# block 1

Figure 1. The clock network (block 1).
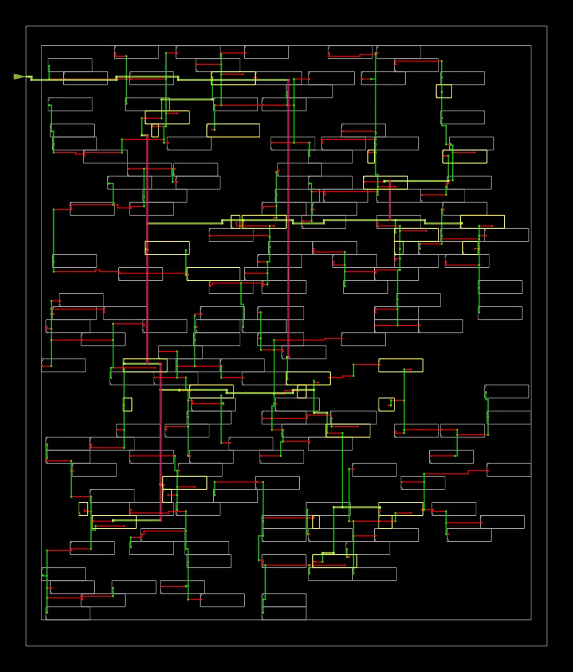
Figure 2. Clock distribution (block 1).
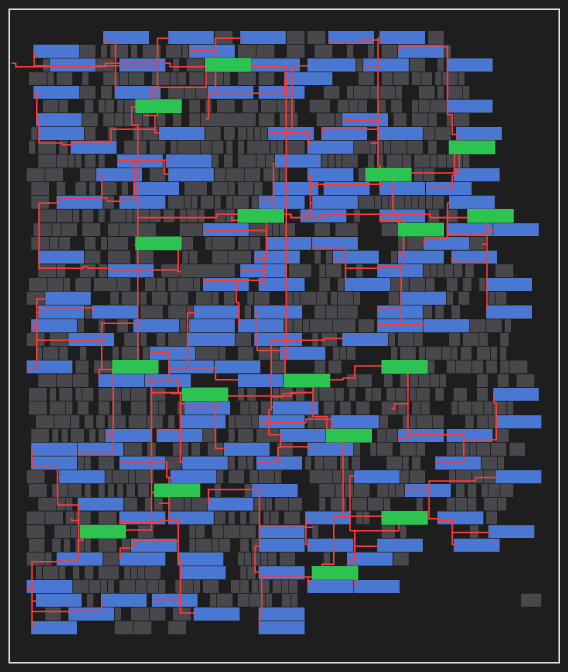
$ cat config.mk
export PLATFORM = sky130hd
export DESIGN_NAME = pcileech_sysctl_rst
export DESIGN_NICKNAME = d
export VERILOG_FILES = /design/src/rtl/pcileech_sysctl_pkg.sv /design/src/rtl/pcileech_sysctl_debounce.sv /design/src/rtl/pcileech_sysctl_rst.sv
export SDC_FILE = /design/constraint.sdc
export NUM_CORES = 1
export LEC_CHECK = 0
export CORE_ASPECT_RATIO = 1.2
export CORE_MARGIN = 3
export CORE_UTILIZATION = 60
export CTS_BUF_LIST = sky130_fd_sc_hd__clkbuf_16
export CTS_CLUSTER_DIAMETER = 50
export DETAILED_ROUTE_END_ITERATION = 8
export HOLD_SLACK_MARGIN = 0.1
export PLACE_DENSITY = 0.83
export SYNTH_ARGS = -nofsm -noshare
export SYNTH_HDL_FRONTEND = slang
export SYNTH_SLANG_ARGS = --single-unit
$ cat constraint.sdc
create_clock -name clk -period 6 [get_ports clk]
set_input_delay 1.2 -clock clk [delete_from_list [all_inputs] [get_ports clk]]
set_output_delay 1.2 -clock clk [all_outputs]
set_load 0.01 [all_outputs]
$ cat src/rtl/pcileech_sysctl_pkg.sv
// pcileech_sysctl_pkg
// Shared types and constants for the system reset / button sequencer.
//   sysctl_state_t : sequencer states (hold, run, button pressed, reload).
//   SYNC_STAGES    : depth of the flop chain used on every asynchronous input.
//   cntWidth()     : counter width for a terminal count, never less than 1 bit.
// Optional feature macro used by the slice: PCILEECH_SYSCTL_PERST_RST_EN.

package pcileech_sysctl_pkg;

  typedef enum logic [1:0] {
    S_HOLD,
    S_RUN,
    S_PRESS,
    S_RELOAD
  } sysctl_state_t;

  localparam int SYNC_STAGES = 2;

  // $clog2 of 1 is 0, which would give a zero-width counter, so clamp to 1.
  function automatic int cntWidth(input int n);
    return (n > 1) ? $clog2(n) : 1;
  endfunction

endpackage

$ cat src/rtl/pcileech_sysctl_debounce.sv
// pcileech_sysctl_debounce
// Synchroniser plus debounce counter for one active-low mechanical switch.
// A change is accepted only after the synchronised level has differed from
// the accepted level for DEBOUNCE_CYCLES consecutive cycles; raw edge to
// o_stable_n edge is DEBOUNCE_CYCLES+2 cycles.
// Ports:
//   clk        : system clock
//   rst_n      : asynchronous active-low reset (presets to released)
//   i_raw_n    : raw switch level, asynchronous, active-low
//   o_stable_n : debounced switch level, active-low

module pcileech_sysctl_debounce
  import pcileech_sysctl_pkg::*;
#(
  parameter int DEBOUNCE_CYCLES = 1000000
) (
  input  logic clk,
  input  logic rst_n,
  input  logic i_raw_n,
  output logic o_stable_n
);

  localparam int CNT_W = cntWidth(DEBOUNCE_CYCLES);
  localparam logic [CNT_W-1:0] CNT_LAST = CNT_W'(DEBOUNCE_CYCLES - 1);

  logic [SYNC_STAGES-1:0] r_sync;
  logic [CNT_W-1:0]       r_cnt;
  logic                   r_stable;
  logic                   w_synced;

  assign w_synced   = r_sync[SYNC_STAGES-1];
  assign o_stable_n = r_stable;

  // Everything presets to 1 so a switch reads as released out of reset.
  // Any cycle where the synced level agrees with the accepted level
  // restarts the count, so only an unbroken run of differing cycles
  // flips the accepted level.
  always_ff @(posedge clk or negedge rst_n) begin
    if (!rst_n) begin
      r_sync   <= '1;
      r_cnt    <= '0;
      r_stable <= 1'b1;
    end else begin
      r_sync <= {r_sync[SYNC_STAGES-2:0], i_raw_n};
      if (w_synced == r_stable) begin
        r_cnt <= '0;
      end else if (r_cnt == CNT_LAST) begin
        r_stable <= w_synced;
        r_cnt    <= '0;
      end else begin
        r_cnt <= r_cnt + CNT_W'(1);
      end
    end
  end

endmodule

$ cat src/rtl/pcileech_sysctl_rst.sv
// pcileech_sysctl_rst
// System reset and button sequencer. Owns the free-running tick counter,
// switch conditioning, the reset hold window after reset or button release,
// the long-press configuration reload request and the power-on LED blink.
// Ports:
//   clk            : system clock, the only clock
//   rst_n          : asynchronous active-low reset
//   user_sw1_n     : raw switch 1, active-low, asynchronous
//   user_sw2_n     : raw switch 2 (reset button), active-low, asynchronous
//   pcie_perst_n   : PCIe PERST#, asynchronous (only used with the macro)
//   rst_sys        : active-high reset to downstream stages
//   rst_cfg_reload : high while a long press is held
//   led_pwronblink : LED invert / power-on blink control
//   tickcount64    : free-running tick counter
// Optional feature: define PCILEECH_SYSCTL_PERST_RST_EN to let a low PERST#
// force the hold state (except while a reload is being requested).

module pcileech_sysctl_rst #(
  parameter int DEBOUNCE_CYCLES = 1000000,
  parameter int RST_HOLD_CYCLES = 64,
  parameter int RELOAD_CYCLES   = 500000000,
  parameter int BLINK_BIT       = 24
) (
  input  logic        clk,
  input  logic        rst_n,
  input  logic        user_sw1_n,
  input  logic        user_sw2_n,
  input  logic        pcie_perst_n,
  output logic        rst_sys,
  output logic        rst_cfg_reload,
  output logic        led_pwronblink,
  output logic [63:0] tickcount64
);

  import pcileech_sysctl_pkg::*;

  localparam int HOLD_W = cntWidth(RST_HOLD_CYCLES);
  localparam int PRESS_W = cntWidth(RELOAD_CYCLES);
  localparam logic [HOLD_W-1:0]  HOLD_LAST  = HOLD_W'(RST_HOLD_CYCLES - 1);
  localparam logic [PRESS_W-1:0] PRESS_LAST = PRESS_W'(RELOAD_CYCLES - 1);

  sysctl_state_t        r_state;
  sysctl_state_t        w_nextState;
  logic [HOLD_W-1:0]    r_holdCnt;
  logic [PRESS_W-1:0]   r_pressCnt;
  logic                 r_rstSys;
  logic                 r_cfgReload;
  logic                 r_led;
  logic [63:0]          r_tick;
  logic                 w_sw1s;
  logic                 w_sw2s;
  logic                 w_perstInRst;
  logic                 w_blink;

  pcileech_sysctl_debounce #(
    .DEBOUNCE_CYCLES(DEBOUNCE_CYCLES)
  ) u_debSw1 (
    .clk       (clk),
    .rst_n     (rst_n),
    .i_raw_n   (user_sw1_n),
    .o_stable_n(w_sw1s)
  );

  pcileech_sysctl_debounce #(
    .DEBOUNCE_CYCLES(DEBOUNCE_CYCLES)
  ) u_debSw2 (
    .clk       (clk),
    .rst_n     (rst_n),
    .i_raw_n   (user_sw2_n),
    .o_stable_n(w_sw2s)
  );

`ifdef PCILEECH_SYSCTL_PERST_RST_EN
  // PERST# is already a clean level from the root complex, so it only
  // needs synchronising, not debouncing. Presets to deasserted.
  logic [SYNC_STAGES-1:0] r_perstSync;

  always_ff @(posedge clk or negedge rst_n) begin
    if (!rst_n) begin
      r_perstSync <= '1;
    end else begin
      r_perstSync <= {r_perstSync[SYNC_STAGES-2:0], pcie_perst_n};
    end
  end

  assign w_perstInRst = ~r_perstSync[SYNC_STAGES-1];
`else
  logic w_unusedPerst;
  assign w_unusedPerst = pcie_perst_n;
  assign w_perstInRst  = 1'b0;
`endif

  // Blink runs only for the first 2^(BLINK_BIT+3) ticks after the counter
  // last restarted.
  assign w_blink = r_tick[BLINK_BIT] & (r_tick[63:BLINK_BIT+3] == '0);

  // A button press beats hold expiry, and a release beats the reload
  // threshold. PERST# overrides everything except an active reload request.
  always_comb begin
    w_nextState = r_state;
    case (r_state)
      S_HOLD: begin
        if (!w_sw2s) begin
          w_nextState = S_PRESS;
        end else if (r_holdCnt == HOLD_LAST) begin
          w_nextState = S_RUN;
        end
      end
      S_RUN: begin
        if (!w_sw2s) begin
          w_nextState = S_PRESS;
        end
      end
      S_PRESS: begin
        if (w_sw2s) begin
          w_nextState = S_HOLD;
        end else if (r_pressCnt == PRESS_LAST) begin
          w_nextState = S_RELOAD;
        end
      end
      S_RELOAD: begin
        if (w_sw2s) begin
          w_nextState = S_HOLD;
        end
      end
      default: w_nextState = S_HOLD;
    endcase
    if (w_perstInRst && (r_state != S_RELOAD)) begin
      w_nextState = S_HOLD;
    end
  end

  // Outputs are decoded from the next state and registered alongside it, so
  // they move on the same edge as the state register and never glitch from
  // the switch inputs. Counters restart on any state entry.
  always_ff @(posedge clk or negedge rst_n) begin
    if (!rst_n) begin
      r_state     <= S_HOLD;
      r_holdCnt   <= '0;
      r_pressCnt  <= '0;
      r_rstSys    <= 1'b1;
      r_cfgReload <= 1'b0;
      r_led       <= 1'b0;
      r_tick      <= '0;
    end else begin
      r_state <= w_nextState;

      if ((w_nextState != r_state) || w_perstInRst) begin
        r_holdCnt <= '0;
      end else if (r_state == S_HOLD) begin
        r_holdCnt <= r_holdCnt + HOLD_W'(1);
      end

      if (w_nextState != r_state) begin
        r_pressCnt <= '0;
      end else if ((r_state == S_PRESS) && (r_pressCnt != PRESS_LAST)) begin
        r_pressCnt <= r_pressCnt + PRESS_W'(1);
      end

      r_rstSys    <= (w_nextState != S_RUN);
      r_cfgReload <= (w_nextState == S_RELOAD);

      if ((w_nextState == S_PRESS) || (w_nextState == S_RELOAD)) begin
        r_tick <= '0;
      end else begin
        r_tick <= r_tick + 64'd1;
      end

      r_led <= ~w_sw1s ^ w_blink;
    end
  end

  assign rst_sys        = r_rstSys;
  assign rst_cfg_reload = r_cfgReload;
  assign led_pwronblink = r_led;
  assign tickcount64    = r_tick;

endmodule

==> results.json <==
{
  "met3_usage_pct": 7.723,
  "status": "finished clean",
  "synthesis.area_sq_mm": 0.007590,
  "num_io_pins": 72,
  "holdBufCountCts": 0,
  "avgSynthCellArea_sq_um": 9.656,
  "grtUsageTotal_pct": 25.82,
  "reg2reg_from": "r_pressCnt[0]",
  "syn_to_final_growth_pct": 17.74,
  "p_comb_share_pct": 1.6,
  "drt-total-wl_um": 16990,
  "synth_nets": 798,
  "drtIter0Drc": 483,
  "setup_slack_ns": 2.692,
  "yosysWarnings": 0,
  "adder_share_pct": 1.154,
  "crit_end": "r_pressCnt[21]",
  "via_count": 5999,
  "async_flop_share_pct": 100.0,
  "simple_gate_area_share_pct": 28.47,
  "cp-start-kind": "flop",
  "worst-slew-pin-transition_ns": 1.078,
  "largest_reg_flops": 64,
  "synth-area-yosys_sq_mm": 0.007590,
  "power_w": 0.002071,
  "cp_max_fo": 33
}
## Picture notes: Figure 1
Worst Clk Skew: 0.009830 ns
clock sinks: 150
flop count: 150
Late-Pin Clk Latency: 0.42 ns
CTS Buf Count: 17

## Picture notes: Figure 2
[green] cells driving clock nets | count: 17
[red] clock wires | length: 1760 um
[blue] flip-flops | count: 150
flops lie	spread over the die
routed clock nets	18
Clock group: 0.00102 W
Clock power frac: 49.1%

## synthesized netlist by cell type, drive strengths merged (15+ instances only)
library cell / instances
a21oi: 23
and3: 18
clkbuf: 15
dfrtp: 143
inv: 16
nand2: 56
nand3: 56
nand4: 26
nor2: 140
nor3: 25
nor4: 27
o21ai: 17
xnor2: 62
xor2: 54
## layout make-up
cell class / instances / area, sq um
inverters: 16 / 60.06
repair buffers: 72 / 716.9
clock buffers: 17 / 425.4
flip-flops and latches: 150 / 3762
fillers: 896 / 3286
clock inverters: 15 / 135.1
well taps: 161 / 201.4
multi-input cells: 595 / 3635

# block 2

$ cat config.mk
export PLATFORM = sky130hd
export DESIGN_NAME = mcu_rot_window_flat
export DESIGN_NICKNAME = d
export VERILOG_FILES = /design/src/rtl/mcu_rot_window_pkg.sv /design/src/rtl/mcu_rot_window_if.sv /design/src/rtl/mcu_rot_window_bank_rotator.sv /design/src/rtl/mcu_rot_window.sv /design/src/flat_wrapper.sv
export SDC_FILE = /design/constraint.sdc
export NUM_CORES = 1
export LEC_CHECK = 0
export ABC_AREA = 1
export CAP_MARGIN = 15
export CORE_AREA = 2 2 113 115
export CTS_BUF_LIST = sky130_fd_sc_hd__clkbuf_16
export CTS_CLUSTER_DIAMETER = 30
export DETAILED_ROUTE_END_ITERATION = 12
export DIE_AREA = 0 0 115 117
export GPL_ROUTABILITY_DRIVEN = 0
export PLACE_DENSITY = 0.85
export SYNTH_ARGS = -nofsm -noshare
export SYNTH_HDL_FRONTEND = slang
export SYNTH_SLANG_ARGS = --single-unit
$ cat constraint.sdc
create_clock -name clk -period 4.8 [get_ports clk]
set_clock_uncertainty 0.1 [all_clocks]
set_input_delay 1.44 -clock clk [delete_from_list [all_inputs] [get_ports clk]]
set_output_delay 1.44 -clock clk [all_outputs]
set_load 0.01 [all_outputs]
$ cat src/rtl/mcu_rot_window_pkg.sv
// Shared types and helpers for the rotating-window memory control unit.
// Physical bank index arithmetic is done with compare-and-subtract, never a divider.
package mcu_rot_window_pkg;

  typedef enum logic [1:0] {
    StLoad   = 2'b00,
    StRun    = 2'b01,
    StUnload = 2'b10
  } state_e;

  function automatic int unsigned clog2(input int unsigned n);
    int unsigned r;
    r = 0;
    for (int unsigned i = 0; i < 32; i++) begin
      if ((32'd1 << i) < n) r = i + 1;
    end
    return r;
  endfunction

  // (a + b) mod m, valid while a, b < m
  function automatic int unsigned wrap_add(input int unsigned a, input int unsigned b,
                                           input int unsigned m);
    int unsigned s;
    s = a + b;
    if (s >= m) s = s - m;
    return s;
  endfunction

endpackage

$ cat src/rtl/mcu_rot_window_if.sv
// Host/datapath bus of the rotating-window memory control unit.
// Signal names keep the datapath's historical i_/o_ naming, seen from the MCU side.
interface mcu_rot_window_if #(
  parameter int unsigned N           = 2,
  parameter int unsigned K           = 3,
  parameter int unsigned BITS_IMAGEN = 8,
  parameter int unsigned BITS_DATA   = 13,
  parameter int unsigned BITS_ADDR   = 10
);
  localparam int unsigned M = N + K - 1;

  logic [BITS_IMAGEN-1:0]     i_Data;
  logic [N*BITS_DATA-1:0]     i_DataConv;
  logic [M*BITS_DATA-1:0]     i_MemData;
  logic [BITS_ADDR-1:0]       i_WAddr;
  logic [BITS_ADDR-1:0]       i_RAddr;
  logic                       i_chblk;
  logic                       i_sop;
  logic                       i_eop;
  logic [K*N*BITS_IMAGEN-1:0] o_DataConv;
  logic [BITS_DATA-1:0]       o_Data;
  logic [M-1:0]               o_we;
  logic [BITS_ADDR-1:0]       o_WAddr;
  logic [BITS_ADDR-1:0]       o_RAddr;
  logic [M*BITS_DATA-1:0]     o_MemData;
  logic [1:0]                 o_state;
  logic                       o_ready;

  modport slave (
    input  i_Data, i_DataConv, i_MemData, i_WAddr, i_RAddr, i_chblk, i_sop, i_eop,
    output o_DataConv, o_Data, o_we, o_WAddr, o_RAddr, o_MemData, o_state, o_ready
  );

  modport master (
    output i_Data, i_DataConv, i_MemData, i_WAddr, i_RAddr, i_chblk, i_sop, i_eop,
    input  o_DataConv, o_Data, o_we, o_WAddr, o_RAddr, o_MemData, o_state, o_ready
  );

endinterface

$ cat src/rtl/mcu_rot_window_bank_rotator.sv
// Reorders physical bank lanes into logical order: logical lane L is physical lane
// (base + L) mod M.
module mcu_rot_window_bank_rotator
  import mcu_rot_window_pkg::*;
#(
  parameter int unsigned M    = 4,
  parameter int unsigned W    = 13,
  parameter int unsigned IdxW = 2
) (
  input  logic [IdxW-1:0] base_i,
  input  logic [M*W-1:0]  phys_i,
  output logic [M*W-1:0]  log_o
);

  always_comb begin
    log_o = '0;
    for (int unsigned l = 0; l < M; l++) begin
      for (int unsigned p = 0; p < M; p++) begin
        if (p == wrap_add(32'(base_i), l, M)) log_o[l*W +: W] = phys_i[p*W +: W];
      end
    end
  end

endmodule

$ cat src/rtl/mcu_rot_window.sv
// Memory control unit for the NxK convolution datapath: loads banks from the host, feeds
// sliding windows to the convolvers, unloads results, and rotates the bank base per strip.
module mcu_rot_window
  import mcu_rot_window_pkg::*;
#(
  parameter int unsigned N           = 2,
  parameter int unsigned K           = 3,
  parameter int unsigned BITS_IMAGEN = 8,
  parameter int unsigned BITS_DATA   = 13,
  parameter int unsigned BITS_ADDR   = 10
) (
  input logic             clk,
  input logic             rst,
  mcu_rot_window_if.slave bus
);

  localparam int unsigned M    = N + K - 1;
  localparam int unsigned IdxW = clog2(M);
  localparam int unsigned PtrW = clog2(M + 1);

  state_e                     state_q;
  logic                       chblk_q;
  logic [IdxW-1:0]            base_q;
  logic [PtrW-1:0]            ptr_q;
  logic [PtrW-1:0]            need_q;
  logic                       ready_q;
  logic [M-1:0]               we_q;
  logic [M*BITS_DATA-1:0]     mem_data_q;
  logic [BITS_ADDR-1:0]       waddr_q;
  logic [K*N*BITS_IMAGEN-1:0] win_q;
  logic [BITS_DATA-1:0]       data_q;

  logic                       chblk_edge;
  logic [PtrW-1:0]            ptr_inc;
  int unsigned                load_phys;
  logic [IdxW-1:0]            next_base;
  logic [M-1:0]               load_we;
  logic [M-1:0]               run_we;
  logic [M*BITS_DATA-1:0]     load_wdata;
  logic [M*BITS_DATA-1:0]     run_wdata;
  logic [M*BITS_DATA-1:0]     log_lanes;
  logic [K*N*BITS_IMAGEN-1:0] win_d;
  logic [BITS_DATA-1:0]       unload_data;

  mcu_rot_window_bank_rotator #(
    .M    (M),
    .W    (BITS_DATA),
    .IdxW (IdxW)
  ) u_rotator (
    .base_i (base_q),
    .phys_i (bus.i_MemData),
    .log_o  (log_lanes)
  );

  assign load_wdata = {M{BITS_DATA'(bus.i_Data)}};
  assign next_base  = IdxW'(wrap_add(32'(base_q), N, M));

  always_comb begin
    chblk_edge  = bus.i_chblk & ~chblk_q;
    ptr_inc     = ptr_q + 1'b1;
    // Refill the oldest (M-need) .. M-1 logical banks in order
    load_phys   = wrap_add(32'(base_q), M - 32'(need_q) + 32'(ptr_q), M);
    load_we     = '0;
    run_we      = '0;
    run_wdata   = '0;
    win_d       = '0;
    unload_data = '0;
    for (int unsigned p = 0; p < M; p++) begin
      if (p == load_phys) load_we[p] = 1'b1;
    end
    for (int unsigned j = 0; j < N; j++) begin
      for (int unsigned p = 0; p < M; p++) begin
        if (p == wrap_add(32'(base_q), j, M)) begin
          run_we[p]                        = 1'b1;
          run_wdata[p*BITS_DATA +: BITS_DATA] = bus.i_DataConv[j*BITS_DATA +: BITS_DATA];
        end
      end
      for (int unsigned t = 0; t < K; t++) begin
        win_d[(j*K+t)*BITS_IMAGEN +: BITS_IMAGEN] = log_lanes[(j+t)*BITS_DATA +: BITS_IMAGEN];
      end
    end
    for (int unsigned l = 0; l < M; l++) begin
      if (l == 32'(ptr_q)) unload_data = log_lanes[l*BITS_DATA +: BITS_DATA];
    end
  end

  always_ff @(posedge clk) begin
    if (rst) begin
      state_q    <= StLoad;
      chblk_q    <= 1'b0;
      base_q     <= '0;
      ptr_q      <= '0;
      need_q     <= PtrW'(M);
      ready_q    <= 1'b0;
      we_q       <= '0;
      mem_data_q <= '0;
      waddr_q    <= '0;
      win_q      <= '0;
      data_q     <= '0;
    end else begin
      chblk_q    <= bus.i_chblk;
      waddr_q    <= bus.i_WAddr;
      we_q       <= '0;
      mem_data_q <= '0;
      win_q      <= '0;
      data_q     <= '0;
      unique case (state_q)
        StLoad: begin
          mem_data_q <= load_wdata;
          if (chblk_edge && !ready_q) begin
            we_q  <= load_we;
            ptr_q <= ptr_inc;
            if (ptr_inc == need_q) ready_q <= 1'b1;
          end
          if (bus.i_sop && ready_q) begin
            state_q <= StRun;
            ptr_q   <= '0;
          end
        end
        StRun: begin
          we_q       <= run_we;
          mem_data_q <= run_wdata;
          win_q      <= win_d;
          if (bus.i_eop) state_q <= StUnload;
        end
        StUnload: begin
          data_q <= unload_data;
          if (chblk_edge) begin
            if (ptr_inc == PtrW'(N)) begin
              base_q  <= next_base;
              ptr_q   <= '0;
              need_q  <= PtrW'(N);
              ready_q <= 1'b0;
              state_q <= StLoad;
            end else begin
              ptr_q <= ptr_inc;
            end
          end
        end
        default: state_q <= StLoad;
      endcase
    end
  end

  assign bus.o_RAddr    = (state_q != StLoad) ? bus.i_RAddr : '0;
  assign bus.o_we       = we_q;
  assign bus.o_MemData  = mem_data_q;
  assign bus.o_WAddr    = waddr_q;
  assign bus.o_DataConv = win_q;
  assign bus.o_Data     = data_q;
  assign bus.o_state    = state_q;
  assign bus.o_ready    = ready_q;

endmodule

$ cat src/flat_wrapper.sv
// flat-port wrapper written by rule: the top's interface ports become plain ports
module mcu_rot_window_flat import mcu_rot_window_pkg::*;
#(
  parameter int unsigned N           = 2,
  parameter int unsigned K           = 3,
  parameter int unsigned BITS_IMAGEN = 8,
  parameter int unsigned BITS_DATA   = 13,
  parameter int unsigned BITS_ADDR   = 10
)
  (clk, rst, bus_i_Data, bus_i_DataConv, bus_i_MemData, bus_i_WAddr, bus_i_RAddr, bus_i_chblk, bus_i_sop, bus_i_eop, bus_o_DataConv, bus_o_Data, bus_o_we, bus_o_WAddr, bus_o_RAddr, bus_o_MemData, bus_o_state, bus_o_ready);
  mcu_rot_window_if #(.N(N), .K(K), .BITS_IMAGEN(BITS_IMAGEN), .BITS_DATA(BITS_DATA), .BITS_ADDR(BITS_ADDR)) bus_i ();
  input logic clk;
  input logic rst;
  input wire logic [$bits(bus_i.i_Data)-1:0] bus_i_Data;
  input wire logic [$bits(bus_i.i_DataConv)-1:0] bus_i_DataConv;
  input wire logic [$bits(bus_i.i_MemData)-1:0] bus_i_MemData;
  input wire logic [$bits(bus_i.i_WAddr)-1:0] bus_i_WAddr;
  input wire logic [$bits(bus_i.i_RAddr)-1:0] bus_i_RAddr;
  input wire logic [$bits(bus_i.i_chblk)-1:0] bus_i_chblk;
  input wire logic [$bits(bus_i.i_sop)-1:0] bus_i_sop;
  input wire logic [$bits(bus_i.i_eop)-1:0] bus_i_eop;
  output wire logic [$bits(bus_i.o_DataConv)-1:0] bus_o_DataConv;
  output wire logic [$bits(bus_i.o_Data)-1:0] bus_o_Data;
  output wire logic [$bits(bus_i.o_we)-1:0] bus_o_we;
  output wire logic [$bits(bus_i.o_WAddr)-1:0] bus_o_WAddr;
  output wire logic [$bits(bus_i.o_RAddr)-1:0] bus_o_RAddr;
  output wire logic [$bits(bus_i.o_MemData)-1:0] bus_o_MemData;
  output wire logic [$bits(bus_i.o_state)-1:0] bus_o_state;
  output wire logic [$bits(bus_i.o_ready)-1:0] bus_o_ready;
  assign bus_i.i_Data = bus_i_Data;
  assign bus_i.i_DataConv = bus_i_DataConv;
  assign bus_i.i_MemData = bus_i_MemData;
  assign bus_i.i_WAddr = bus_i_WAddr;
  assign bus_i.i_RAddr = bus_i_RAddr;
  assign bus_i.i_chblk = bus_i_chblk;
  assign bus_i.i_sop = bus_i_sop;
  assign bus_i.i_eop = bus_i_eop;
  assign bus_o_DataConv = bus_i.o_DataConv;
  assign bus_o_Data = bus_i.o_Data;
  assign bus_o_we = bus_i.o_we;
  assign bus_o_WAddr = bus_i.o_WAddr;
  assign bus_o_RAddr = bus_i.o_RAddr;
  assign bus_o_MemData = bus_i.o_MemData;
  assign bus_o_state = bus_i.o_state;
  assign bus_o_ready = bus_i.o_ready;
  mcu_rot_window #(.N(N), .K(K), .BITS_IMAGEN(BITS_IMAGEN), .BITS_DATA(BITS_DATA), .BITS_ADDR(BITS_ADDR)) u_core (.clk(clk), .rst(rst), .bus(bus_i));
endmodule
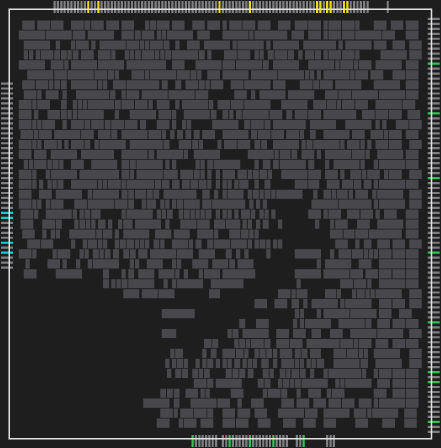
Figure 3: block 2, pin placement.
Pins as bars across the die edge, other pins in grey.
colour	port	pins	direction	edge
yellow	bus_i_WAddr	10	input	top
green	bus_o_Data	13	output	8 right, 5 bottom
cyan	bus_o_we	4	output	left
all pins by edge	95 top, 84 right, 38 left, 34 bottom
die height: 117 um
DIE WIDTH: 115 um
IO Port Bufs: 250

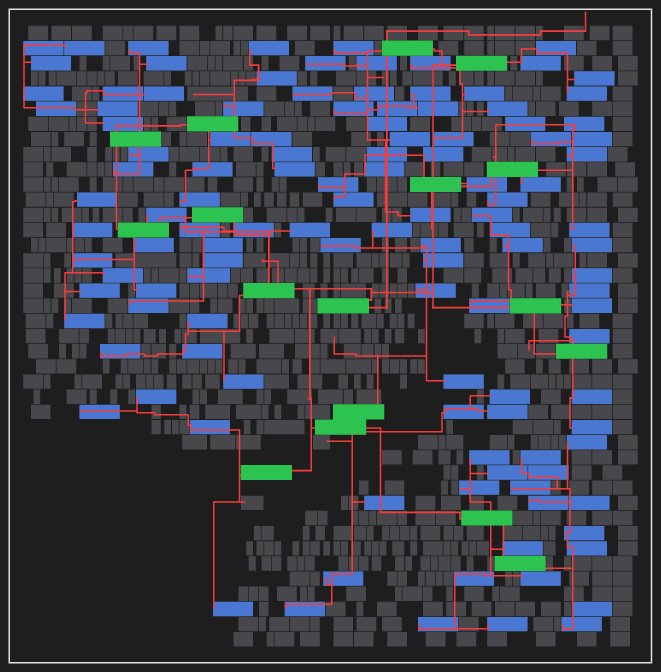
Figure 4: block 2, clock distribution.
[green] cells driving clock nets | count: 17
[red] clock wires | length: 1550 um
[blue] flip-flops | count: 121
flops lie	spread over the die
routed clock nets	18

==> results.json <==
{
  "synthAoiAreaFrac_pct": 12.69,
  "numClockSinks": 121,
  "place_area_sq_mm": 0.007816,
  "yosys.area.top_type_share_pct": 45.16,
  "taps": 150,
  "utilization_pct": 68.29,
  "ff2ff_path_depth": 15,
  "largest_area_cell": "dfxtp_1",
  "clockBufferDepth": 2,
  "ys_cells": 690,
  "status": "finished clean",
  "layout_top_cell": "clkdlybuf4s50_1",
  "period_minus_slack_ns": 4.154,
  "max_stage_delay_ns": 0.56,
  "synthesis.area_sq_mm": 0.005364,
  "nets": 1047,
  "num_io_pins": 251,
  "worst-slew-pin-transition_ns": 1.107,
  "end_kind": "primary output"
}
==> power breakdown <==
group | total (W) | leakage (nW) | switching, W | internal [W]
Sequential | 0.00104 | 0.988 | 0.0000108 | 0.00103
Combinational | 0.000363 | 2.28 | 0.000181 | 0.000182
Clock | 0.00128 | 0.286 | 0.000502 | 0.000776
==> Yosys cell counts, types with 6 or more instances <==
master and number:
nand2_1 57, buf_4 17, nand3_1 9, nor2_2 6, nor3_1 22, buf_2 7, a221oi_1 8, mux2i_1 32
nor2_1 145, o22ai_1 14, o21ai_0 18, clkbuf_1 23, ha_1 20, dfxtp_1 121, inv_1 90, a21oi_1 74

# block 3

Figure 5. Pin placement (block 3).
Pins as bars across the die edge, other pins in grey.
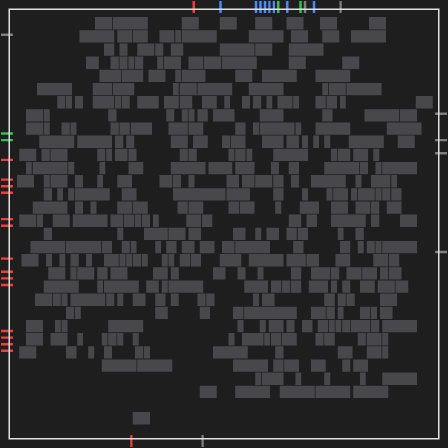
===== src/rtl/sseg_pkg.sv =====
// Shared constants and helpers for the seven-segment scan driver:
// glyph table (active-low, DP bit off), blank pattern and nibble extraction.
package sseg_pkg;

    typedef logic [3:0] nibble_t;

    localparam logic [7:0] SEG_OFF = 8'hFF;
    localparam logic [6:0] SEG_BLANK_AG = 7'h7F;

    // seg[7:1] = a..g, seg[0] = DP; all active-low, DP off here.
    localparam logic [7:0] GLYPH_TABLE [16] = '{
        8'h03, 8'h9F, 8'h25, 8'h0D, 8'h99, 8'h49, 8'h41, 8'h1F,
        8'h01, 8'h09, 8'h11, 8'hC1, 8'h63, 8'h85, 8'h61, 8'h71
    };

    // Pull nibble idx out of a packed value (value zero-extended to 32 bits).
    function automatic nibble_t nibble_at(input logic [31:0] v, input int unsigned idx);
        return nibble_t'(v >> (idx * 4));
    endfunction

endpackage


===== src/rtl/hex_glyph_rom.sv =====
// Combinational hex-to-segment decode; the single place glyphs are looked up.
// A blanked digit keeps its decimal point so DP-only indications still show.
module hex_glyph_rom
    import sseg_pkg::*;
(
    input  nibble_t    nibble,
    input  logic       dp,
    input  logic       blank,
    output logic [7:0] seg
);

    logic [7:0] glyph;

    assign glyph = GLYPH_TABLE[nibble];
    assign seg   = {(blank ? SEG_BLANK_AG : glyph[7:1]), ~dp};

endmodule


===== src/rtl/sseg_scan_driver.sv =====
// Time-multiplexed common-anode seven-segment driver with per-frame snapshot,
// anti-ghosting dead time and optional leading-zero blanking.
module sseg_scan_driver
    import sseg_pkg::*;
#(
    parameter int DIGITS      = 4,
    parameter int REFRESH_DIV = 50000,
    parameter int DEAD        = 2
)
(
    input  logic                  clk,
    input  logic                  rst,
    input  logic [4*DIGITS-1:0]   value,
    input  logic [DIGITS-1:0]     dp,
    input  logic                  blank_lz_en,
    output logic [7:0]            seg,
    output logic [DIGITS-1:0]     an,
    output logic                  frame_done
);

    localparam int TW = (REFRESH_DIV > 1) ? $clog2(REFRESH_DIV) : 1;
    localparam int DW = (DIGITS > 1) ? $clog2(DIGITS) : 1;
    localparam logic [TW-1:0] TICK_LAST  = TW'(REFRESH_DIV - 1);
    localparam logic [DW-1:0] DIGIT_LAST = DW'(DIGITS - 1);
    localparam logic [TW-1:0] DEAD_TICKS = TW'(DEAD);

    logic [TW-1:0]          tick_reg, tick_next;
    logic [DW-1:0]          digit_reg, digit_next;
    logic [4*DIGITS-1:0]    val_q_reg, val_q_next;
    logic [DIGITS-1:0]      dp_q_reg, dp_q_next;
    logic [7:0]             seg_reg, seg_next;
    logic [DIGITS-1:0]      an_reg, an_next;
    logic                   frame_done_reg, frame_done_next;

    logic                   tick_wrap;
    logic                   frame_wrap;
    logic [DIGITS-1:0]      digit_sel;
    logic [DIGITS-1:0]      blank_mask;
    nibble_t                cur_nibble;
    logic                   cur_dp;
    logic                   cur_blank;
    logic [7:0]             glyph_seg;

    // Next-state counters
    assign tick_wrap  = (tick_reg == TICK_LAST);
    assign frame_wrap = tick_wrap && (digit_reg == DIGIT_LAST);

    always_comb begin
        tick_next  = tick_reg + TW'(1);
        digit_next = digit_reg;
        if (tick_wrap) begin
            tick_next  = '0;
            digit_next = (digit_reg == DIGIT_LAST) ? '0 : digit_reg + DW'(1);
        end
    end

    // Snapshot only at the frame boundary so a frame never mixes two values.
    assign val_q_next = frame_wrap ? value : val_q_reg;
    assign dp_q_next  = frame_wrap ? dp    : dp_q_reg;

    // Digit i is blank when it and every more-significant nibble are zero.
    genvar gi;
    generate
        for (gi = 0; gi < DIGITS; gi++) begin : g_lz
            if (gi == 0) begin : g_lsd
                assign blank_mask[gi] = 1'b0;
            end else begin : g_upper
                assign blank_mask[gi] = blank_lz_en &&
                                        (val_q_next[4*DIGITS-1:4*gi] == '0);
            end
        end
    endgenerate

    // Outputs are registered from next state so they line up with the state registers.
    assign digit_sel  = DIGITS'(1) << digit_next;
    assign cur_nibble = nibble_at(32'(val_q_next), 32'(digit_next));
    assign cur_dp     = |(dp_q_next & digit_sel);
    assign cur_blank  = |(blank_mask & digit_sel);

    hex_glyph_rom u_glyph (
        .nibble (cur_nibble),
        .dp     (cur_dp),
        .blank  (cur_blank),
        .seg    (glyph_seg)
    );

    always_comb begin
        seg_next = glyph_seg;
        an_next  = ~digit_sel;
        if (tick_next < DEAD_TICKS) begin
            seg_next = SEG_OFF;
            an_next  = '1;
        end
    end

    assign frame_done_next = (tick_next == TICK_LAST) && (digit_next == DIGIT_LAST);

    always_ff @(posedge clk) begin
        if (rst) begin
            tick_reg       <= '0;
            digit_reg      <= '0;
            val_q_reg      <= '0;
            dp_q_reg       <= '0;
            seg_reg        <= SEG_OFF;
            an_reg         <= '1;
            frame_done_reg <= 1'b0;
        end else begin
            tick_reg       <= tick_next;
            digit_reg      <= digit_next;
            val_q_reg      <= val_q_next;
            dp_q_reg       <= dp_q_next;
            seg_reg        <= seg_next;
            an_reg         <= an_next;
            frame_done_reg <= frame_done_next;
        end
    end

    assign seg        = seg_reg;
    assign an         = an_reg;
    assign frame_done = frame_done_reg;

endmodule


===== config.mk =====
export PLATFORM = sky130hd
export DESIGN_NAME = sseg_scan_driver
export DESIGN_NICKNAME = d
export VERILOG_FILES = /design/src/rtl/sseg_pkg.sv /design/src/rtl/hex_glyph_rom.sv /design/src/rtl/sseg_scan_driver.sv
export SDC_FILE = /design/constraint.sdc
export NUM_CORES = 1
export LEC_CHECK = 0
export CORE_UTILIZATION = 39
export DETAILED_ROUTE_END_ITERATION = 7
export MAX_ROUTING_LAYER = met4
export SLEW_MARGIN = 20
export SYNTH_ARGS = -nofsm -noshare
export SYNTH_HDL_FRONTEND = slang
export SYNTH_SLANG_ARGS = --single-unit

===== constraint.sdc =====
create_clock -name clk -period 4.3 [get_ports clk]
set_input_delay 0.86 -clock clk [delete_from_list [all_inputs] [get_ports clk]]
set_output_delay 0.86 -clock clk [all_outputs]
set_load 0.005 [all_outputs]

==> results.json <==
{
  "status": "finished clean",
  "reg2reg_from": "tick_reg[10]",
  "cts-resized-gates": 0,
  "syn_to_final_growth_pct": 19.20,
  "wl_met2_um": 3495,
  "clockBufferCount": 5,
  "mi_logic_area_sq_mm": 0.001743,
  "grt_busiest_layer": "met2",
  "place_area_sq_mm": 0.003336,
  "grt_max_degree": 20,
  "powerSeq_w": 0.000489,
  "cp_top_family": "simple AND/OR/NAND/NOR gates",
  "drtIter0Drc": 146,
  "max_stage_delay_ns": 0.66,
  "clkLatencyLatePin_ns": 0.31,
  "hp-class": "flop to flop",
  "synthesis.area_sq_mm": 0.002913,
  "grt-ovfl-total": 0,
  "clock-root-buffer": "clkbuf_8",
  "async_flop_share_pct": 0,
  "adder_share_pct": 3.866,
  "ff2ff_path_depth": 11,
  "crit_slowest_cell": "or4b_1",
  "seq_share_pct": 29.41,
  "maxCapViolCount": 0,
  "nFillCells": 766,
  "fmax_mhz": 278.0,
  "log.warning_count": 32,
  "cts_buffers": 5,
  "worst-slew-pin-transition_ns": 1.014,
  "buffer_area_share_pct": 11.60,
  "pg_comb_w": 0.0000720,
  "holdPathStages": 2,
  "mux_area_share_pct": 5.155,
  "cp_max_fo": 15,
  "highest_layer": "met4",
  "grtUsageTotal_pct": 21.74,
  "synth-area-yosys_sq_mm": 0.002913,
  "via_count": 2731,
  "critical_path_required_ns": 4.48,
  "worst_hold_startpoint": "dp_q_reg[2]",
  "ys_cells": 365
}
Notes on Figure 5 above:
colour	port	pins	direction	edge
red	value	16	input	14 left, 1 top, 1 bottom
blue	seg	8	output	top
green	dp	4	input	2 left, 2 top
all pins by edge	17 left, 13 top, 4 right, 2 bottom

stage by stage:
stage	std cells	setup WS [ns]	hold slack (ns)	total power, W
5_1_grt	489	0.3671	0.5019	0.0009979
3_5_place_dp	481	0.7317	0.4595	0.0005734
4_1_cts	489	0.7342	0.4730	0.0009735
6_report	489	0.7030	0.4699	0.0009617
3_3_place_gp	481	0.8517	0.4528	0.0005738
2_1_floorplan	365	1.115	0.4406	0.0005244

# block 4

Figure 6. Pin placement (block 4).
Pins as bars across the die edge, other pins in grey.
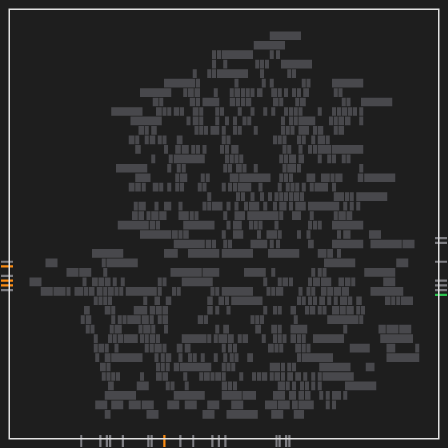
Figure 7. Sizing map (block 4).
Scale bar: 20 um.
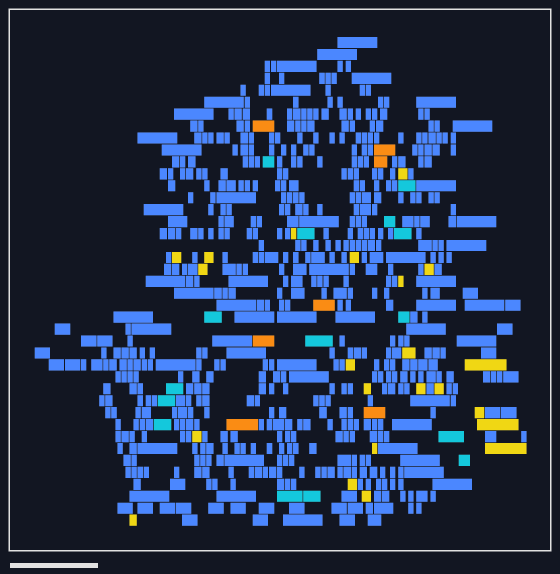
Figure 8. The clock network (block 4).
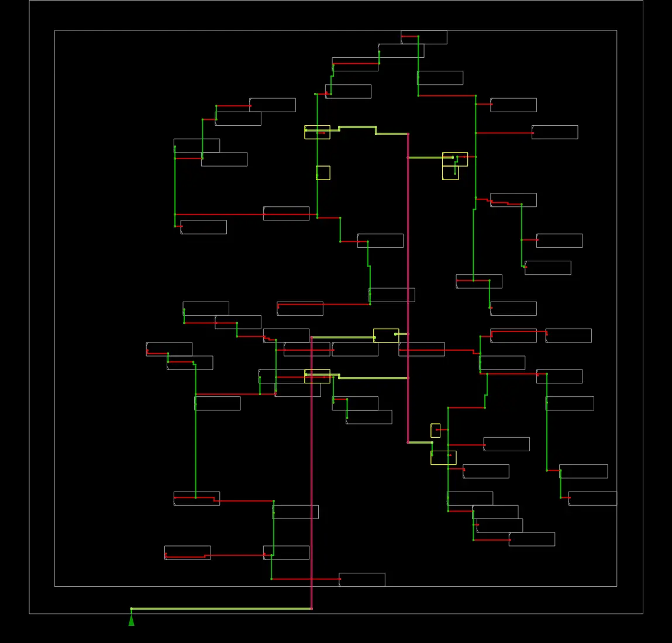
### src/rtl/cook_sequencer_pkg.sv
// Shared types and constants for the microwave cook-time sequencer.
//   state_e : front-panel FSM states (3-bit encoding, fixed values)
//   BcdW    : width of one BCD display digit
//   bcd_t   : one BCD digit
package cook_sequencer_pkg;

  localparam int unsigned BcdW = 4;

  typedef logic [BcdW-1:0] bcd_t;

  typedef enum logic [2:0] {
    StIdle  = 3'd0,
    StSet   = 3'd1,
    StRun   = 3'd2,
    StPause = 3'd3,
    StDone  = 3'd4
  } state_e;

endpackage

### src/rtl/bcd_mmss_dec.sv
// Combinational MM:SS decrement by one second, digit-wise in BCD.
//   min_tens_i .. sec_ones_i : current time digits
//   min_tens_o .. sec_ones_o : time minus one second
//   zero_o                   : decremented time is 00:00
// Seconds borrow from 00 to 59; a seconds-tens digit of 6-9 entered from the
// keypad simply counts down like any other digit.
module bcd_mmss_dec
  import cook_sequencer_pkg::*;
(
  input  bcd_t min_tens_i,
  input  bcd_t min_ones_i,
  input  bcd_t sec_tens_i,
  input  bcd_t sec_ones_i,
  output bcd_t min_tens_o,
  output bcd_t min_ones_o,
  output bcd_t sec_tens_o,
  output bcd_t sec_ones_o,
  output logic zero_o
);

  logic borrow_so, borrow_st, borrow_mo;

  always_comb begin
    borrow_so  = 1'b0;
    borrow_st  = 1'b0;
    borrow_mo  = 1'b0;
    sec_ones_o = sec_ones_i;
    sec_tens_o = sec_tens_i;
    min_ones_o = min_ones_i;
    min_tens_o = min_tens_i;

    if (sec_ones_i == '0) begin
      sec_ones_o = 4'd9;
      borrow_so  = 1'b1;
    end else begin
      sec_ones_o = sec_ones_i - 4'd1;
    end

    if (borrow_so) begin
      if (sec_tens_i == '0) begin
        sec_tens_o = 4'd5;
        borrow_st  = 1'b1;
      end else begin
        sec_tens_o = sec_tens_i - 4'd1;
      end
    end

    if (borrow_st) begin
      if (min_ones_i == '0) begin
        min_ones_o = 4'd9;
        borrow_mo  = 1'b1;
      end else begin
        min_ones_o = min_ones_i - 4'd1;
      end
    end

    // Never reached from 00:00 because the sequencer only counts non-zero times.
    if (borrow_mo) begin
      min_tens_o = min_tens_i - 4'd1;
    end

    zero_o = (min_tens_o == '0) && (min_ones_o == '0) &&
             (sec_tens_o == '0) && (sec_ones_o == '0);
  end

endmodule

### src/rtl/cook_sequencer.sv
// Microwave front-panel sequencer: keypad entry of an MM:SS cook time, one-second
// countdown while cooking, magnetron enable and door interlock.
//   clk, rstn        : clock, asynchronous active-low reset
//   startn/stopn/clearn : active-low button levels, acted on at their falling edge
//   door_closed      : interlock, 1 = closed
//   key_valid/key_digit : keypad strobe and BCD digit (10-15 ignored)
//   mag              : magnetron enable (RUN only)
//   timer_done       : one-cycle pulse when the countdown reaches 00:00
//   min_tens..sec_ones : BCD display digits
//   busy             : RUN or PAUSE
// All outputs are registers updated on the edge that samples the causing input.
module cook_sequencer
  import cook_sequencer_pkg::*;
#(
  parameter int unsigned TICKS_PER_SEC = 100_000_000
) (
  input  logic            clk,
  input  logic            rstn,
  input  logic            startn,
  input  logic            stopn,
  input  logic            clearn,
  input  logic            door_closed,
  input  logic            key_valid,
  input  logic [BcdW-1:0] key_digit,
  output logic            mag,
  output logic            timer_done,
  output logic [BcdW-1:0] min_tens,
  output logic [BcdW-1:0] min_ones,
  output logic [BcdW-1:0] sec_tens,
  output logic [BcdW-1:0] sec_ones,
  output logic            busy
);

  localparam int unsigned PresW = (TICKS_PER_SEC > 1) ? $clog2(TICKS_PER_SEC) : 1;
  localparam logic [PresW-1:0] PresTerm = PresW'(TICKS_PER_SEC - 1);

  state_e            state_q, state_d;
  bcd_t              mt_q, mo_q, st_q, so_q;
  bcd_t              mt_d, mo_d, st_d, so_d;
  bcd_t              dec_mt, dec_mo, dec_st, dec_so;
  logic              dec_zero;
  logic [PresW-1:0]  presc_q, presc_d;
  logic              start_h_q, stop_h_q, clear_h_q;
  logic              mag_q, done_q, done_d, busy_q;
  logic              start_ev, stop_ev, clear_ev, key_ok, tick, time_nz;

  bcd_mmss_dec u_dec (
    .min_tens_i (mt_q),
    .min_ones_i (mo_q),
    .sec_tens_i (st_q),
    .sec_ones_i (so_q),
    .min_tens_o (dec_mt),
    .min_ones_o (dec_mo),
    .sec_tens_o (dec_st),
    .sec_ones_o (dec_so),
    .zero_o     (dec_zero)
  );

  assign start_ev = start_h_q & ~startn;
  assign stop_ev  = stop_h_q & ~stopn;
  assign clear_ev = clear_h_q & ~clearn;
  assign key_ok   = key_valid && (key_digit <= 4'd9);
  assign tick     = (presc_q == PresTerm);
  assign time_nz  = |{mt_q, mo_q, st_q, so_q};

  always_comb begin
    state_d = state_q;
    mt_d    = mt_q;
    mo_d    = mo_q;
    st_d    = st_q;
    so_d    = so_q;
    presc_d = presc_q;
    done_d  = 1'b0;

    case (state_q)
      StIdle: begin
        if (!clear_ev && key_ok) begin
          state_d = StSet;
          mt_d    = mo_q;
          mo_d    = st_q;
          st_d    = so_q;
          so_d    = key_digit;
        end
      end

      StSet: begin
        if (clear_ev) begin
          state_d = StIdle;
          {mt_d, mo_d, st_d, so_d} = '0;
        end else if (stop_ev) begin
          // Stop outranks start and key entry but has nothing to act on here.
        end else if (start_ev && door_closed && time_nz) begin
          state_d = StRun;
          presc_d = '0;
        end else if (key_ok) begin
          mt_d = mo_q;
          mo_d = st_q;
          st_d = so_q;
          so_d = key_digit;
        end
      end

      StRun: begin
        // Pausing also suppresses a coinciding tick, so the partial second is kept.
        if (stop_ev || !door_closed) begin
          state_d = StPause;
        end else if (tick) begin
          presc_d = '0;
          mt_d    = dec_mt;
          mo_d    = dec_mo;
          st_d    = dec_st;
          so_d    = dec_so;
          if (dec_zero) begin
            state_d = StDone;
            done_d  = 1'b1;
          end
        end else begin
          presc_d = presc_q + PresW'(1);
        end
      end

      StPause: begin
        if (clear_ev) begin
          state_d = StIdle;
          presc_d = '0;
          {mt_d, mo_d, st_d, so_d} = '0;
        end else if (!stop_ev && start_ev && door_closed) begin
          state_d = StRun;
        end
      end

      StDone: begin
        if (clear_ev || !door_closed) begin
          state_d = StIdle;
          presc_d = '0;
        end
      end

      default: begin
        state_d = StIdle;
        presc_d = '0;
        {mt_d, mo_d, st_d, so_d} = '0;
      end
    endcase
  end

  always_ff @(posedge clk or negedge rstn) begin
    if (!rstn) begin
      state_q   <= StIdle;
      mt_q      <= '0;
      mo_q      <= '0;
      st_q      <= '0;
      so_q      <= '0;
      presc_q   <= '0;
      start_h_q <= 1'b1;
      stop_h_q  <= 1'b1;
      clear_h_q <= 1'b1;
      mag_q     <= 1'b0;
      done_q    <= 1'b0;
      busy_q    <= 1'b0;
    end else begin
      state_q   <= state_d;
      mt_q      <= mt_d;
      mo_q      <= mo_d;
      st_q      <= st_d;
      so_q      <= so_d;
      presc_q   <= presc_d;
      start_h_q <= startn;
      stop_h_q  <= stopn;
      clear_h_q <= clearn;
      mag_q     <= (state_d == StRun);
      done_q    <= done_d;
      busy_q    <= (state_d == StRun) || (state_d == StPause);
    end
  end

  assign mag        = mag_q;
  assign timer_done = done_q;
  assign busy       = busy_q;
  assign min_tens   = mt_q;
  assign min_ones   = mo_q;
  assign sec_tens   = st_q;
  assign sec_ones   = so_q;

endmodule

### config.mk
export PLATFORM = sky130hd
export DESIGN_NAME = cook_sequencer
export DESIGN_NICKNAME = d
export VERILOG_FILES = /design/src/rtl/cook_sequencer_pkg.sv /design/src/rtl/bcd_mmss_dec.sv /design/src/rtl/cook_sequencer.sv
export SDC_FILE = /design/constraint.sdc
export NUM_CORES = 1
export LEC_CHECK = 0
export ABC_AREA = 1
export ABC_CLOCK_PERIOD_IN_PS = 4100
export CAP_MARGIN = 20
export CORE_MARGIN = 5
export CORE_UTILIZATION = 30
export CTS_BUF_LIST = sky130_fd_sc_hd__clkbuf_8
export CTS_CLUSTER_DIAMETER = 40
export CTS_CLUSTER_SIZE = 20
export DETAILED_ROUTE_END_ITERATION = 8
export PLACE_DENSITY = 0.55
export SLEW_MARGIN = 20
export SYNTH_ARGS = -nofsm -noshare
export SYNTH_HDL_FRONTEND = slang
export SYNTH_HIERARCHICAL = 1
export SYNTH_SLANG_ARGS = --single-unit
### constraint.sdc
create_clock -name clk -period 4.1 [get_ports clk]
set_clock_uncertainty 0.2 [all_clocks]
set_input_delay 0.615 -clock clk [delete_from_list [all_inputs] [get_ports clk]]
set_output_delay 0.615 -clock clk [all_outputs]
set_load 0.05 [all_outputs]
==> results.json <==
{
  "cp-start-kind": "flop",
  "top_cell": "nand2_1",
  "met3_usage_pct": 2.470,
  "cp_top_family": "simple AND/OR/NAND/NOR gates",
  "path_class": "flop to flop",
  "coreArea_sq_mm": 0.01257,
  "drt-total-wl_um": 10620,
  "yosysWarnings": 6,
  "status": "finished clean",
  "clock-root-buffer": "clkbuf_8",
  "grt_max_degree": 41,
  "grt_pass1_wl_um": 18450,
  "ys_seq_share_pct": 34.06,
  "nFillCells": 1369,
  "layout-drive-gt1-share_pct": 6.940,
  "nets": 646,
  "holdWs_ns": 0.2008,
  "clkLatencyLatePin_ns": 0.33,
  "diodes": 0,
  "dominant-cell-class": "logic gates"
}
## Picture notes: Figure 6
colour	port	pins	direction	edge
green	clearn	1	input	right
orange	key_digit	4	input	3 left, 1 bottom
all pins by edge	17 bottom, 7 right, 6 left

## Picture notes: Figure 7
colour	size	cells	share
cyan	drive 3 to 4	15	2.4%
orange	drive 6 and up	7	1.1%
yellow	drive 2	22	3.5%
blue	drive 1 or less	590	93%
Finished Cell Area: 0.004372 sq mm
non-clock buffer count in the final layout: 32
PnR worst setup slack: 1.439 ns
Area growth syn-to-layout: 14.11%

## Picture notes: Figure 8
Clock group: 0.000323 W
clock sinks: 52
CTS Buf Count: 5
clkbuf count: 5

cell families (layout without fill, tap and decap cells):
logic type | Yosys count | count (layout) | share of synthesized area [%]
flip-flops | 52 | 52 | 34.06
AND-OR/OR-AND | 41 | 41 | 5.780
XOR/XNOR | 10 | 10 | 2.286
buffers and inverters | 71 | 98 | 7.577
adder cells (fa/ha/maj) | 2 | 2 | 0.6531
AND/OR/NAND/NOR | 431 | 431 | 49.64

# block 5

<file path="src/rtl/mandelbrot_scheduler.sv">
// Frame scheduler: walks a WIDTH x HEIGHT frame in raster order, hands pixels to a pool of
// mandelbrot engines and streams their iteration counts out over a valid/ready port.
module mandelbrot_scheduler #(
  parameter int FP_TOP    = 8,
  parameter int FP_BOT    = 24,
  parameter int N_ENGINES = 4,
  parameter int WIDTH     = 640,
  parameter int HEIGHT    = 480
) (
  input  logic                                 clk,
  input  logic                                 reset,
  input  logic                                 start,
  input  logic [FP_TOP+FP_BOT-1:0]             x_start,
  input  logic [FP_TOP+FP_BOT-1:0]             y_start,
  input  logic [FP_TOP+FP_BOT-1:0]             step,
  input  logic [31:0]                          iterations_max,
  output logic                                 busy,
  output logic                                 done,
  output logic [N_ENGINES-1:0]                 eng_reset,
  output logic [N_ENGINES*(FP_TOP+FP_BOT)-1:0] eng_x0,
  output logic [N_ENGINES*(FP_TOP+FP_BOT)-1:0] eng_y0,
  output logic [31:0]                          eng_iterations_max,
  input  logic [N_ENGINES-1:0]                 eng_finished,
  input  logic [N_ENGINES*32-1:0]              eng_iterations,
  output logic                                 out_valid,
  input  logic                                 out_ready,
  output logic [15:0]                          out_x,
  output logic [15:0]                          out_y,
  output logic [31:0]                          out_iterations
);
  localparam int FP = FP_TOP + FP_BOT;
  localparam int IW = (N_ENGINES > 1) ? $clog2(N_ENGINES) : 1;

  typedef enum logic [1:0] {S_IDLE, S_RUN, S_FIN} state_t;
  state_t state;

  logic [FP-1:0]        x_start_r;
  logic [FP-1:0]        step_r;
  logic [FP-1:0]        cre;
  logic [FP-1:0]        cim;
  logic [15:0]          col;
  logic [15:0]          row;
  logic                 cursor_done;
  logic [N_ENGINES-1:0] eng_busy;
  logic [15:0]          eng_col [N_ENGINES];
  logic [15:0]          eng_row [N_ENGINES];
  logic [IW-1:0]        rr_ptr;

  logic [N_ENGINES-1:0] eligible;
  logic                 out_free;
  logic                 disp_ok;
  logic [IW-1:0]        disp_idx;
  logic                 coll_ok;
  logic [IW-1:0]        coll_idx;
  logic                 fin_ok;

  function automatic logic [IW-1:0] rr_index(input logic [IW-1:0] base, input int k);
    int j;
    j = int'(base) + k;
    if (j >= N_ENGINES) j = j - N_ENGINES;
    return IW'(j);
  endfunction

  // Dispatch picks the lowest idle engine; collect scans round-robin from rr_ptr.
  // An engine being collected is still busy this cycle, so the two never collide.
  always_comb begin
    eligible = eng_busy & eng_finished;
    out_free = !out_valid || out_ready;
    disp_ok  = 1'b0;
    disp_idx = '0;
    for (int i = N_ENGINES - 1; i >= 0; i--) begin
      if (!eng_busy[i]) begin
        disp_ok  = 1'b1;
        disp_idx = IW'(i);
      end
    end
    if (state != S_RUN || cursor_done) disp_ok = 1'b0;
    coll_ok  = 1'b0;
    coll_idx = '0;
    for (int k = N_ENGINES - 1; k >= 0; k--) begin
      if (eligible[rr_index(rr_ptr, k)]) begin
        coll_ok  = 1'b1;
        coll_idx = rr_index(rr_ptr, k);
      end
    end
    if (state != S_RUN || !out_free) coll_ok = 1'b0;
    fin_ok = (state == S_RUN) && cursor_done && (eng_busy == '0) && out_free;
  end

  always_ff @(posedge clk) begin
    if (reset) begin
      state              <= S_IDLE;
      busy               <= 1'b0;
      done               <= 1'b0;
      x_start_r          <= '0;
      step_r             <= '0;
      cre                <= '0;
      cim                <= '0;
      col                <= '0;
      row                <= '0;
      cursor_done        <= 1'b0;
      eng_busy           <= '0;
      eng_reset          <= '1;
      eng_x0             <= '0;
      eng_y0             <= '0;
      eng_iterations_max <= '0;
      rr_ptr             <= '0;
      out_valid          <= 1'b0;
      out_x              <= '0;
      out_y              <= '0;
      out_iterations     <= '0;
      for (int i = 0; i < N_ENGINES; i++) begin
        eng_col[i] <= '0;
        eng_row[i] <= '0;
      end
    end else begin
      done <= 1'b0;
      if (out_valid && out_ready) out_valid <= 1'b0;

      case (state)
        S_IDLE: begin
          if (start) begin
            state              <= S_RUN;
            busy               <= 1'b1;
            x_start_r          <= x_start;
            step_r             <= step;
            eng_iterations_max <= iterations_max;
            cre                <= x_start;
            cim                <= y_start;
            col                <= '0;
            row                <= '0;
            cursor_done        <= 1'b0;
          end
        end
        S_RUN: begin
          if (fin_ok) begin
            state <= S_FIN;
            busy  <= 1'b0;
            done  <= 1'b1;
          end
        end
        S_FIN: state <= S_IDLE;
        default: state <= S_IDLE;
      endcase

      if (disp_ok) begin
        eng_x0[int'(disp_idx)*FP +: FP] <= cre;
        eng_y0[int'(disp_idx)*FP +: FP] <= cim;
        eng_reset[disp_idx]             <= 1'b0;
        eng_busy[disp_idx]              <= 1'b1;
        eng_col[disp_idx]               <= col;
        eng_row[disp_idx]               <= row;
        if (col == 16'(WIDTH - 1)) begin
          col <= '0;
          cre <= x_start_r;
          row <= row + 16'd1;
          cim <= cim + step_r;
          if (row == 16'(HEIGHT - 1)) cursor_done <= 1'b1;
        end else begin
          col <= col + 16'd1;
          cre <= cre + step_r;
        end
      end

      if (coll_ok) begin
        out_valid           <= 1'b1;
        out_x               <= eng_col[coll_idx];
        out_y               <= eng_row[coll_idx];
        out_iterations      <= eng_iterations[int'(coll_idx)*32 +: 32];
        eng_reset[coll_idx] <= 1'b1;
        eng_busy[coll_idx]  <= 1'b0;
        rr_ptr              <= rr_index(coll_idx, 1);
      end
    end
  end

endmodule

</file>
<file path="config.mk">
export PLATFORM = sky130hd
export DESIGN_NAME = mandelbrot_scheduler
export DESIGN_NICKNAME = d
export VERILOG_FILES = /design/src/rtl/mandelbrot_scheduler.sv
export SDC_FILE = /design/constraint.sdc
export NUM_CORES = 1
export LEC_CHECK = 0
export ABC_AREA = 0
export CAP_MARGIN = 20
export CORE_MARGIN = 1
export CORE_UTILIZATION = 50
export CTS_CLUSTER_SIZE = 24
export DETAILED_ROUTE_END_ITERATION = 6
export GPL_TIMING_DRIVEN = 0
export PLACE_DENSITY = 0.79
export RECOVER_POWER = 100
export SLEW_MARGIN = 20
export SYNTH_ARGS = -nofsm -noshare
export SYNTH_HDL_FRONTEND = slang
export SYNTH_SLANG_ARGS = --single-unit
</file>
<file path="constraint.sdc">
create_clock -name clk -period 6.33 [get_ports clk]
set_clock_uncertainty 0.1 [all_clocks]
set_input_delay 0.633 -clock clk [delete_from_list [all_inputs] [get_ports clk]]
set_output_delay 0.633 -clock clk [all_outputs]
set_load 0.02 [all_outputs]
</file>
==> results.json <==
{
  "via_count": 27954,
  "place_area_sq_mm": 0.03638,
  "cp_max_fo": 32,
  "syn_to_final_growth_pct": 32.15,
  "status": "complete, but fails checks",
  "p_sw_share_pct": 26.31,
  "p_seq_share_pct": 47.0,
  "async_flop_share_pct": 0,
  "maxCapViolCount": 7,
  "cts_max_level": 3,
  "violations": "max-capacitance violations, max-slew violations",
  "cts_buffers": 70,
  "drtAntennaViolNets": 0,
  "worst_hold_startpoint": "eng_iterations_max[4]",
  "crit_end": "eng_row[1][10]",
  "hold_violations": 0,
  "clkCellAreaFrac_pct": 5.725,
  "fp_util_pct": 50.56,
  "grt_max_degree": 33,
  "maxSlewViolCount": 151,
  "topCellsByArea": "dfxtp_1, edfxtp_1, a22oi_1",
  "pg_comb_w": 0.00108,
  "num_io_pins": 623
}
[metrics by stage]
stage / total power [W] / utilization, %
global route: 0.009884 / 66.80
CTS: 0.009620 / 66.89
global placement: 0.005656 / 62.99
detailed placement: 0.005672 / 63.06
floorplan: 0.005129 / -
finish: 0.009621 / 66.82
[cells by family after synthesis]
| logic type | Yosys count | synth area share, % |
|---|---|---|
| compound gates | 816 | 19.37 |
| xor+xnor | 48 | 1.441 |
| fa+ha+maj | 78 | 3.397 |
| buf+inv | 281 | 3.744 |
| flops | 656 | 49.41 |
| mux | 138 | 4.744 |
| simple gates | 1195 | 17.89 |
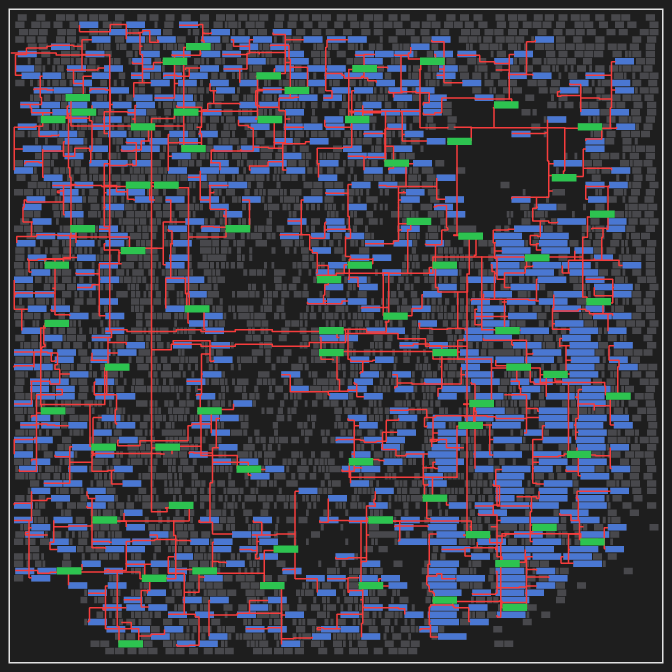
Figure 9: block 5, clock distribution.
[blue] flip-flops | count: 656
[green] cells driving clock nets | count: 70
[red] clock wires | length: 7930 um
flops lie	spread over the die

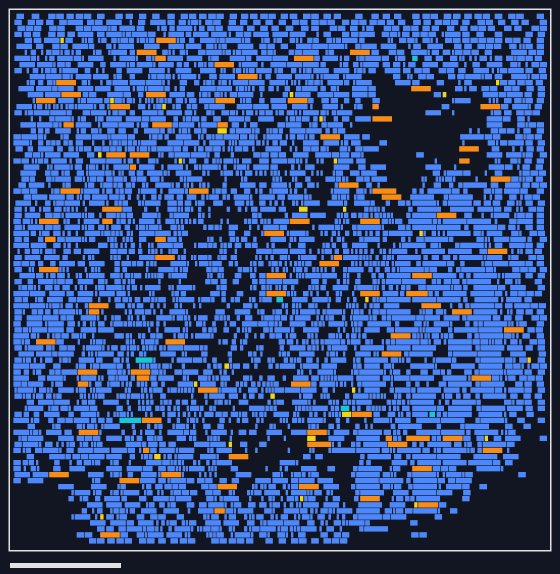
Figure 10: block 5, sizing map.
Scale bar: 50 um.
colour	size	cells	share	most used
orange	drive 6 and up	90	2.3%	clkbuf_16
cyan	drive 3 to 4	6	0.15%	clkinvlp_4
blue	drive 1 or less	3837	97%	dfxtp_1
yellow	drive 2	28	0.71%	clkinv_2
non-clock buffer count in the final layout: 867
PnR worst setup slack: 1.211 ns

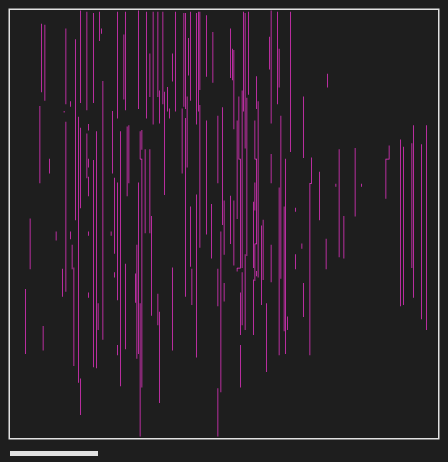
Figure 11: block 5, signal wires on met4.
Scale bar: 50 um.
share of all routed wire	6.5%
main direction	vertical
nets with wire on the layer	124
longest straight run	151 um


# block 6

`config.mk`:
```
export PLATFORM = sky130hd
export DESIGN_NAME = nh_lcd_pixel_streamer
export DESIGN_NICKNAME = d
export VERILOG_FILES = /design/src/rtl/nh_lcd_pixel_streamer.sv
export SDC_FILE = /design/constraint.sdc
export NUM_CORES = 1
export LEC_CHECK = 0
export CAP_MARGIN = 20
export CORE_ASPECT_RATIO = 1.1
export CORE_MARGIN = 3
export CORE_UTILIZATION = 59
export DETAILED_ROUTE_END_ITERATION = 6
export GPL_TIMING_DRIVEN = 1
export PLACE_DENSITY_LB_ADDON = 0.12
export SLEW_MARGIN = 20
export SYNTH_ARGS = -nofsm -noshare
export SYNTH_HDL_FRONTEND = slang
export SYNTH_SLANG_ARGS = --single-unit
```
`constraint.sdc`:
```
create_clock -name clk -period 14.2 [get_ports clk]
set_input_delay 1.42 -clock clk [delete_from_list [all_inputs] [get_ports clk]]
set_output_delay 1.42 -clock clk [all_outputs]
set_load 0.05 [all_outputs]
```
`src/rtl/nh_lcd_pixel_streamer.sv`:
```
// Streams 24-bit pixels to a parallel LCD bus as timed write beats, prefixed by a
// memory-write command and optionally synchronised to the panel tearing-effect line.
module nh_lcd_pixel_streamer #(
  parameter int unsigned BUS_WIDTH     = 8,
  parameter int unsigned WR_CYCLES     = 2,
  parameter logic [7:0]  MEM_WRITE_CMD = 8'h2C
) (
  input  logic                 clk,
  input  logic                 rst,
  input  logic                 i_enable,
  input  logic [31:0]          i_num_pixels,
  input  logic                 i_enable_tearing,
  input  logic                 i_mode,
  input  logic                 i_tearing_effect,
  input  logic                 i_pixel_valid,
  input  logic [23:0]          i_pixel_data,
  output logic                 o_pixel_ack,
  output logic                 o_cmd_mode,
  output logic [BUS_WIDTH-1:0] o_data_out,
  output logic                 o_write,
  output logic                 o_read,
  output logic                 o_data_out_en,
  output logic                 o_busy,
  output logic                 o_frame_done,
  output logic [31:0]          o_pixel_cnt,
  output logic [15:0]          o_underrun
);

  localparam logic [BUS_WIDTH-1:0] CMD_WORD = BUS_WIDTH'(MEM_WRITE_CMD);
  localparam logic [3:0]           CNT_LAST = 4'(WR_CYCLES - 1);

  typedef enum logic [2:0] {IDLE, WAIT_TE, CMD, FETCH, BEAT, WAIT_TE_LOW} state_t;

  state_t               state_reg, state_next;
  logic [3:0]           beat_cnt_reg, beat_cnt_next;
  logic [1:0]           beat_idx_reg, beat_idx_next;
  logic [23:0]          pixel_reg, pixel_next;
  logic                 mode_reg, mode_next;
  logic [31:0]          num_pixels_reg, num_pixels_next;
  logic                 tearing_reg, tearing_next;
  logic                 cmd_mode_reg, cmd_mode_next;
  logic [BUS_WIDTH-1:0] data_out_reg, data_out_next;
  logic                 write_reg, write_next;
  logic                 frame_done_reg, frame_done_next;
  logic [31:0]          pixel_cnt_reg, pixel_cnt_next;
  logic [15:0]          underrun_reg, underrun_next;

  logic       pixel_ack;
  logic       beat_last;
  logic       start_cmd;
  logic       want_pixel;
  logic       finish;
  logic [1:0] last_idx;

  // Bus word for beat idx of a pixel; the 8-bit bus uses the low byte only.
  function automatic logic [BUS_WIDTH-1:0] beat_word(input logic [23:0] px,
                                                     input logic        rgb565,
                                                     input logic [1:0]  idx);
    logic [7:0]  r;
    logic [7:0]  g;
    logic [7:0]  b;
    logic [15:0] w;
    r = px[23:16];
    g = px[15:8];
    b = px[7:0];
    w = 16'h0000;
    if (BUS_WIDTH == 16) begin
      if (rgb565)           w = {r[7:3], g[7:2], b[7:3]};
      else if (idx == 2'd0) w = {r, g};
      else                  w = {b, 8'h00};
    end else begin
      if (rgb565)           w = (idx == 2'd0) ? {8'h00, r[7:3], g[7:5]} : {8'h00, g[4:2], b[7:3]};
      else if (idx == 2'd0) w = {8'h00, r};
      else if (idx == 2'd1) w = {8'h00, g};
      else                  w = {8'h00, b};
    end
    return BUS_WIDTH'(w);
  endfunction

  always_ff @(posedge clk or posedge rst) begin
    if (rst) begin
      state_reg      <= IDLE;
      beat_cnt_reg   <= 4'd0;
      beat_idx_reg   <= 2'd0;
      pixel_reg      <= 24'd0;
      mode_reg       <= 1'b0;
      num_pixels_reg <= 32'd0;
      tearing_reg    <= 1'b0;
      cmd_mode_reg   <= 1'b1;
      data_out_reg   <= CMD_WORD;
      write_reg      <= 1'b0;
      frame_done_reg <= 1'b0;
      pixel_cnt_reg  <= 32'd0;
      underrun_reg   <= 16'd0;
    end else begin
      state_reg      <= state_next;
      beat_cnt_reg   <= beat_cnt_next;
      beat_idx_reg   <= beat_idx_next;
      pixel_reg      <= pixel_next;
      mode_reg       <= mode_next;
      num_pixels_reg <= num_pixels_next;
      tearing_reg    <= tearing_next;
      cmd_mode_reg   <= cmd_mode_next;
      data_out_reg   <= data_out_next;
      write_reg      <= write_next;
      frame_done_reg <= frame_done_next;
      pixel_cnt_reg  <= pixel_cnt_next;
      underrun_reg   <= underrun_next;
    end
  end

  always_comb begin
    state_next      = state_reg;
    beat_cnt_next   = beat_cnt_reg;
    beat_idx_next   = beat_idx_reg;
    pixel_next      = pixel_reg;
    mode_next       = mode_reg;
    num_pixels_next = num_pixels_reg;
    tearing_next    = tearing_reg;
    cmd_mode_next   = cmd_mode_reg;
    data_out_next   = data_out_reg;
    write_next      = 1'b0;
    frame_done_next = 1'b0;
    pixel_cnt_next  = pixel_cnt_reg;
    underrun_next   = underrun_reg;
    pixel_ack       = 1'b0;
    start_cmd       = 1'b0;
    want_pixel      = 1'b0;
    finish          = 1'b0;
    beat_last       = (beat_cnt_reg == CNT_LAST);
    if (BUS_WIDTH == 16) last_idx = mode_reg ? 2'd0 : 2'd1;
    else                 last_idx = mode_reg ? 2'd1 : 2'd2;

    case (state_reg)
      IDLE: begin
        if (i_enable) begin
          mode_next       = i_mode;
          num_pixels_next = i_num_pixels;
          tearing_next    = i_enable_tearing;
          pixel_cnt_next  = 32'd0;
          underrun_next   = 16'd0;
          if (i_enable_tearing) state_next = WAIT_TE;
          else                  start_cmd  = 1'b1;
        end
      end
      WAIT_TE: begin
        if (!i_enable)             state_next = IDLE;
        else if (i_tearing_effect) start_cmd  = 1'b1;
      end
      CMD: begin
        if (!beat_last) begin
          beat_cnt_next = beat_cnt_reg + 4'd1;
        end else begin
          cmd_mode_next = 1'b1;
          if (!i_enable)                   state_next = IDLE;
          else if (num_pixels_reg == 32'd0) finish    = 1'b1;
          else                             want_pixel = 1'b1;
        end
      end
      FETCH: begin
        if (!i_enable) begin
          state_next     = IDLE;
          pixel_cnt_next = 32'd0;
        end else begin
          want_pixel = 1'b1;
        end
      end
      BEAT: begin
        if (!beat_last) begin
          beat_cnt_next = beat_cnt_reg + 4'd1;
        end else if (beat_idx_reg != last_idx) begin
          beat_idx_next = beat_idx_reg + 2'd1;
          beat_cnt_next = 4'd0;
          data_out_next = beat_word(pixel_reg, mode_reg, beat_idx_reg + 2'd1);
          write_next    = 1'b1;
        end else begin
          pixel_cnt_next = pixel_cnt_reg + 32'd1;
          // A dropped enable only takes effect once the pixel's beats are out.
          if (!i_enable) begin
            state_next     = IDLE;
            pixel_cnt_next = 32'd0;
          end else if (({1'b0, pixel_cnt_reg} + 33'd1) >= {1'b0, num_pixels_reg}) begin
            finish = 1'b1;
          end else begin
            want_pixel = 1'b1;
          end
        end
      end
      WAIT_TE_LOW: begin
        if (!i_tearing_effect) begin
          state_next      = IDLE;
          frame_done_next = 1'b1;
        end
      end
      default: state_next = IDLE;
    endcase

    if (start_cmd) begin
      state_next    = CMD;
      beat_cnt_next = 4'd0;
      cmd_mode_next = 1'b0;
      data_out_next = CMD_WORD;
      write_next    = 1'b1;
    end

    if (finish) begin
      if (tearing_reg) begin
        state_next = WAIT_TE_LOW;
      end else begin
        state_next      = IDLE;
        frame_done_next = 1'b1;
      end
    end

    // Fetching straight out of the previous beat keeps back-to-back beats WR_CYCLES apart.
    if (want_pixel) begin
      if (i_pixel_valid) begin
        pixel_ack     = 1'b1;
        pixel_next    = i_pixel_data;
        state_next    = BEAT;
        beat_idx_next = 2'd0;
        beat_cnt_next = 4'd0;
        data_out_next = beat_word(i_pixel_data, mode_reg, 2'd0);
        write_next    = 1'b1;
      end else begin
        state_next = FETCH;
        if (pixel_cnt_next != 32'd0 && underrun_reg != 16'hFFFF)
          underrun_next = underrun_reg + 16'd1;
      end
    end
  end

  assign o_pixel_ack   = pixel_ack;
  assign o_cmd_mode    = cmd_mode_reg;
  assign o_data_out    = data_out_reg;
  assign o_write       = write_reg;
  assign o_read        = 1'b0;
  assign o_data_out_en = 1'b1;
  assign o_busy        = (state_reg != IDLE);
  assign o_frame_done  = frame_done_reg;
  assign o_pixel_cnt   = pixel_cnt_reg;
  assign o_underrun    = underrun_reg;

endmodule

```
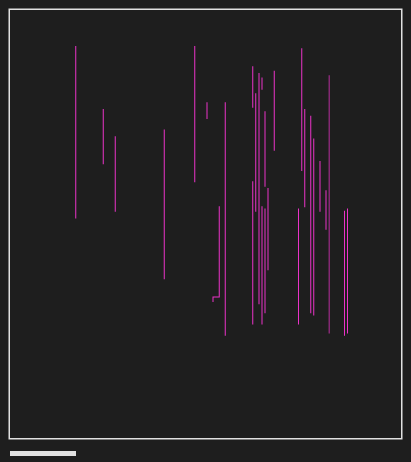
Figure 12: block 6, signal wires on met4.
Scale bar: 20 um.
nets with wire on the layer	27
longest straight run	77.5 um
main direction	vertical
wire length on this layer	974 um
share of all routed wire	4.4%

==> results.json <==
{
  "clockPowerShare_pct": 27.6,
  "avgSynthCellArea_sq_um": 8.869,
  "clockBufferDepth": 2,
  "max_stage_delay_ns": 0.96,
  "place_ws_ns": 7.157,
  "fmax_mhz": 132.8,
  "nonClockInverterCount": 50,
  "synth-area-yosys_sq_mm": 0.008107,
  "hpwl_um": 15660,
  "path_class": "flop to primary output",
  "setup_slack_ns": 6.673,
  "holdBufCountCts": 0,
  "synth-seq-cells": 126,
  "coreArea_sq_mm": 0.01332,
  "io_buffers": 123,
  "dr.pass1.iters": 5,
  "setup_viol": 0,
  "numClockSinks": 126,
  "p_sw_share_pct": 36.73,
  "synthesis.area_sq_mm": 0.008107,
  "place.gp.congestion": 0.9854,
  "drt-total-wl_um": 21940,
  "maxCapViolCount": 0,
  "grt_pass1_vias": 7276,
  "common_cells": "nand2_1, dfrtp_1, nor2_1, inv_1, o21ai_0",
  "nFillCells": 1046,
  "nets": 1112,
  "cp-start-kind": "flop",
  "simple_gate_area_share_pct": 22.49,
  "slew_headroom_pct": 39.83,
  "chipHeight_um": 128.9,
  "hp-class": "flop to flop",
  "taps": 184,
  "post_cts_buffers": 0,
  "grt_pass1_wl_um": 35900,
  "tritoncts": "built",
  "ff_latch_area_sq_mm": 0.003158,
  "peakVddDrop_mv": 0.1180,
  "p_comb_share_pct": 34.6,
  "route.detailed.drc": 0,
  "status": "finished clean",
  "min_to": "pixel_reg[18]",
  "arrival_ns": 6.11,
  "flop_cell": "dfrtp_1"
}
worst max path at each step:
stage | to | slack [ns] | depth (start not counted)
final | o_pixel_ack | 6.67 | 18
after global routing | o_pixel_ack | 6.19 | 15
after CTS | o_pixel_ack | 6.68 | 18
after detailed placement | o_pixel_ack | 7.16 | 18
after global placement | o_pixel_ack | 7.27 | 18
after floorplan | o_pixel_ack | 7.93 | 18
metal layers:
layer / vias up / track usage, % / wire (um)
met3: 62 / 6.505 / 1472
met1: 3485 / 35.71 / 8677
met4: 0 / 15.38 / 973
met2: 317 / 49.76 / 10810
met5: - / 0 / 0
li1: 3477 / - / -

# block 7

**src/rtl/bch_enc_par.sv**
```systemverilog
// Multi-cycle systematic BCH encoder: W message bits per clock into a P-bit LFSR.
// Ports: clk, rst_n (async low), in_valid/in_ready/in_data (K), out_valid/out_ready/out_data, busy.
// Macro BCH_ENC_XPARITY_EN appends an overall even-parity bit as out_data LSB.
module bch_enc_par #(
    parameter int         K        = 63,
    parameter int         P        = 12,
    parameter int         W        = 9,
    parameter logic [P:0] GEN_POLY = 13'h1539,
`ifdef BCH_ENC_XPARITY_EN
    localparam int        OW       = K + P + 1
`else
    localparam int        OW       = K + P
`endif
) (
    input  logic          clk,
    input  logic          rst_n,
    input  logic          in_valid,
    output logic          in_ready,
    input  logic [K-1:0]  in_data,
    output logic          out_valid,
    input  logic          out_ready,
    output logic [OW-1:0] out_data,
    output logic          busy
);

    localparam int N  = K / W;
    localparam int CW = (N > 1) ? $clog2(N) : 1;

    if ((K % W) != 0 || W > K) begin : g_bad_w
        $error("bch_enc_par: W must divide K");
    end

    typedef enum logic [1:0] {
        S_IDLE,
        S_RUN,
        S_HOLD
    } state_t;

    state_t         state_q;
    state_t         state_d;
    logic [K-1:0]   shreg;
    logic [K-1:0]   shreg_nxt;
    logic [K-1:0]   msg;
    logic [P-1:0]   lfsr;
    logic [P-1:0]   lfsr_nxt;
    logic [CW-1:0]  cnt;
    logic [OW-1:0]  code_nxt;
    logic           accept;
    logic           last;
    logic           run;

    assign run    = (state_q == S_RUN);
    assign accept = in_valid & in_ready;
    assign last   = (cnt == CW'(N - 1));

    // State register
    always_ff @(posedge clk or negedge rst_n) begin
        if (!rst_n) begin
            state_q <= S_IDLE;
        end else begin
            state_q <= state_d;
        end
    end

    // Next-state logic
    always_comb begin
        state_d = state_q;
        unique case (state_q)
            S_IDLE:  if (in_valid) state_d = S_RUN;
            S_RUN:   if (last) state_d = S_HOLD;
            S_HOLD:  if (out_ready) state_d = S_IDLE;
            default: state_d = S_IDLE;
        endcase
    end

    // Output logic
    always_comb begin
        in_ready  = 1'b0;
        out_valid = 1'b0;
        busy      = 1'b0;
        unique case (state_q)
            S_IDLE: in_ready = 1'b1;
            S_RUN:  busy = 1'b1;
            S_HOLD: begin
                out_valid = 1'b1;
                busy      = 1'b1;
            end
            default: in_ready = 1'b0;
        endcase
    end

    // A full-width shift would exceed the vector when W == K
    if (W < K) begin : g_shift
        assign shreg_nxt = shreg << W;
    end else begin : g_flush
        assign shreg_nxt = '0;
    end

    // W serial division steps unrolled into one cycle, MSB first
    always_comb begin
        lfsr_nxt = lfsr;
        for (int i = 0; i < W; i++) begin
            if (lfsr_nxt[P-1] ^ shreg[K-1-i]) begin
                lfsr_nxt = {lfsr_nxt[P-2:0], 1'b0} ^ GEN_POLY[P-1:0];
            end else begin
                lfsr_nxt = {lfsr_nxt[P-2:0], 1'b0};
            end
        end
    end

`ifdef BCH_ENC_XPARITY_EN
    assign code_nxt = {msg, lfsr_nxt, ^{msg, lfsr_nxt}};
`else
    assign code_nxt = {msg, lfsr_nxt};
`endif

    // Datapath
    always_ff @(posedge clk or negedge rst_n) begin
        if (!rst_n) begin
            shreg    <= '0;
            msg      <= '0;
            lfsr     <= '0;
            cnt      <= '0;
            out_data <= '0;
        end else if (accept) begin
            shreg <= in_data;
            msg   <= in_data;
            lfsr  <= '0;
            cnt   <= '0;
        end else if (run) begin
            shreg <= shreg_nxt;
            lfsr  <= lfsr_nxt;
            cnt   <= cnt + CW'(1);
            if (last) begin
                out_data <= code_nxt;
            end
        end
    end

endmodule

```
**config.mk**
```make
export PLATFORM = sky130hd
export DESIGN_NAME = bch_enc_par
export DESIGN_NICKNAME = d
export VERILOG_FILES = /design/src/rtl/bch_enc_par.sv
export SDC_FILE = /design/constraint.sdc
export NUM_CORES = 1
export LEC_CHECK = 0
export CAP_MARGIN = 40
export CORE_ASPECT_RATIO = 1.5
export CORE_MARGIN = 4
export CORE_UTILIZATION = 25
export CTS_BUF_LIST = sky130_fd_sc_hd__clkbuf_2 sky130_fd_sc_hd__clkbuf_4 sky130_fd_sc_hd__clkbuf_8
export CTS_CLUSTER_DIAMETER = 50
export CTS_CLUSTER_SIZE = 8
export DETAILED_ROUTE_END_ITERATION = 12
export PLACE_DENSITY_LB_ADDON = 0.1
export REMOVE_ABC_BUFFERS = 1
export SLEW_MARGIN = 20
export SYNTH_ARGS = -nofsm -noshare
export SYNTH_HDL_FRONTEND = slang
export SYNTH_SLANG_ARGS = --single-unit
```
**constraint.sdc**
```tcl
create_clock -name clk -period 2.05 [get_ports clk]
set_input_delay 0.3075 -clock clk [delete_from_list [all_inputs] [get_ports clk]]
set_output_delay 0.3075 -clock clk [all_outputs]
set_load 0.01 [all_outputs]
```
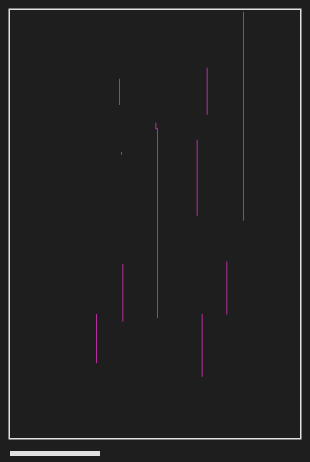
Figure 13: block 7, signal wires on met4.
Scale bar: 50 um.
wire length on this layer	433 um
nets with wire on the layer	6
longest straight run	116 um

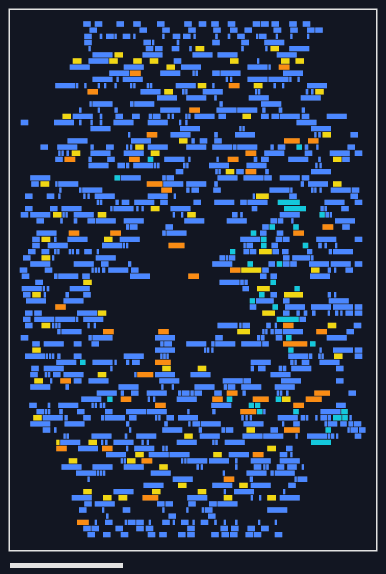
Figure 14: block 7, sizing map.
Scale bar: 50 um.
colour	size	cells	share	most used
yellow	drive 2	73	7.8%	mux2_2
cyan	drive 3 to 4	37	3.9%	buf_4
orange	drive 6 and up	48	5.1%	clkbuf_8
blue	drive 1 or less	781	83%	nand2_1
PnR worst setup slack: 0.1328 ns
Area growth syn-to-layout: 32.35%
Finished Cell Area: 0.01175 sq mm
non-clock buffer count in the final layout: 183

==> results.json <==
{
  "wl_met1_um": 9680,
  "top_cell": "nand2_1",
  "status": "finished clean",
  "synth_xor_xnor_area_share_pct": 5.653,
  "grtUsageTotal_pct": 12.30,
  "met2_usage_pct": 21.79,
  "crit_end": "out_data[57]",
  "die_w_um": 161.9,
  "grt_pass1_vias": 6664,
  "buffer_area_share_pct": 15.97,
  "cp_max_fo": 9,
  "via_per_inst": 4.149,
  "adder_share_pct": 0.7048,
  "hold_violations": 0,
  "drtAntennaViolNets": 0,
  "crit_cells": 8,
  "nets": 1006,
  "cp_top_family": "buffers and inverters",
  "wl_met2_um": 12010,
  "antenna_found_initial": 1,
  "syn_inst": 754,
  "largest_area_cell": "dfrtp_1",
  "dr.pass1.iters": 4,
  "reg_top3": "out_data (75), msg (63), shreg (63)",
  "mi_logic_area_sq_mm": 0.003253,
  "yosysWarnings": 0,
  "clk_pin_slew_ns": 0.06,
  "maxSlewViolCount": 0,
  "via_count": 5863,
  "critical_path_required_ns": 2.45,
  "skew_ns": 0.02059,
  "fp_util_pct": 25.29
}
## through the flow
| step | hold WS, ns | instances | cell area (sq um) | utilization, % | power [W] |
|---|---|---|---|---|---|
| 6_report | 0.2998 | 1413 | 11750 | 33.47 | 0.01963 |
| 3_5_place_dp | 0.2544 | 1369 | 11170 | 31.81 | 0.01657 |
| 3_3_place_gp | 0.2547 | 1368 | 11160 | 31.79 | 0.01651 |
| 2_1_floorplan | 0.01191 | 715 | 8690 | - | 0.01270 |
| 4_1_cts | 0.2632 | 1412 | 11730 | 33.40 | 0.02010 |
| 5_1_grt | 0.2814 | 1413 | 11750 | 33.47 | 0.02136 |

# block 8

Figure 15. The clock network (block 8).
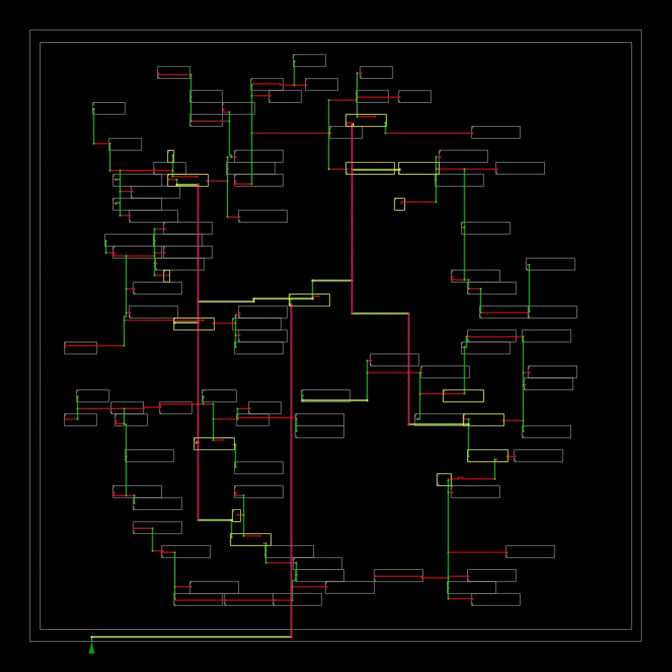
$ cat src/rtl/mem_ctrl_pkg.sv
// Shared types and constants for the memory request controller.
//   sq_entry_t   : one buffered store (address + data)
//   ctrl_state_e : controller FSM states
`timescale 1ns/1ps
package mem_ctrl_pkg;

    localparam int ADDR_W = 8;
    localparam int DATA_W = 8;

    typedef struct packed {
        logic [ADDR_W-1:0] addr;
        logic [DATA_W-1:0] data;
    } sq_entry_t;

    typedef enum logic {
        RUN   = 1'b0,
        FLUSH = 1'b1
    } ctrl_state_e;

endpackage

$ cat src/rtl/store_queue.sv
// In-order store queue with youngest-match forwarding search.
// Ports:
//   clk, rst                 clock, synchronous active-high reset (pointers only)
//   push, push_addr/data     enqueue one store at the tail
//   pop                      retire the head entry
//   head_addr, head_data     oldest entry (valid when !empty)
//   full, empty              occupancy flags
//   lookup_addr              address searched for forwarding
//   hit, hit_data            youngest queued store matching lookup_addr
`timescale 1ns/1ps
module store_queue
    import mem_ctrl_pkg::*;
#(
    parameter int DEPTH = 4
) (
    input  logic              clk,
    input  logic              rst,
    input  logic              push,
    input  logic [ADDR_W-1:0] push_addr,
    input  logic [DATA_W-1:0] push_data,
    input  logic              pop,
    output logic [ADDR_W-1:0] head_addr,
    output logic [DATA_W-1:0] head_data,
    output logic              full,
    output logic              empty,
    input  logic [ADDR_W-1:0] lookup_addr,
    output logic              hit,
    output logic [DATA_W-1:0] hit_data
);

    localparam int IW = $clog2(DEPTH);
    localparam int PW = IW + 1;

    sq_entry_t      entries [DEPTH];
    logic [PW-1:0]  wr_ptr;
    logic [PW-1:0]  rd_ptr;
    logic [PW-1:0]  count;
    logic [IW-1:0]  idx;

    // The extra pointer bit distinguishes full from empty when the index bits match.
    assign count = wr_ptr - rd_ptr;
    assign empty = (wr_ptr == rd_ptr);
    assign full  = (wr_ptr[IW] != rd_ptr[IW]) && (wr_ptr[IW-1:0] == rd_ptr[IW-1:0]);

    assign head_addr = entries[rd_ptr[IW-1:0]].addr;
    assign head_data = entries[rd_ptr[IW-1:0]].data;

    always_ff @(posedge clk) begin
        if (rst) begin
            wr_ptr <= '0;
            rd_ptr <= '0;
        end else begin
            if (push) wr_ptr <= wr_ptr + PW'(1);
            if (pop)  rd_ptr <= rd_ptr + PW'(1);
        end
    end

    // Storage is not reset: entries beyond the pointers are never observed.
    always_ff @(posedge clk) begin
        if (push) begin
            entries[wr_ptr[IW-1:0]] <= '{addr: push_addr, data: push_data};
        end
    end

    // Walk from head (oldest) towards tail; later matches overwrite earlier ones,
    // so the result is the youngest matching store.
    always_comb begin
        hit      = 1'b0;
        hit_data = '0;
        idx      = '0;
        for (int i = 0; i < DEPTH; i++) begin
            idx = rd_ptr[IW-1:0] + IW'(i);
            if ((PW'(i) < count) && (entries[idx].addr == lookup_addr)) begin
                hit      = 1'b1;
                hit_data = entries[idx].data;
            end
        end
    end

endmodule

$ cat src/rtl/mem_req_ctrl.sv
// Initiator side of a single-port 8-bit memory. Accepts loads/stores from the
// core, buffers stores in an in-order queue, forwards queued data to loads and
// serialises all traffic onto the one memory port (one access per cycle).
// Ports:
//   clk, rst                      clock, synchronous active-high reset
//   req_*                         core request (valid/ready handshake)
//   resp_valid/rdata/tag          load response, one cycle after acceptance
//   flush, flush_done             drain request (level) and completion pulse
//   sq_empty                      store queue is empty
//   mem_addr/data_in/enable/wr    memory port outputs (combinational)
//   mem_data_out                  memory read data (combinational)
`timescale 1ns/1ps
module mem_req_ctrl
    import mem_ctrl_pkg::*;
#(
    parameter int SQ_DEPTH     = 4,
    parameter int TAG_W        = 3,
    parameter int STARVE_LIMIT = 3
) (
    input  logic              clk,
    input  logic              rst,
    input  logic              req_valid,
    output logic              req_ready,
    input  logic              req_is_store,
    input  logic [ADDR_W-1:0] req_addr,
    input  logic [DATA_W-1:0] req_wdata,
    input  logic [TAG_W-1:0]  req_tag,
    output logic              resp_valid,
    output logic [DATA_W-1:0] resp_rdata,
    output logic [TAG_W-1:0]  resp_tag,
    input  logic              flush,
    output logic              flush_done,
    output logic              sq_empty,
    output logic [ADDR_W-1:0] mem_addr,
    output logic [DATA_W-1:0] mem_data_in,
    input  logic [DATA_W-1:0] mem_data_out,
    output logic              mem_enable,
    output logic              mem_wr
);

    localparam int SC_W = $clog2(STARVE_LIMIT + 1);

    ctrl_state_e       state_q, state_d;
    logic              flush_sent_q, flush_sent_d;
    logic [SC_W-1:0]   starve_q, starve_d;

    logic              sq_full;
    logic [ADDR_W-1:0] head_addr;
    logic [DATA_W-1:0] head_data;
    logic              fwd_hit;
    logic [DATA_W-1:0] fwd_data;

    logic              force_drain;
    logic              accept_en;
    logic              req_fire;
    logic              load_fire;
    logic              store_fire;
    logic              load_miss;
    logic              drain;

    store_queue #(
        .DEPTH (SQ_DEPTH)
    ) u_sq (
        .clk         (clk),
        .rst         (rst),
        .push        (store_fire),
        .push_addr   (req_addr),
        .push_data   (req_wdata),
        .pop         (drain),
        .head_addr   (head_addr),
        .head_data   (head_data),
        .full        (sq_full),
        .empty       (sq_empty),
        .lookup_addr (req_addr),
        .hit         (fwd_hit),
        .hit_data    (fwd_data)
    );

    // Requests are only taken in RUN with flush low; a pending flush stops
    // new traffic in the same cycle it is raised. Reset also gates everything
    // so the memory port stays idle while rst is held.
    assign force_drain = (state_q == RUN) && !sq_empty && (starve_q == SC_W'(STARVE_LIMIT));
    assign accept_en   = !rst && (state_q == RUN) && !flush;
    assign req_ready   = accept_en && (req_is_store ? !sq_full : !force_drain);
    assign req_fire    = req_valid && req_ready;
    assign load_fire   = req_fire && !req_is_store;
    assign store_fire  = req_fire && req_is_store;
    assign load_miss   = load_fire && !fwd_hit;

    // The head drains whenever the port is free. A store pushed this cycle lands
    // at the tail, so it is never the entry being drained.
    assign drain = !rst && !sq_empty && !load_miss;

    always_comb begin
        starve_d = starve_q;
        if (drain) begin
            starve_d = '0;
        end else if (load_miss && !sq_empty) begin
            starve_d = starve_q + SC_W'(1);
        end
    end

    always_ff @(posedge clk) begin
        if (rst) begin
            state_q      <= RUN;
            flush_sent_q <= 1'b0;
            starve_q     <= '0;
        end else begin
            state_q      <= state_d;
            flush_sent_q <= flush_sent_d;
            starve_q     <= starve_d;
        end
    end

    // flush_sent_q remembers that flush_done already fired while flush is held.
    always_comb begin
        state_d      = state_q;
        flush_sent_d = flush_sent_q;
        flush_done   = 1'b0;
        case (state_q)
            RUN: begin
                flush_sent_d = 1'b0;
                if (flush) state_d = FLUSH;
            end
            FLUSH: begin
                if (sq_empty && !flush_sent_q) begin
                    flush_done = !rst;
                    if (!flush) state_d = RUN;
                    else        flush_sent_d = 1'b1;
                end else if (flush_sent_q && !flush) begin
                    state_d = RUN;
                end
            end
            default: state_d = RUN;
        endcase
    end

    always_ff @(posedge clk) begin
        if (rst) begin
            resp_valid <= 1'b0;
            resp_rdata <= '0;
            resp_tag   <= '0;
        end else begin
            resp_valid <= load_fire;
            if (load_fire) begin
                resp_rdata <= fwd_hit ? fwd_data : mem_data_out;
                resp_tag   <= req_tag;
            end
        end
    end

    // Load misses and drains are mutually exclusive by construction of drain.
    always_comb begin
        mem_enable  = 1'b0;
        mem_wr      = 1'b0;
        mem_addr    = '0;
        mem_data_in = '0;
        if (load_miss) begin
            mem_enable = 1'b1;
            mem_addr   = req_addr;
        end else if (drain) begin
            mem_enable  = 1'b1;
            mem_wr      = 1'b1;
            mem_addr    = head_addr;
            mem_data_in = head_data;
        end
    end

endmodule
$ cat config.mk
export PLATFORM = sky130hd
export DESIGN_NAME = mem_req_ctrl
export DESIGN_NICKNAME = d
export VERILOG_FILES = /design/src/rtl/mem_ctrl_pkg.sv /design/src/rtl/store_queue.sv /design/src/rtl/mem_req_ctrl.sv
export SDC_FILE = /design/constraint.sdc
export NUM_CORES = 1
export LEC_CHECK = 0
export ABC_AREA = 1
export CORE_MARGIN = 2
export CORE_UTILIZATION = 34
export CTS_CLUSTER_SIZE = 16
export DETAILED_ROUTE_END_ITERATION = 10
export SYNTH_ARGS = -nofsm -noshare
export SYNTH_HDL_FRONTEND = slang
export SYNTH_HIERARCHICAL = 1
export SYNTH_SLANG_ARGS = --single-unit
$ cat constraint.sdc
create_clock -name clk -period 12.1 [get_ports clk]
set_input_delay 3.63 -clock clk [delete_from_list [all_inputs] [get_ports clk]]
set_output_delay 3.63 -clock clk [all_outputs]
set_load 0.005 [all_outputs]
==> results.json <==
{
  "skew_ns": 0.006654,
  "grtUsageMet1_pct": 26.46,
  "reg2reg_from": "u_sq/rd_ptr[0]",
  "clockBufferCount": 12,
  "clkCellAreaFrac_pct": 4.258,
  "met2_usage_pct": 30.78,
  "die_w_um": 138.9,
  "grt_pass1_vias": 5375,
  "fp_util_pct": 34.54,
  "adder_share_pct": 1.943,
  "yosysWarnings": 6,
  "crit_end": "mem_addr[5]",
  "taps": 229,
  "ff2ff_path_depth": 21,
  "clockBufferDepth": 2,
  "final_cell_area_sq_mm": 0.007228,
  "coreArea_sq_mm": 0.01790,
  "holdPathStages": 2,
  "crit_slowest_cell": "clkdlybuf4s50_1",
  "ys_cells": 881,
  "highest_layer": "met4",
  "pg_comb_w": 0.000336,
  "rows": 49,
  "cts_max_level": 3,
  "synth_xor_xnor_area_share_pct": 1.133,
  "p_sw_share_pct": 36.44,
  "status": "finished clean",
  "cp_max_fo": 16,
  "chipHeight_um": 138.9,
  "rsz0062_at_grt": "false",
  "nonClockInverterCount": 94,
  "fin_setup_tns_ns": 0,
  "hp-class": "flop to flop",
  "clockPowerShare_pct": 30.4,
  "nFillCells": 1848,
  "dominant-cell-class": "logic gates",
  "p_sw_w": 0.0003514,
  "period_used_pct": 90.67,
  "slew_headroom_pct": 30.41,
  "wl_met1_um": 8371,
  "synth_nets": 922,
  "grt-ovfl-total": 0,
  "crit_path_cell_trace": "clkdlybuf4s50_1, inv_1, xor2_1, nor2_1, nand3_1, buf_4, inv_1, nor2_1, nand3_1, clkinv_1, nand4_1, nand2_2, inv_4, nand2_1, nand2_1, clkdlybuf4s50_1"
}
About Figure 15:
flop count: 88
Clock group: 0.000293 W

==> worst min-delay path: stages (launching register included) <==
cell	delay, ns
dfxtp_1	0.31
inv_1	0.06
a21oi_2	0.04
==> through the flow <==
stage / power, W / hold WS, ns / util (%)
3_5_place_dp: 0.0006721 / 0.4421 / 38.66
6_report: 0.0009644 / 0.4478 / 40.38
3_3_place_gp: 0.0006713 / 0.4418 / 38.66
5_1_grt: 0.001021 / 0.4684 / 40.38
4_1_cts: 0.0009688 / 0.4506 / 40.38
2_1_floorplan: 0.0005761 / 0.4308 / -

# block 9

Figure 16. Sizing map (block 9).
Scale bar: 20 um.
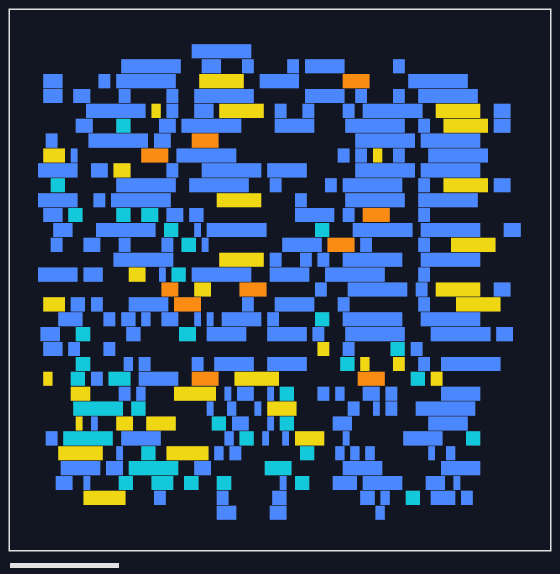
Figure 17. Pin placement (block 9).
Pins as bars across the die edge, other pins in grey.
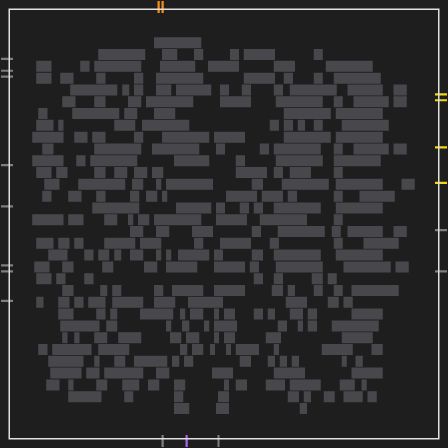
File: src/rtl/bus_responder_pkg.sv
// Shared constants and response-entry type for the bus responder and its response FIFO.
package bus_responder_pkg;

    localparam int unsigned ADDR_W        = 2;
    localparam int unsigned TAG_W         = 4;
    localparam int unsigned LATENCY_DEF   = 2;
    localparam int unsigned RSP_DEPTH     = 4;
    localparam int unsigned LOG_RSP_DEPTH = 2;
    localparam int unsigned PTR_W         = LOG_RSP_DEPTH;
    localparam int unsigned CNT_W         = LOG_RSP_DEPTH + 1;

    typedef struct packed {
        logic [ADDR_W-1:0] addr;
        logic [TAG_W-1:0]  data;
    } rsp_entry_t;

endpackage

File: src/rtl/bus_responder_rsp_fifo.sv
// Circular response FIFO with separate occupancy count; head entry is always presented.
module bus_responder_rsp_fifo #(
    parameter int unsigned WIDTH       = 6,
    parameter int unsigned RSPDEPTH    = 4,
    parameter int unsigned LOGRSPDEPTH = 2
) (
    input  logic                   clock,
    input  logic                   reset,
    input  logic                   push,
    input  logic [WIDTH-1:0]       push_data,
    input  logic                   pop,
    output logic                   head_valid,
    output logic [WIDTH-1:0]       head_data,
    output logic [LOGRSPDEPTH:0]   count
);

    logic [WIDTH-1:0]         mem_q [RSPDEPTH];
    logic [LOGRSPDEPTH-1:0]   head_q, tail_q;
    logic [LOGRSPDEPTH:0]     count_q, count_d;
    logic                     do_push, do_pop, full;

    always_comb begin
        full       = (count_q == (LOGRSPDEPTH+1)'(RSPDEPTH));
        do_pop     = pop && (count_q != '0);
        do_push    = push && (!full || do_pop);
        head_valid = (count_q != '0);
        head_data  = mem_q[head_q];
        count      = count_q;
        count_d    = count_q;
        unique case ({do_push, do_pop})
            2'b10:   count_d = count_q + 1'b1;
            2'b01:   count_d = count_q - 1'b1;
            default: count_d = count_q;
        endcase
    end

    always_ff @(posedge clock) begin
        if (reset) begin
            for (int i = 0; i < int'(RSPDEPTH); i++) begin
                mem_q[i] <= '0;
            end
            head_q  <= '0;
            tail_q  <= '0;
            count_q <= '0;
        end else begin
            if (do_push) begin
                mem_q[tail_q] <= push_data;
                tail_q <= (tail_q == LOGRSPDEPTH'(RSPDEPTH - 1)) ? '0 : tail_q + 1'b1;
            end
            if (do_pop) begin
                head_q <= (head_q == LOGRSPDEPTH'(RSPDEPTH - 1)) ? '0 : head_q + 1'b1;
            end
            count_q <= count_d;
        end
    end

endmodule

File: src/rtl/bus_responder.sv
// Target-side request responder: writes stamp the sequence tag into a local store, reads
// return the stored tag through a fixed-latency pipeline into a credit-protected response FIFO.
module bus_responder
    import bus_responder_pkg::*;
#(
    parameter int unsigned WIDTH       = ADDR_W,
    parameter int unsigned DWIDTH      = TAG_W,
    parameter int unsigned LATENCY     = LATENCY_DEF,
    parameter int unsigned RSPDEPTH    = RSP_DEPTH,
    parameter int unsigned LOGRSPDEPTH = LOG_RSP_DEPTH
) (
    input  logic              clock,
    input  logic              reset,
    input  logic              validin,
    input  logic              isread,
    input  logic [WIDTH-1:0]  inaddr,
    output logic              req_ready,
    output logic              rsp_valid,
    output logic [WIDTH-1:0]  rsp_addr,
    output logic [DWIDTH-1:0] rsp_data,
    input  logic              rsp_ready,
    output logic [DWIDTH-1:0] wrcount
);

    localparam int unsigned EW    = WIDTH + DWIDTH;
    localparam int unsigned CW    = LOGRSPDEPTH + 1;
    localparam int unsigned DEPTH = 2 ** WIDTH;

    logic [DWIDTH-1:0] store_q [DEPTH];
    logic [DWIDTH-1:0] wrcount_q;
    logic [LATENCY-1:0] pipe_valid_q;
    logic [EW-1:0]      pipe_entry_q [LATENCY];
    logic [CW-1:0]      inflight_q, inflight_d, fifo_count;
    logic [CW:0]        credit_used;
    logic               accept, accept_rd, accept_wr, push;
    logic [EW-1:0]      head_data;

    // Reads in flight hold a FIFO credit from acceptance, so the FIFO can never overflow.
    always_comb begin
        credit_used = {1'b0, fifo_count} + {1'b0, inflight_q};
        req_ready   = !reset && (credit_used < (CW+1)'(RSPDEPTH));
        accept      = validin && req_ready;
        accept_rd   = accept && isread;
        accept_wr   = accept && !isread;
        push        = pipe_valid_q[LATENCY-1];
        inflight_d  = inflight_q + CW'(accept_rd) - CW'(push);
        wrcount     = wrcount_q;
    end

    always_ff @(posedge clock) begin
        if (reset) begin
            for (int i = 0; i < int'(DEPTH); i++) begin
                store_q[i] <= '0;
            end
            for (int i = 0; i < int'(LATENCY); i++) begin
                pipe_entry_q[i] <= '0;
            end
            wrcount_q    <= '0;
            pipe_valid_q <= '0;
            inflight_q   <= '0;
        end else begin
            if (accept_wr) begin
                store_q[inaddr] <= wrcount_q;
                wrcount_q       <= wrcount_q + 1'b1;
            end
            pipe_valid_q[0] <= accept_rd;
            pipe_entry_q[0] <= {inaddr, store_q[inaddr]};
            for (int i = 1; i < int'(LATENCY); i++) begin
                pipe_valid_q[i] <= pipe_valid_q[i-1];
                pipe_entry_q[i] <= pipe_entry_q[i-1];
            end
            inflight_q <= inflight_d;
        end
    end

    bus_responder_rsp_fifo #(
        .WIDTH       (EW),
        .RSPDEPTH    (RSPDEPTH),
        .LOGRSPDEPTH (LOGRSPDEPTH)
    ) u_rsp_fifo (
        .clock      (clock),
        .reset      (reset),
        .push       (push),
        .push_data  (pipe_entry_q[LATENCY-1]),
        .pop        (rsp_ready),
        .head_valid (rsp_valid),
        .head_data  (head_data),
        .count      (fifo_count)
    );

    assign {rsp_addr, rsp_data} = head_data;

endmodule

File: config.mk
export PLATFORM = sky130hd
export DESIGN_NAME = bus_responder
export DESIGN_NICKNAME = d
export VERILOG_FILES = /design/src/rtl/bus_responder_pkg.sv /design/src/rtl/bus_responder_rsp_fifo.sv /design/src/rtl/bus_responder.sv
export SDC_FILE = /design/constraint.sdc
export NUM_CORES = 1
export LEC_CHECK = 0
export CAP_MARGIN = 40
export CELL_PAD_IN_SITES_DETAIL_PLACEMENT = 1
export CELL_PAD_IN_SITES_GLOBAL_PLACEMENT = 2
export CORE_MARGIN = 4
export CORE_UTILIZATION = 37
export CTS_CLUSTER_DIAMETER = 30
export DETAILED_ROUTE_END_ITERATION = 16
export PLACE_DENSITY_LB_ADDON = 0.1
export RECOVER_POWER = 50
export SYNTH_ARGS = -nofsm -noshare
export SYNTH_HDL_FRONTEND = slang
export SYNTH_SLANG_ARGS = --single-unit
File: constraint.sdc
create_clock -name clock -period 2.35 [get_ports clock]
set_input_delay 0.47 -clock clock [delete_from_list [all_inputs] [get_ports clock]]
set_output_delay 0.47 -clock clock [all_outputs]
set_load 0.02 [all_outputs]
==> results.json <==
{
  "setup_viol": 1,
  "maxSlewViolCount": 0,
  "antenna_found_initial": 0,
  "synthTopLogicFamily": "simple AND/OR/NAND/NOR gates",
  "holdWs_ns": 0.4343,
  "violations": "negative setup slack",
  "p_leak_nw": 1.470,
  "setup_slack_ns": -0.005131,
  "rows": 32,
  "dp.cells": 369,
  "utilization_pct": 47.69,
  "chipHeight_um": 98.67,
  "stdcell_count": 385,
  "adder_share_pct": 4.607,
  "slew_headroom_pct": 70.86,
  "status": "complete, but fails checks",
  "synthesis.area_sq_mm": 0.003042
}
## Picture notes: Figure 16
colour	size	cells	share	most used
orange	drive 6 and up	10	3.5%	clkbuf_8
yellow	drive 2	33	12%	mux4_2
blue	drive 1 or less	204	72%	edfxtp_1
cyan	drive 3 to 4	36	13%	buf_4

## Picture notes: Figure 17
colour	port	pins	direction	edge
orange	inaddr	2	input	top
yellow	rsp_data	4	output	right
purple	rsp_valid	1	output	bottom
all pins by edge	8 left, 6 right, 3 bottom, 2 top

routing by layer:
layer	GRT usage, %	vias up	share of wire (%)
met5	0	-	0
met4	6.303	0	2.1
met3	2.902	9	3.0
met2	21.06	26	52
met1	14.31	879	43
li1	-	938	-
worst max-delay path, stage by stage, from the launching register on:
cell and delay, ns:
dfxtp_2 0.34, ha_4 0.15, or4_4 0.54, nor2_4 0.11
nand3_2 0.09, ha_4 0.27, inv_2 0.03, ha_4 0.14
fa_2 0.51, nor2b_2 0.11

# block 10

Figure 18. The clock network (block 10).
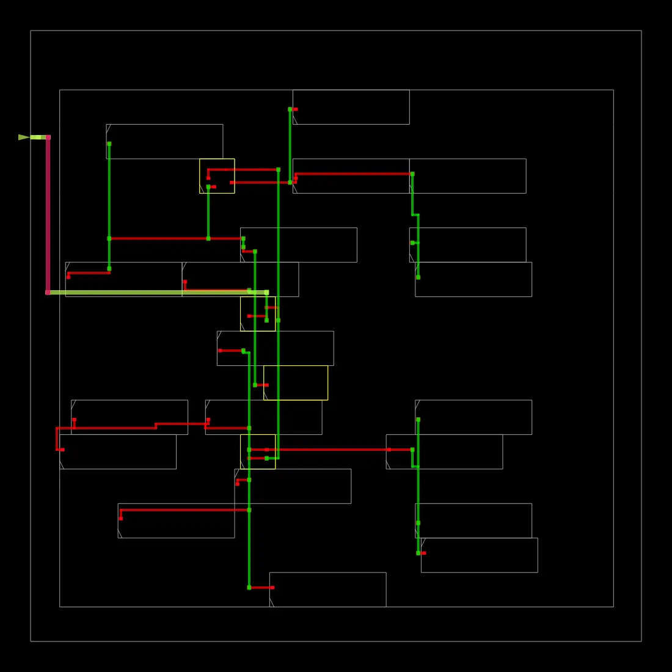
Figure 19. Sizing map (block 10).
Scale bar: 10 um.
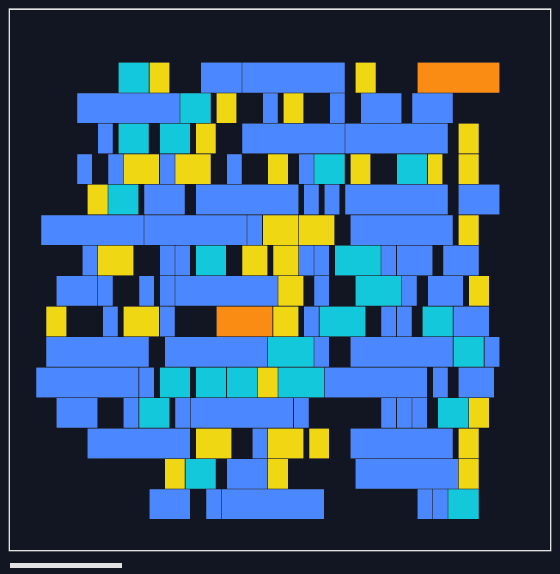
<file path="config.mk">
export PLATFORM = sky130hd
export DESIGN_NAME = decoder3_8_pend
export DESIGN_NICKNAME = d
export VERILOG_FILES = /design/src/rtl/decoder3_8_pkg.sv /design/src/rtl/decoder3_8.sv /design/src/rtl/decoder3_8_pend.sv
export SDC_FILE = /design/constraint.sdc
export NUM_CORES = 1
export LEC_CHECK = 0
export ABC_AREA = 1
export ABC_CLOCK_PERIOD_IN_PS = 1300
export CAP_MARGIN = 10
export CORE_MARGIN = 2
export CORE_UTILIZATION = 39
export DETAILED_ROUTE_END_ITERATION = 10
export PLACE_DENSITY = 0.76
export SLEW_MARGIN = 20
export SYNTH_ARGS = -nofsm -noshare
export SYNTH_HDL_FRONTEND = slang
export SYNTH_HIERARCHICAL = 1
export SYNTH_SLANG_ARGS = --single-unit
</file>
<file path="constraint.sdc">
create_clock -name clk -period 1.3 [get_ports clk]
set_clock_uncertainty 0.15 [all_clocks]
set_input_delay 0.325 -clock clk [delete_from_list [all_inputs] [get_ports clk]]
set_output_delay 0.325 -clock clk [all_outputs]
set_load 0.005 [all_outputs]
</file>
<file path="src/rtl/decoder3_8_pkg.sv">
// Shared constants for the registered 3-to-8 decoder with sticky pending lines.
// Optional overflow tracking in the top level is enabled by DEC_OVERFLOW_EN.
package decoder3_8_pkg;

    localparam int unsigned DEC_CODE_W = 3;
    localparam int unsigned DEC_LINES  = 1 << DEC_CODE_W;

    localparam logic [DEC_LINES-1:0]  DEC_LINE_RST = '0;
    localparam logic [DEC_CODE_W-1:0] DEC_CODE_RST = '0;

endpackage : decoder3_8_pkg

</file>
<file path="src/rtl/decoder3_8.sv">
// Combinational one-hot decode core with enable: all-zero output when en is low.
module decoder3_8
    import decoder3_8_pkg::*;
#(
    parameter  int unsigned CODE_W = DEC_CODE_W,
    localparam int unsigned LINES  = 1 << CODE_W
) (
    input  logic [CODE_W-1:0] in_code,
    input  logic              en,
    output logic [LINES-1:0]  onehot
);

    always_comb begin
        onehot = '0;
        for (int unsigned i = 0; i < LINES; i++) begin
            if (en && (in_code == CODE_W'(i))) begin
                onehot[i] = 1'b1;
            end
        end
    end

endmodule : decoder3_8

</file>
<file path="src/rtl/decoder3_8_pend.sv">
// Registered 3-to-8 decoder with sticky write-1-to-clear pending lines.
// Define DEC_OVERFLOW_EN to add the sticky per-line ovf output.
module decoder3_8_pend
    import decoder3_8_pkg::*;
#(
    parameter  int unsigned CODE_W = DEC_CODE_W,
    localparam int unsigned LINES  = 1 << CODE_W
) (
    input  logic              clk,
    input  logic              rst_n,
    input  logic              en,
    input  logic              in_valid,
    input  logic [CODE_W-1:0] in_code,
    input  logic [LINES-1:0]  clr,
    output logic [LINES-1:0]  strobe,
    output logic [LINES-1:0]  pending,
    output logic              any_pending,
    output logic [CODE_W-1:0] last_code
`ifdef DEC_OVERFLOW_EN
   ,output logic [LINES-1:0]  ovf
`endif
);

    logic              accept;
    logic [LINES-1:0]  hit;

    logic [LINES-1:0]  strobe_q,    strobe_d;
    logic [LINES-1:0]  pending_q,   pending_d;
    logic              any_q,       any_d;
    logic [CODE_W-1:0] last_code_q, last_code_d;

    assign accept = en & in_valid;

    decoder3_8 #(
        .CODE_W (CODE_W)
    ) u_core (
        .in_code (in_code),
        .en      (accept),
        .onehot  (hit)
    );

    // Set is OR'd after the clear mask so a same-cycle set/clear keeps the event.
    always_comb begin
        strobe_d    = hit;
        pending_d   = (pending_q & ~clr) | hit;
        any_d       = |pending_d;
        last_code_d = last_code_q;
        if (accept) begin
            last_code_d = in_code;
        end
    end

    always_ff @(posedge clk or negedge rst_n) begin
        if (!rst_n) begin
            strobe_q    <= LINES'(DEC_LINE_RST);
            pending_q   <= LINES'(DEC_LINE_RST);
            any_q       <= 1'b0;
            last_code_q <= CODE_W'(DEC_CODE_RST);
        end else begin
            strobe_q    <= strobe_d;
            pending_q   <= pending_d;
            any_q       <= any_d;
            last_code_q <= last_code_d;
        end
    end

    assign strobe      = strobe_q;
    assign pending     = pending_q;
    assign any_pending = any_q;
    assign last_code   = last_code_q;

`ifdef DEC_OVERFLOW_EN
    logic [LINES-1:0] ovf_q, ovf_d;

    // A repeat only counts as overflow if the line is not being acknowledged now.
    always_comb begin
        ovf_d = (ovf_q & ~clr) | (hit & pending_q & ~clr);
    end

    always_ff @(posedge clk or negedge rst_n) begin
        if (!rst_n) begin
            ovf_q <= LINES'(DEC_LINE_RST);
        end else begin
            ovf_q <= ovf_d;
        end
    end

    assign ovf = ovf_q;
`endif

endmodule : decoder3_8_pend
</file>
==> results.json <==
{
  "maxSlewViolCount": 0,
  "die_w_um": 48.20,
  "final_cell_area_sq_mm": 0.001236,
  "utilization_pct": 69.33,
  "synth_cell_types": 5,
  "antenna_found_initial": 0,
  "met2_usage_pct": 30.79,
  "dp.cells": 144,
  "fmax_mhz": 769.0,
  "io_buffers": 34,
  "setup_slack_ns": -0.0003202,
  "power_w": 0.001218,
  "chipArea_sq_mm": 0.002323,
  "reg2reg_from": "pending[6]",
  "status": "complete, but fails checks",
  "violations": "negative setup slack",
  "p_sw_share_pct": 23.78,
  "drtIter0Drc": 11,
  "grtUsageTotal_pct": 16.73,
  "wl_met2_um": 977,
  "grt_max_degree": 21,
  "setup_viol": 1,
  "crit_end": "pending[6]",
  "drtAntennaViolNets": 0,
  "fp_util_pct": 42.74,
  "adder_share_pct": 0,
  "cp-start-kind": "flop",
  "synthesis.area_sq_um": 762.0,
  "worst-slew-pin-transition_ns": 0.1859
}
Notes on Figure 18 above:
Clock group: 0.000354 W
clkbuf count: 4
flop count: 20

Notes on Figure 19 above:
colour	size	cells	share
blue	drive 1 or less	75	57%
cyan	drive 3 to 4	22	17%
yellow	drive 2	33	25%
orange	drive 6 and up	2	1.5%

==> Yosys cell counts <==
master   count  area share [%]
a21oi_2      8             9.2
inv_1       20             9.9
dfrtp_1     20              66
nand2_1     21              10
nor2_1      10             4.9
==> layout make-up <==
type,instances,area [sq um]
clock buffers,4,36.28
fillers,149,546.8
inverters,20,75.07
multi-input cells,39,234.0
flip-flops and latches,20,500.5
well taps,25,31.28
repair buffers,49,359.1
==> flip-flops by register name, summed over array words and instances (netlist names) <==
name	count
last_code	3
any_pending	1
strobe	8
pending	8

# block 11

`src/rtl/line_drawer_core.sv`:
```
// line_drawer_core: Bresenham rasterizer emitting one registered on-line pixel per clock.
module line_drawer_core #(
    parameter int W = 11
) (
    input  logic         clk,
    input  logic         reset,
    input  logic [W-1:0] x0,
    input  logic [W-1:0] y0,
    input  logic [W-1:0] x1,
    input  logic [W-1:0] y1,
    output logic [W-1:0] x,
    output logic [W-1:0] y,
    output logic         done
);
    typedef enum logic [1:0] {LOAD, DRAW, DONE} state_t;
    state_t state, state_n;
    logic [W-1:0] x_n, y_n, xe, ye, xe_n, ye_n;
    logic done_n, sx_neg, sy_neg, sx_n, sy_n, step_x, step_y;
    logic signed [W+1:0] dx, dy, dx_n, dy_n, dxs, dys, ax, ay;
    // err spans roughly [2*dy, 2*dx]; one extra bit over dx keeps it and e2 overflow-free
    logic signed [W+2:0] err, err_n;
    logic signed [W+3:0] e2;

    always_ff @(posedge clk or posedge reset) begin
        if (reset) begin
            state  <= LOAD;
            x      <= '0;
            y      <= '0;
            done   <= 1'b0;
            err    <= '0;
            dx     <= '0;
            dy     <= '0;
            xe     <= '0;
            ye     <= '0;
            sx_neg <= 1'b0;
            sy_neg <= 1'b0;
        end else begin
            state  <= state_n;
            x      <= x_n;
            y      <= y_n;
            done   <= done_n;
            err    <= err_n;
            dx     <= dx_n;
            dy     <= dy_n;
            xe     <= xe_n;
            ye     <= ye_n;
            sx_neg <= sx_n;
            sy_neg <= sy_n;
        end
    end

    always_comb begin
        dxs     = $signed({2'b00, x1}) - $signed({2'b00, x0});
        dys     = $signed({2'b00, y1}) - $signed({2'b00, y0});
        e2      = {err, 1'b0};
        step_x  = e2 >= dy;
        step_y  = e2 <= dx;
        ax      = step_x ? dy : '0;
        ay      = step_y ? dx : '0;
        state_n = state;
        x_n     = x;
        y_n     = y;
        done_n  = done;
        err_n   = err;
        dx_n    = dx;
        dy_n    = dy;
        xe_n    = xe;
        ye_n    = ye;
        sx_n    = sx_neg;
        sy_n    = sy_neg;
        if (state == LOAD) begin
            xe_n    = x1;
            ye_n    = y1;
            dx_n    = dxs[W+1] ? -dxs : dxs;
            dy_n    = dys[W+1] ? dys : -dys;
            sx_n    = !(x0 < x1);
            sy_n    = !(y0 < y1);
            err_n   = dx_n + dy_n;
            x_n     = x0;
            y_n     = y0;
            done_n  = (x0 == x1) && (y0 == y1);
            state_n = done_n ? DONE : DRAW;
        end else if (state == DRAW) begin
            x_n     = step_x ? x + (sx_neg ? {W{1'b1}} : W'(1)) : x;
            y_n     = step_y ? y + (sy_neg ? {W{1'b1}} : W'(1)) : y;
            err_n   = err + ax + ay;
            done_n  = (x_n == xe) && (y_n == ye);
            state_n = done_n ? DONE : DRAW;
        end
    end
endmodule

```
`config.mk`:
```
export PLATFORM = sky130hd
export DESIGN_NAME = line_drawer_core
export DESIGN_NICKNAME = d
export VERILOG_FILES = /design/src/rtl/line_drawer_core.sv
export SDC_FILE = /design/constraint.sdc
export NUM_CORES = 1
export LEC_CHECK = 0
export CORE_ASPECT_RATIO = 1.75
export CORE_MARGIN = 10
export CORE_UTILIZATION = 61
export CTS_CLUSTER_DIAMETER = 200
export DETAILED_ROUTE_END_ITERATION = 10
export PLACE_DENSITY = 0.83
export SLEW_MARGIN = 20
export SYNTH_ARGS = -nofsm -noshare
export SYNTH_HDL_FRONTEND = slang
export SYNTH_SLANG_ARGS = --single-unit
```
`constraint.sdc`:
```
create_clock -name clk -period 5.85 [get_ports clk]
set_clock_uncertainty 0.2 [all_clocks]
set_input_delay 0.585 -clock clk [delete_from_list [all_inputs] [get_ports clk]]
set_output_delay 0.585 -clock clk [all_outputs]
set_load 0.01 [all_outputs]
```
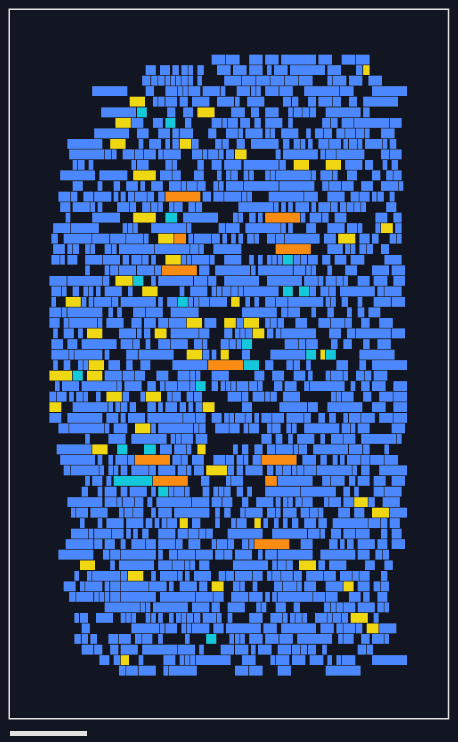
Figure 20: block 11, sizing map.
Scale bar: 20 um.
colour	size	cells	share	most used
orange	drive 6 and up	11	0.92%	clkbuf_16
cyan	drive 3 to 4	19	1.6%	buf_4
blue	drive 1 or less	1117	93%	nand2_1
yellow	drive 2	51	4.3%	mux2_2
Finished Cell Area: 0.01039 sq mm
non-clock buffer count in the final layout: 81
Area growth syn-to-layout: 12.45%
PnR worst setup slack: 0.3743 ns

==> power by group through the flow <==
stage	logic, W	clock network [W]	registers (W)
floorplan	0.000874	0	0.000652
global placement	0.00115	0	0.000662
detailed placement	0.00117	0	0.000662
CTS	0.00118	0.000561	0.000651
global route	0.00132	0.000587	0.000652
finish	0.00120	0.000561	0.000651
==> registers in the layout, indices dropped and copies added, names as in the netlist <==
name,flops
sy_neg,1
err,14
dx,13
xe,11
dy,13
ye,11
x,11
y,11
done,1
sx_neg,1
state,1
==> results.json <==
{
  "grt_pass1_wl_um": 45530,
  "grt-ovfl-total": 0,
  "synthesis.area_sq_mm": 0.009239,
  "yosysWarnings": 0,
  "place_area_sq_mm": 0.01011,
  "syn_inst": 1138,
  "path_class": "primary input to flop",
  "cp_common_cell": "a21oi_1",
  "cts_buffers": 9,
  "comb.multi_input.count": 893,
  "wl_met3_um": 1314,
  "chipArea_sq_mm": 0.02066,
  "tritoncts": "built",
  "ys_cells": 1138,
  "p_sw_share_pct": 41.53,
  "status": "finished clean",
  "crit_cells": 22,
  "peakVddDrop_mv": 0.1944,
  "fmax_mhz": 182.6,
  "arrival_ns": 5.56,
  "chipHeight_um": 182.8,
  "nets": 1354,
  "nonClockInverterCount": 120,
  "cts-resized-gates": 0,
  "crit_end": "err[12]",
  "via_per_inst": 6.434,
  "drtIter0Drc": 522,
  "critical_path_required_ns": 5.94,
  "period_used_pct": 93.60,
  "hold_violations": 0,
  "via_count": 8886,
  "topCellsByArea": "dfrtp_1, ha_1, nand2_1",
  "crit_path_cell_trace": "clkdlybuf4s50_1, inv_1, ha_1, nor2b_1, o21ai_1, a21boi_1, o21a_1, o211ai_1, a21oi_1, buf_4, nor2b_1, xnor2_1, ha_1, a21o_1, a21oi_1, o21bai_1, a2111oi_0, o41ai_1, a31oi_1, nor3_1, a21oi_1, o311a_1",
  "hp-class": "flop to flop",
  "holdWs_ns": 0.3062,
  "adder_share_pct": 17.12,
  "period_minus_slack_ns": 5.476,
  "synth_nets": 1299
}


==> layout pictures side by side <==
Signal wires on met4.
picture 1
Scale bar: 50 um.
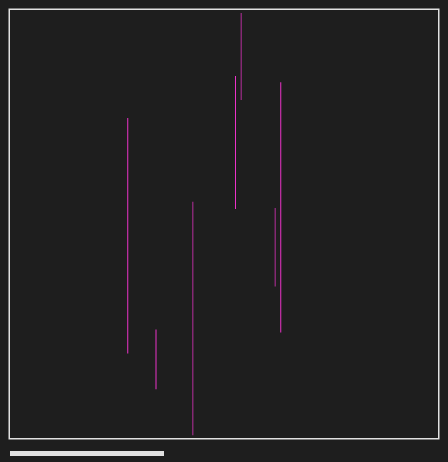
picture 2
Scale bar: 20 um.
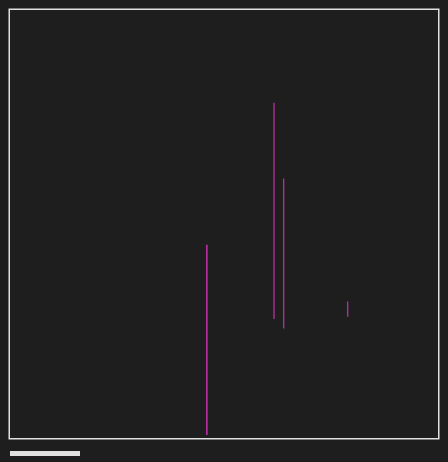
picture 3
Scale bar: 20 um.
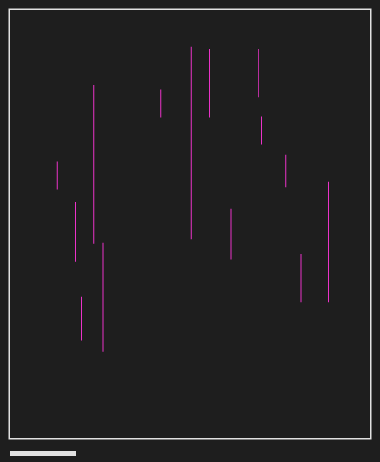
picture 4
Scale bar: 20 um.
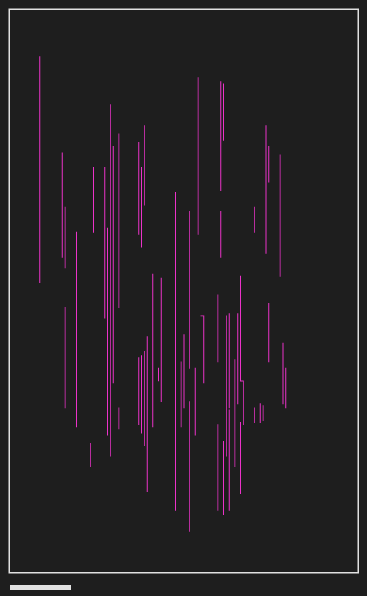
picture 5
Scale bar: 20 um.
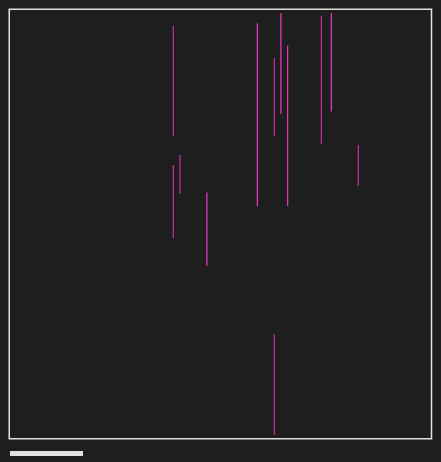
Block 1 is picture 3.
Block 4 is picture 2.
Block 2 is picture 5.
Block 11 is picture 4.
Block 8 is picture 1.


==> gallery <==
Pin placement.
Pins as bars across the die edge, other pins in grey.
shot_01.png
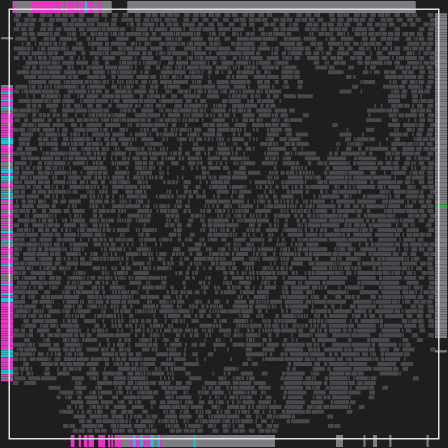
shot_02.png
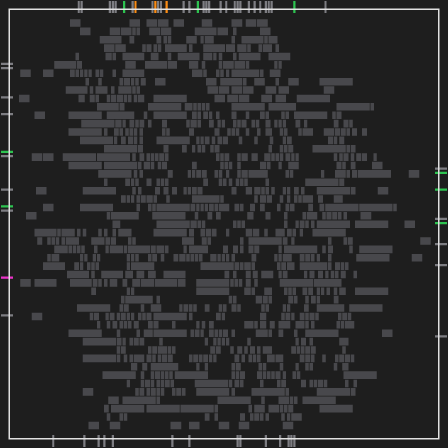
shot_03.png
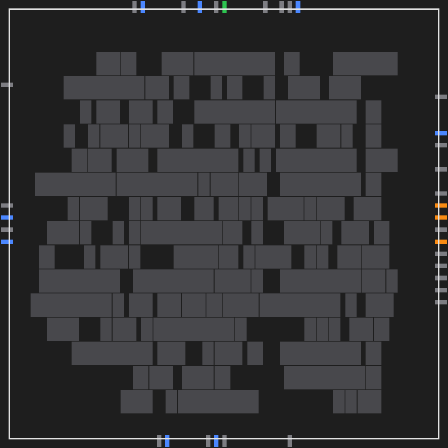
shot_04.png
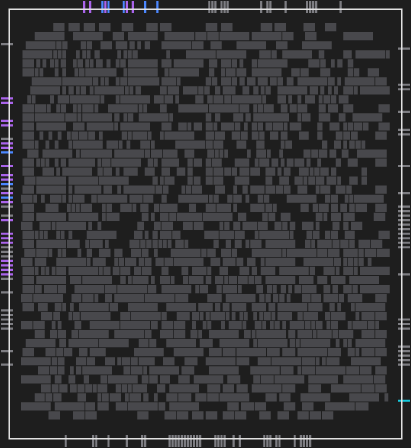
shot_05.png
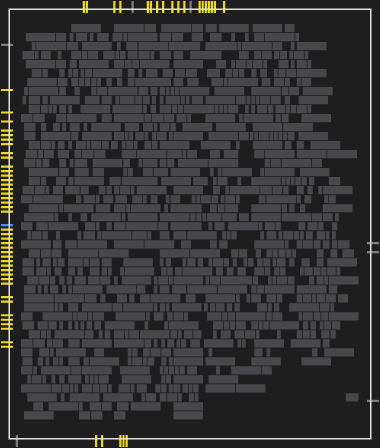
shot_06.png
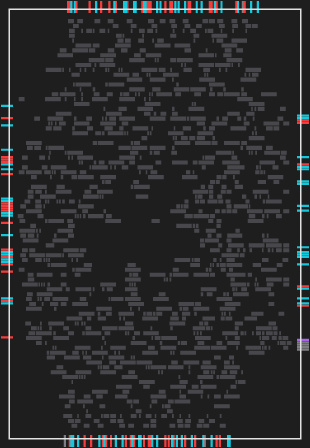
For block 1, see shot_05.png.
For block 5, see shot_01.png.
For block 10, see shot_03.png.
For block 8, see shot_02.png.
For block 6, see shot_04.png.
For block 7, see shot_06.png.
Of these, most pins: shot_01.png
Of these, fewest pins: shot_03.png

Key to shot_04.png:
colour	port	pins	direction	edge
cyan	o_read	1	output	right
purple	i_pixel_data	24	input	19 left, 5 top
blue	o_data_out	8	output	5 top, 3 left
all pins by edge	39 left, 34 bottom, 28 right, 25 top

Power and IR drop assume default switching activity.
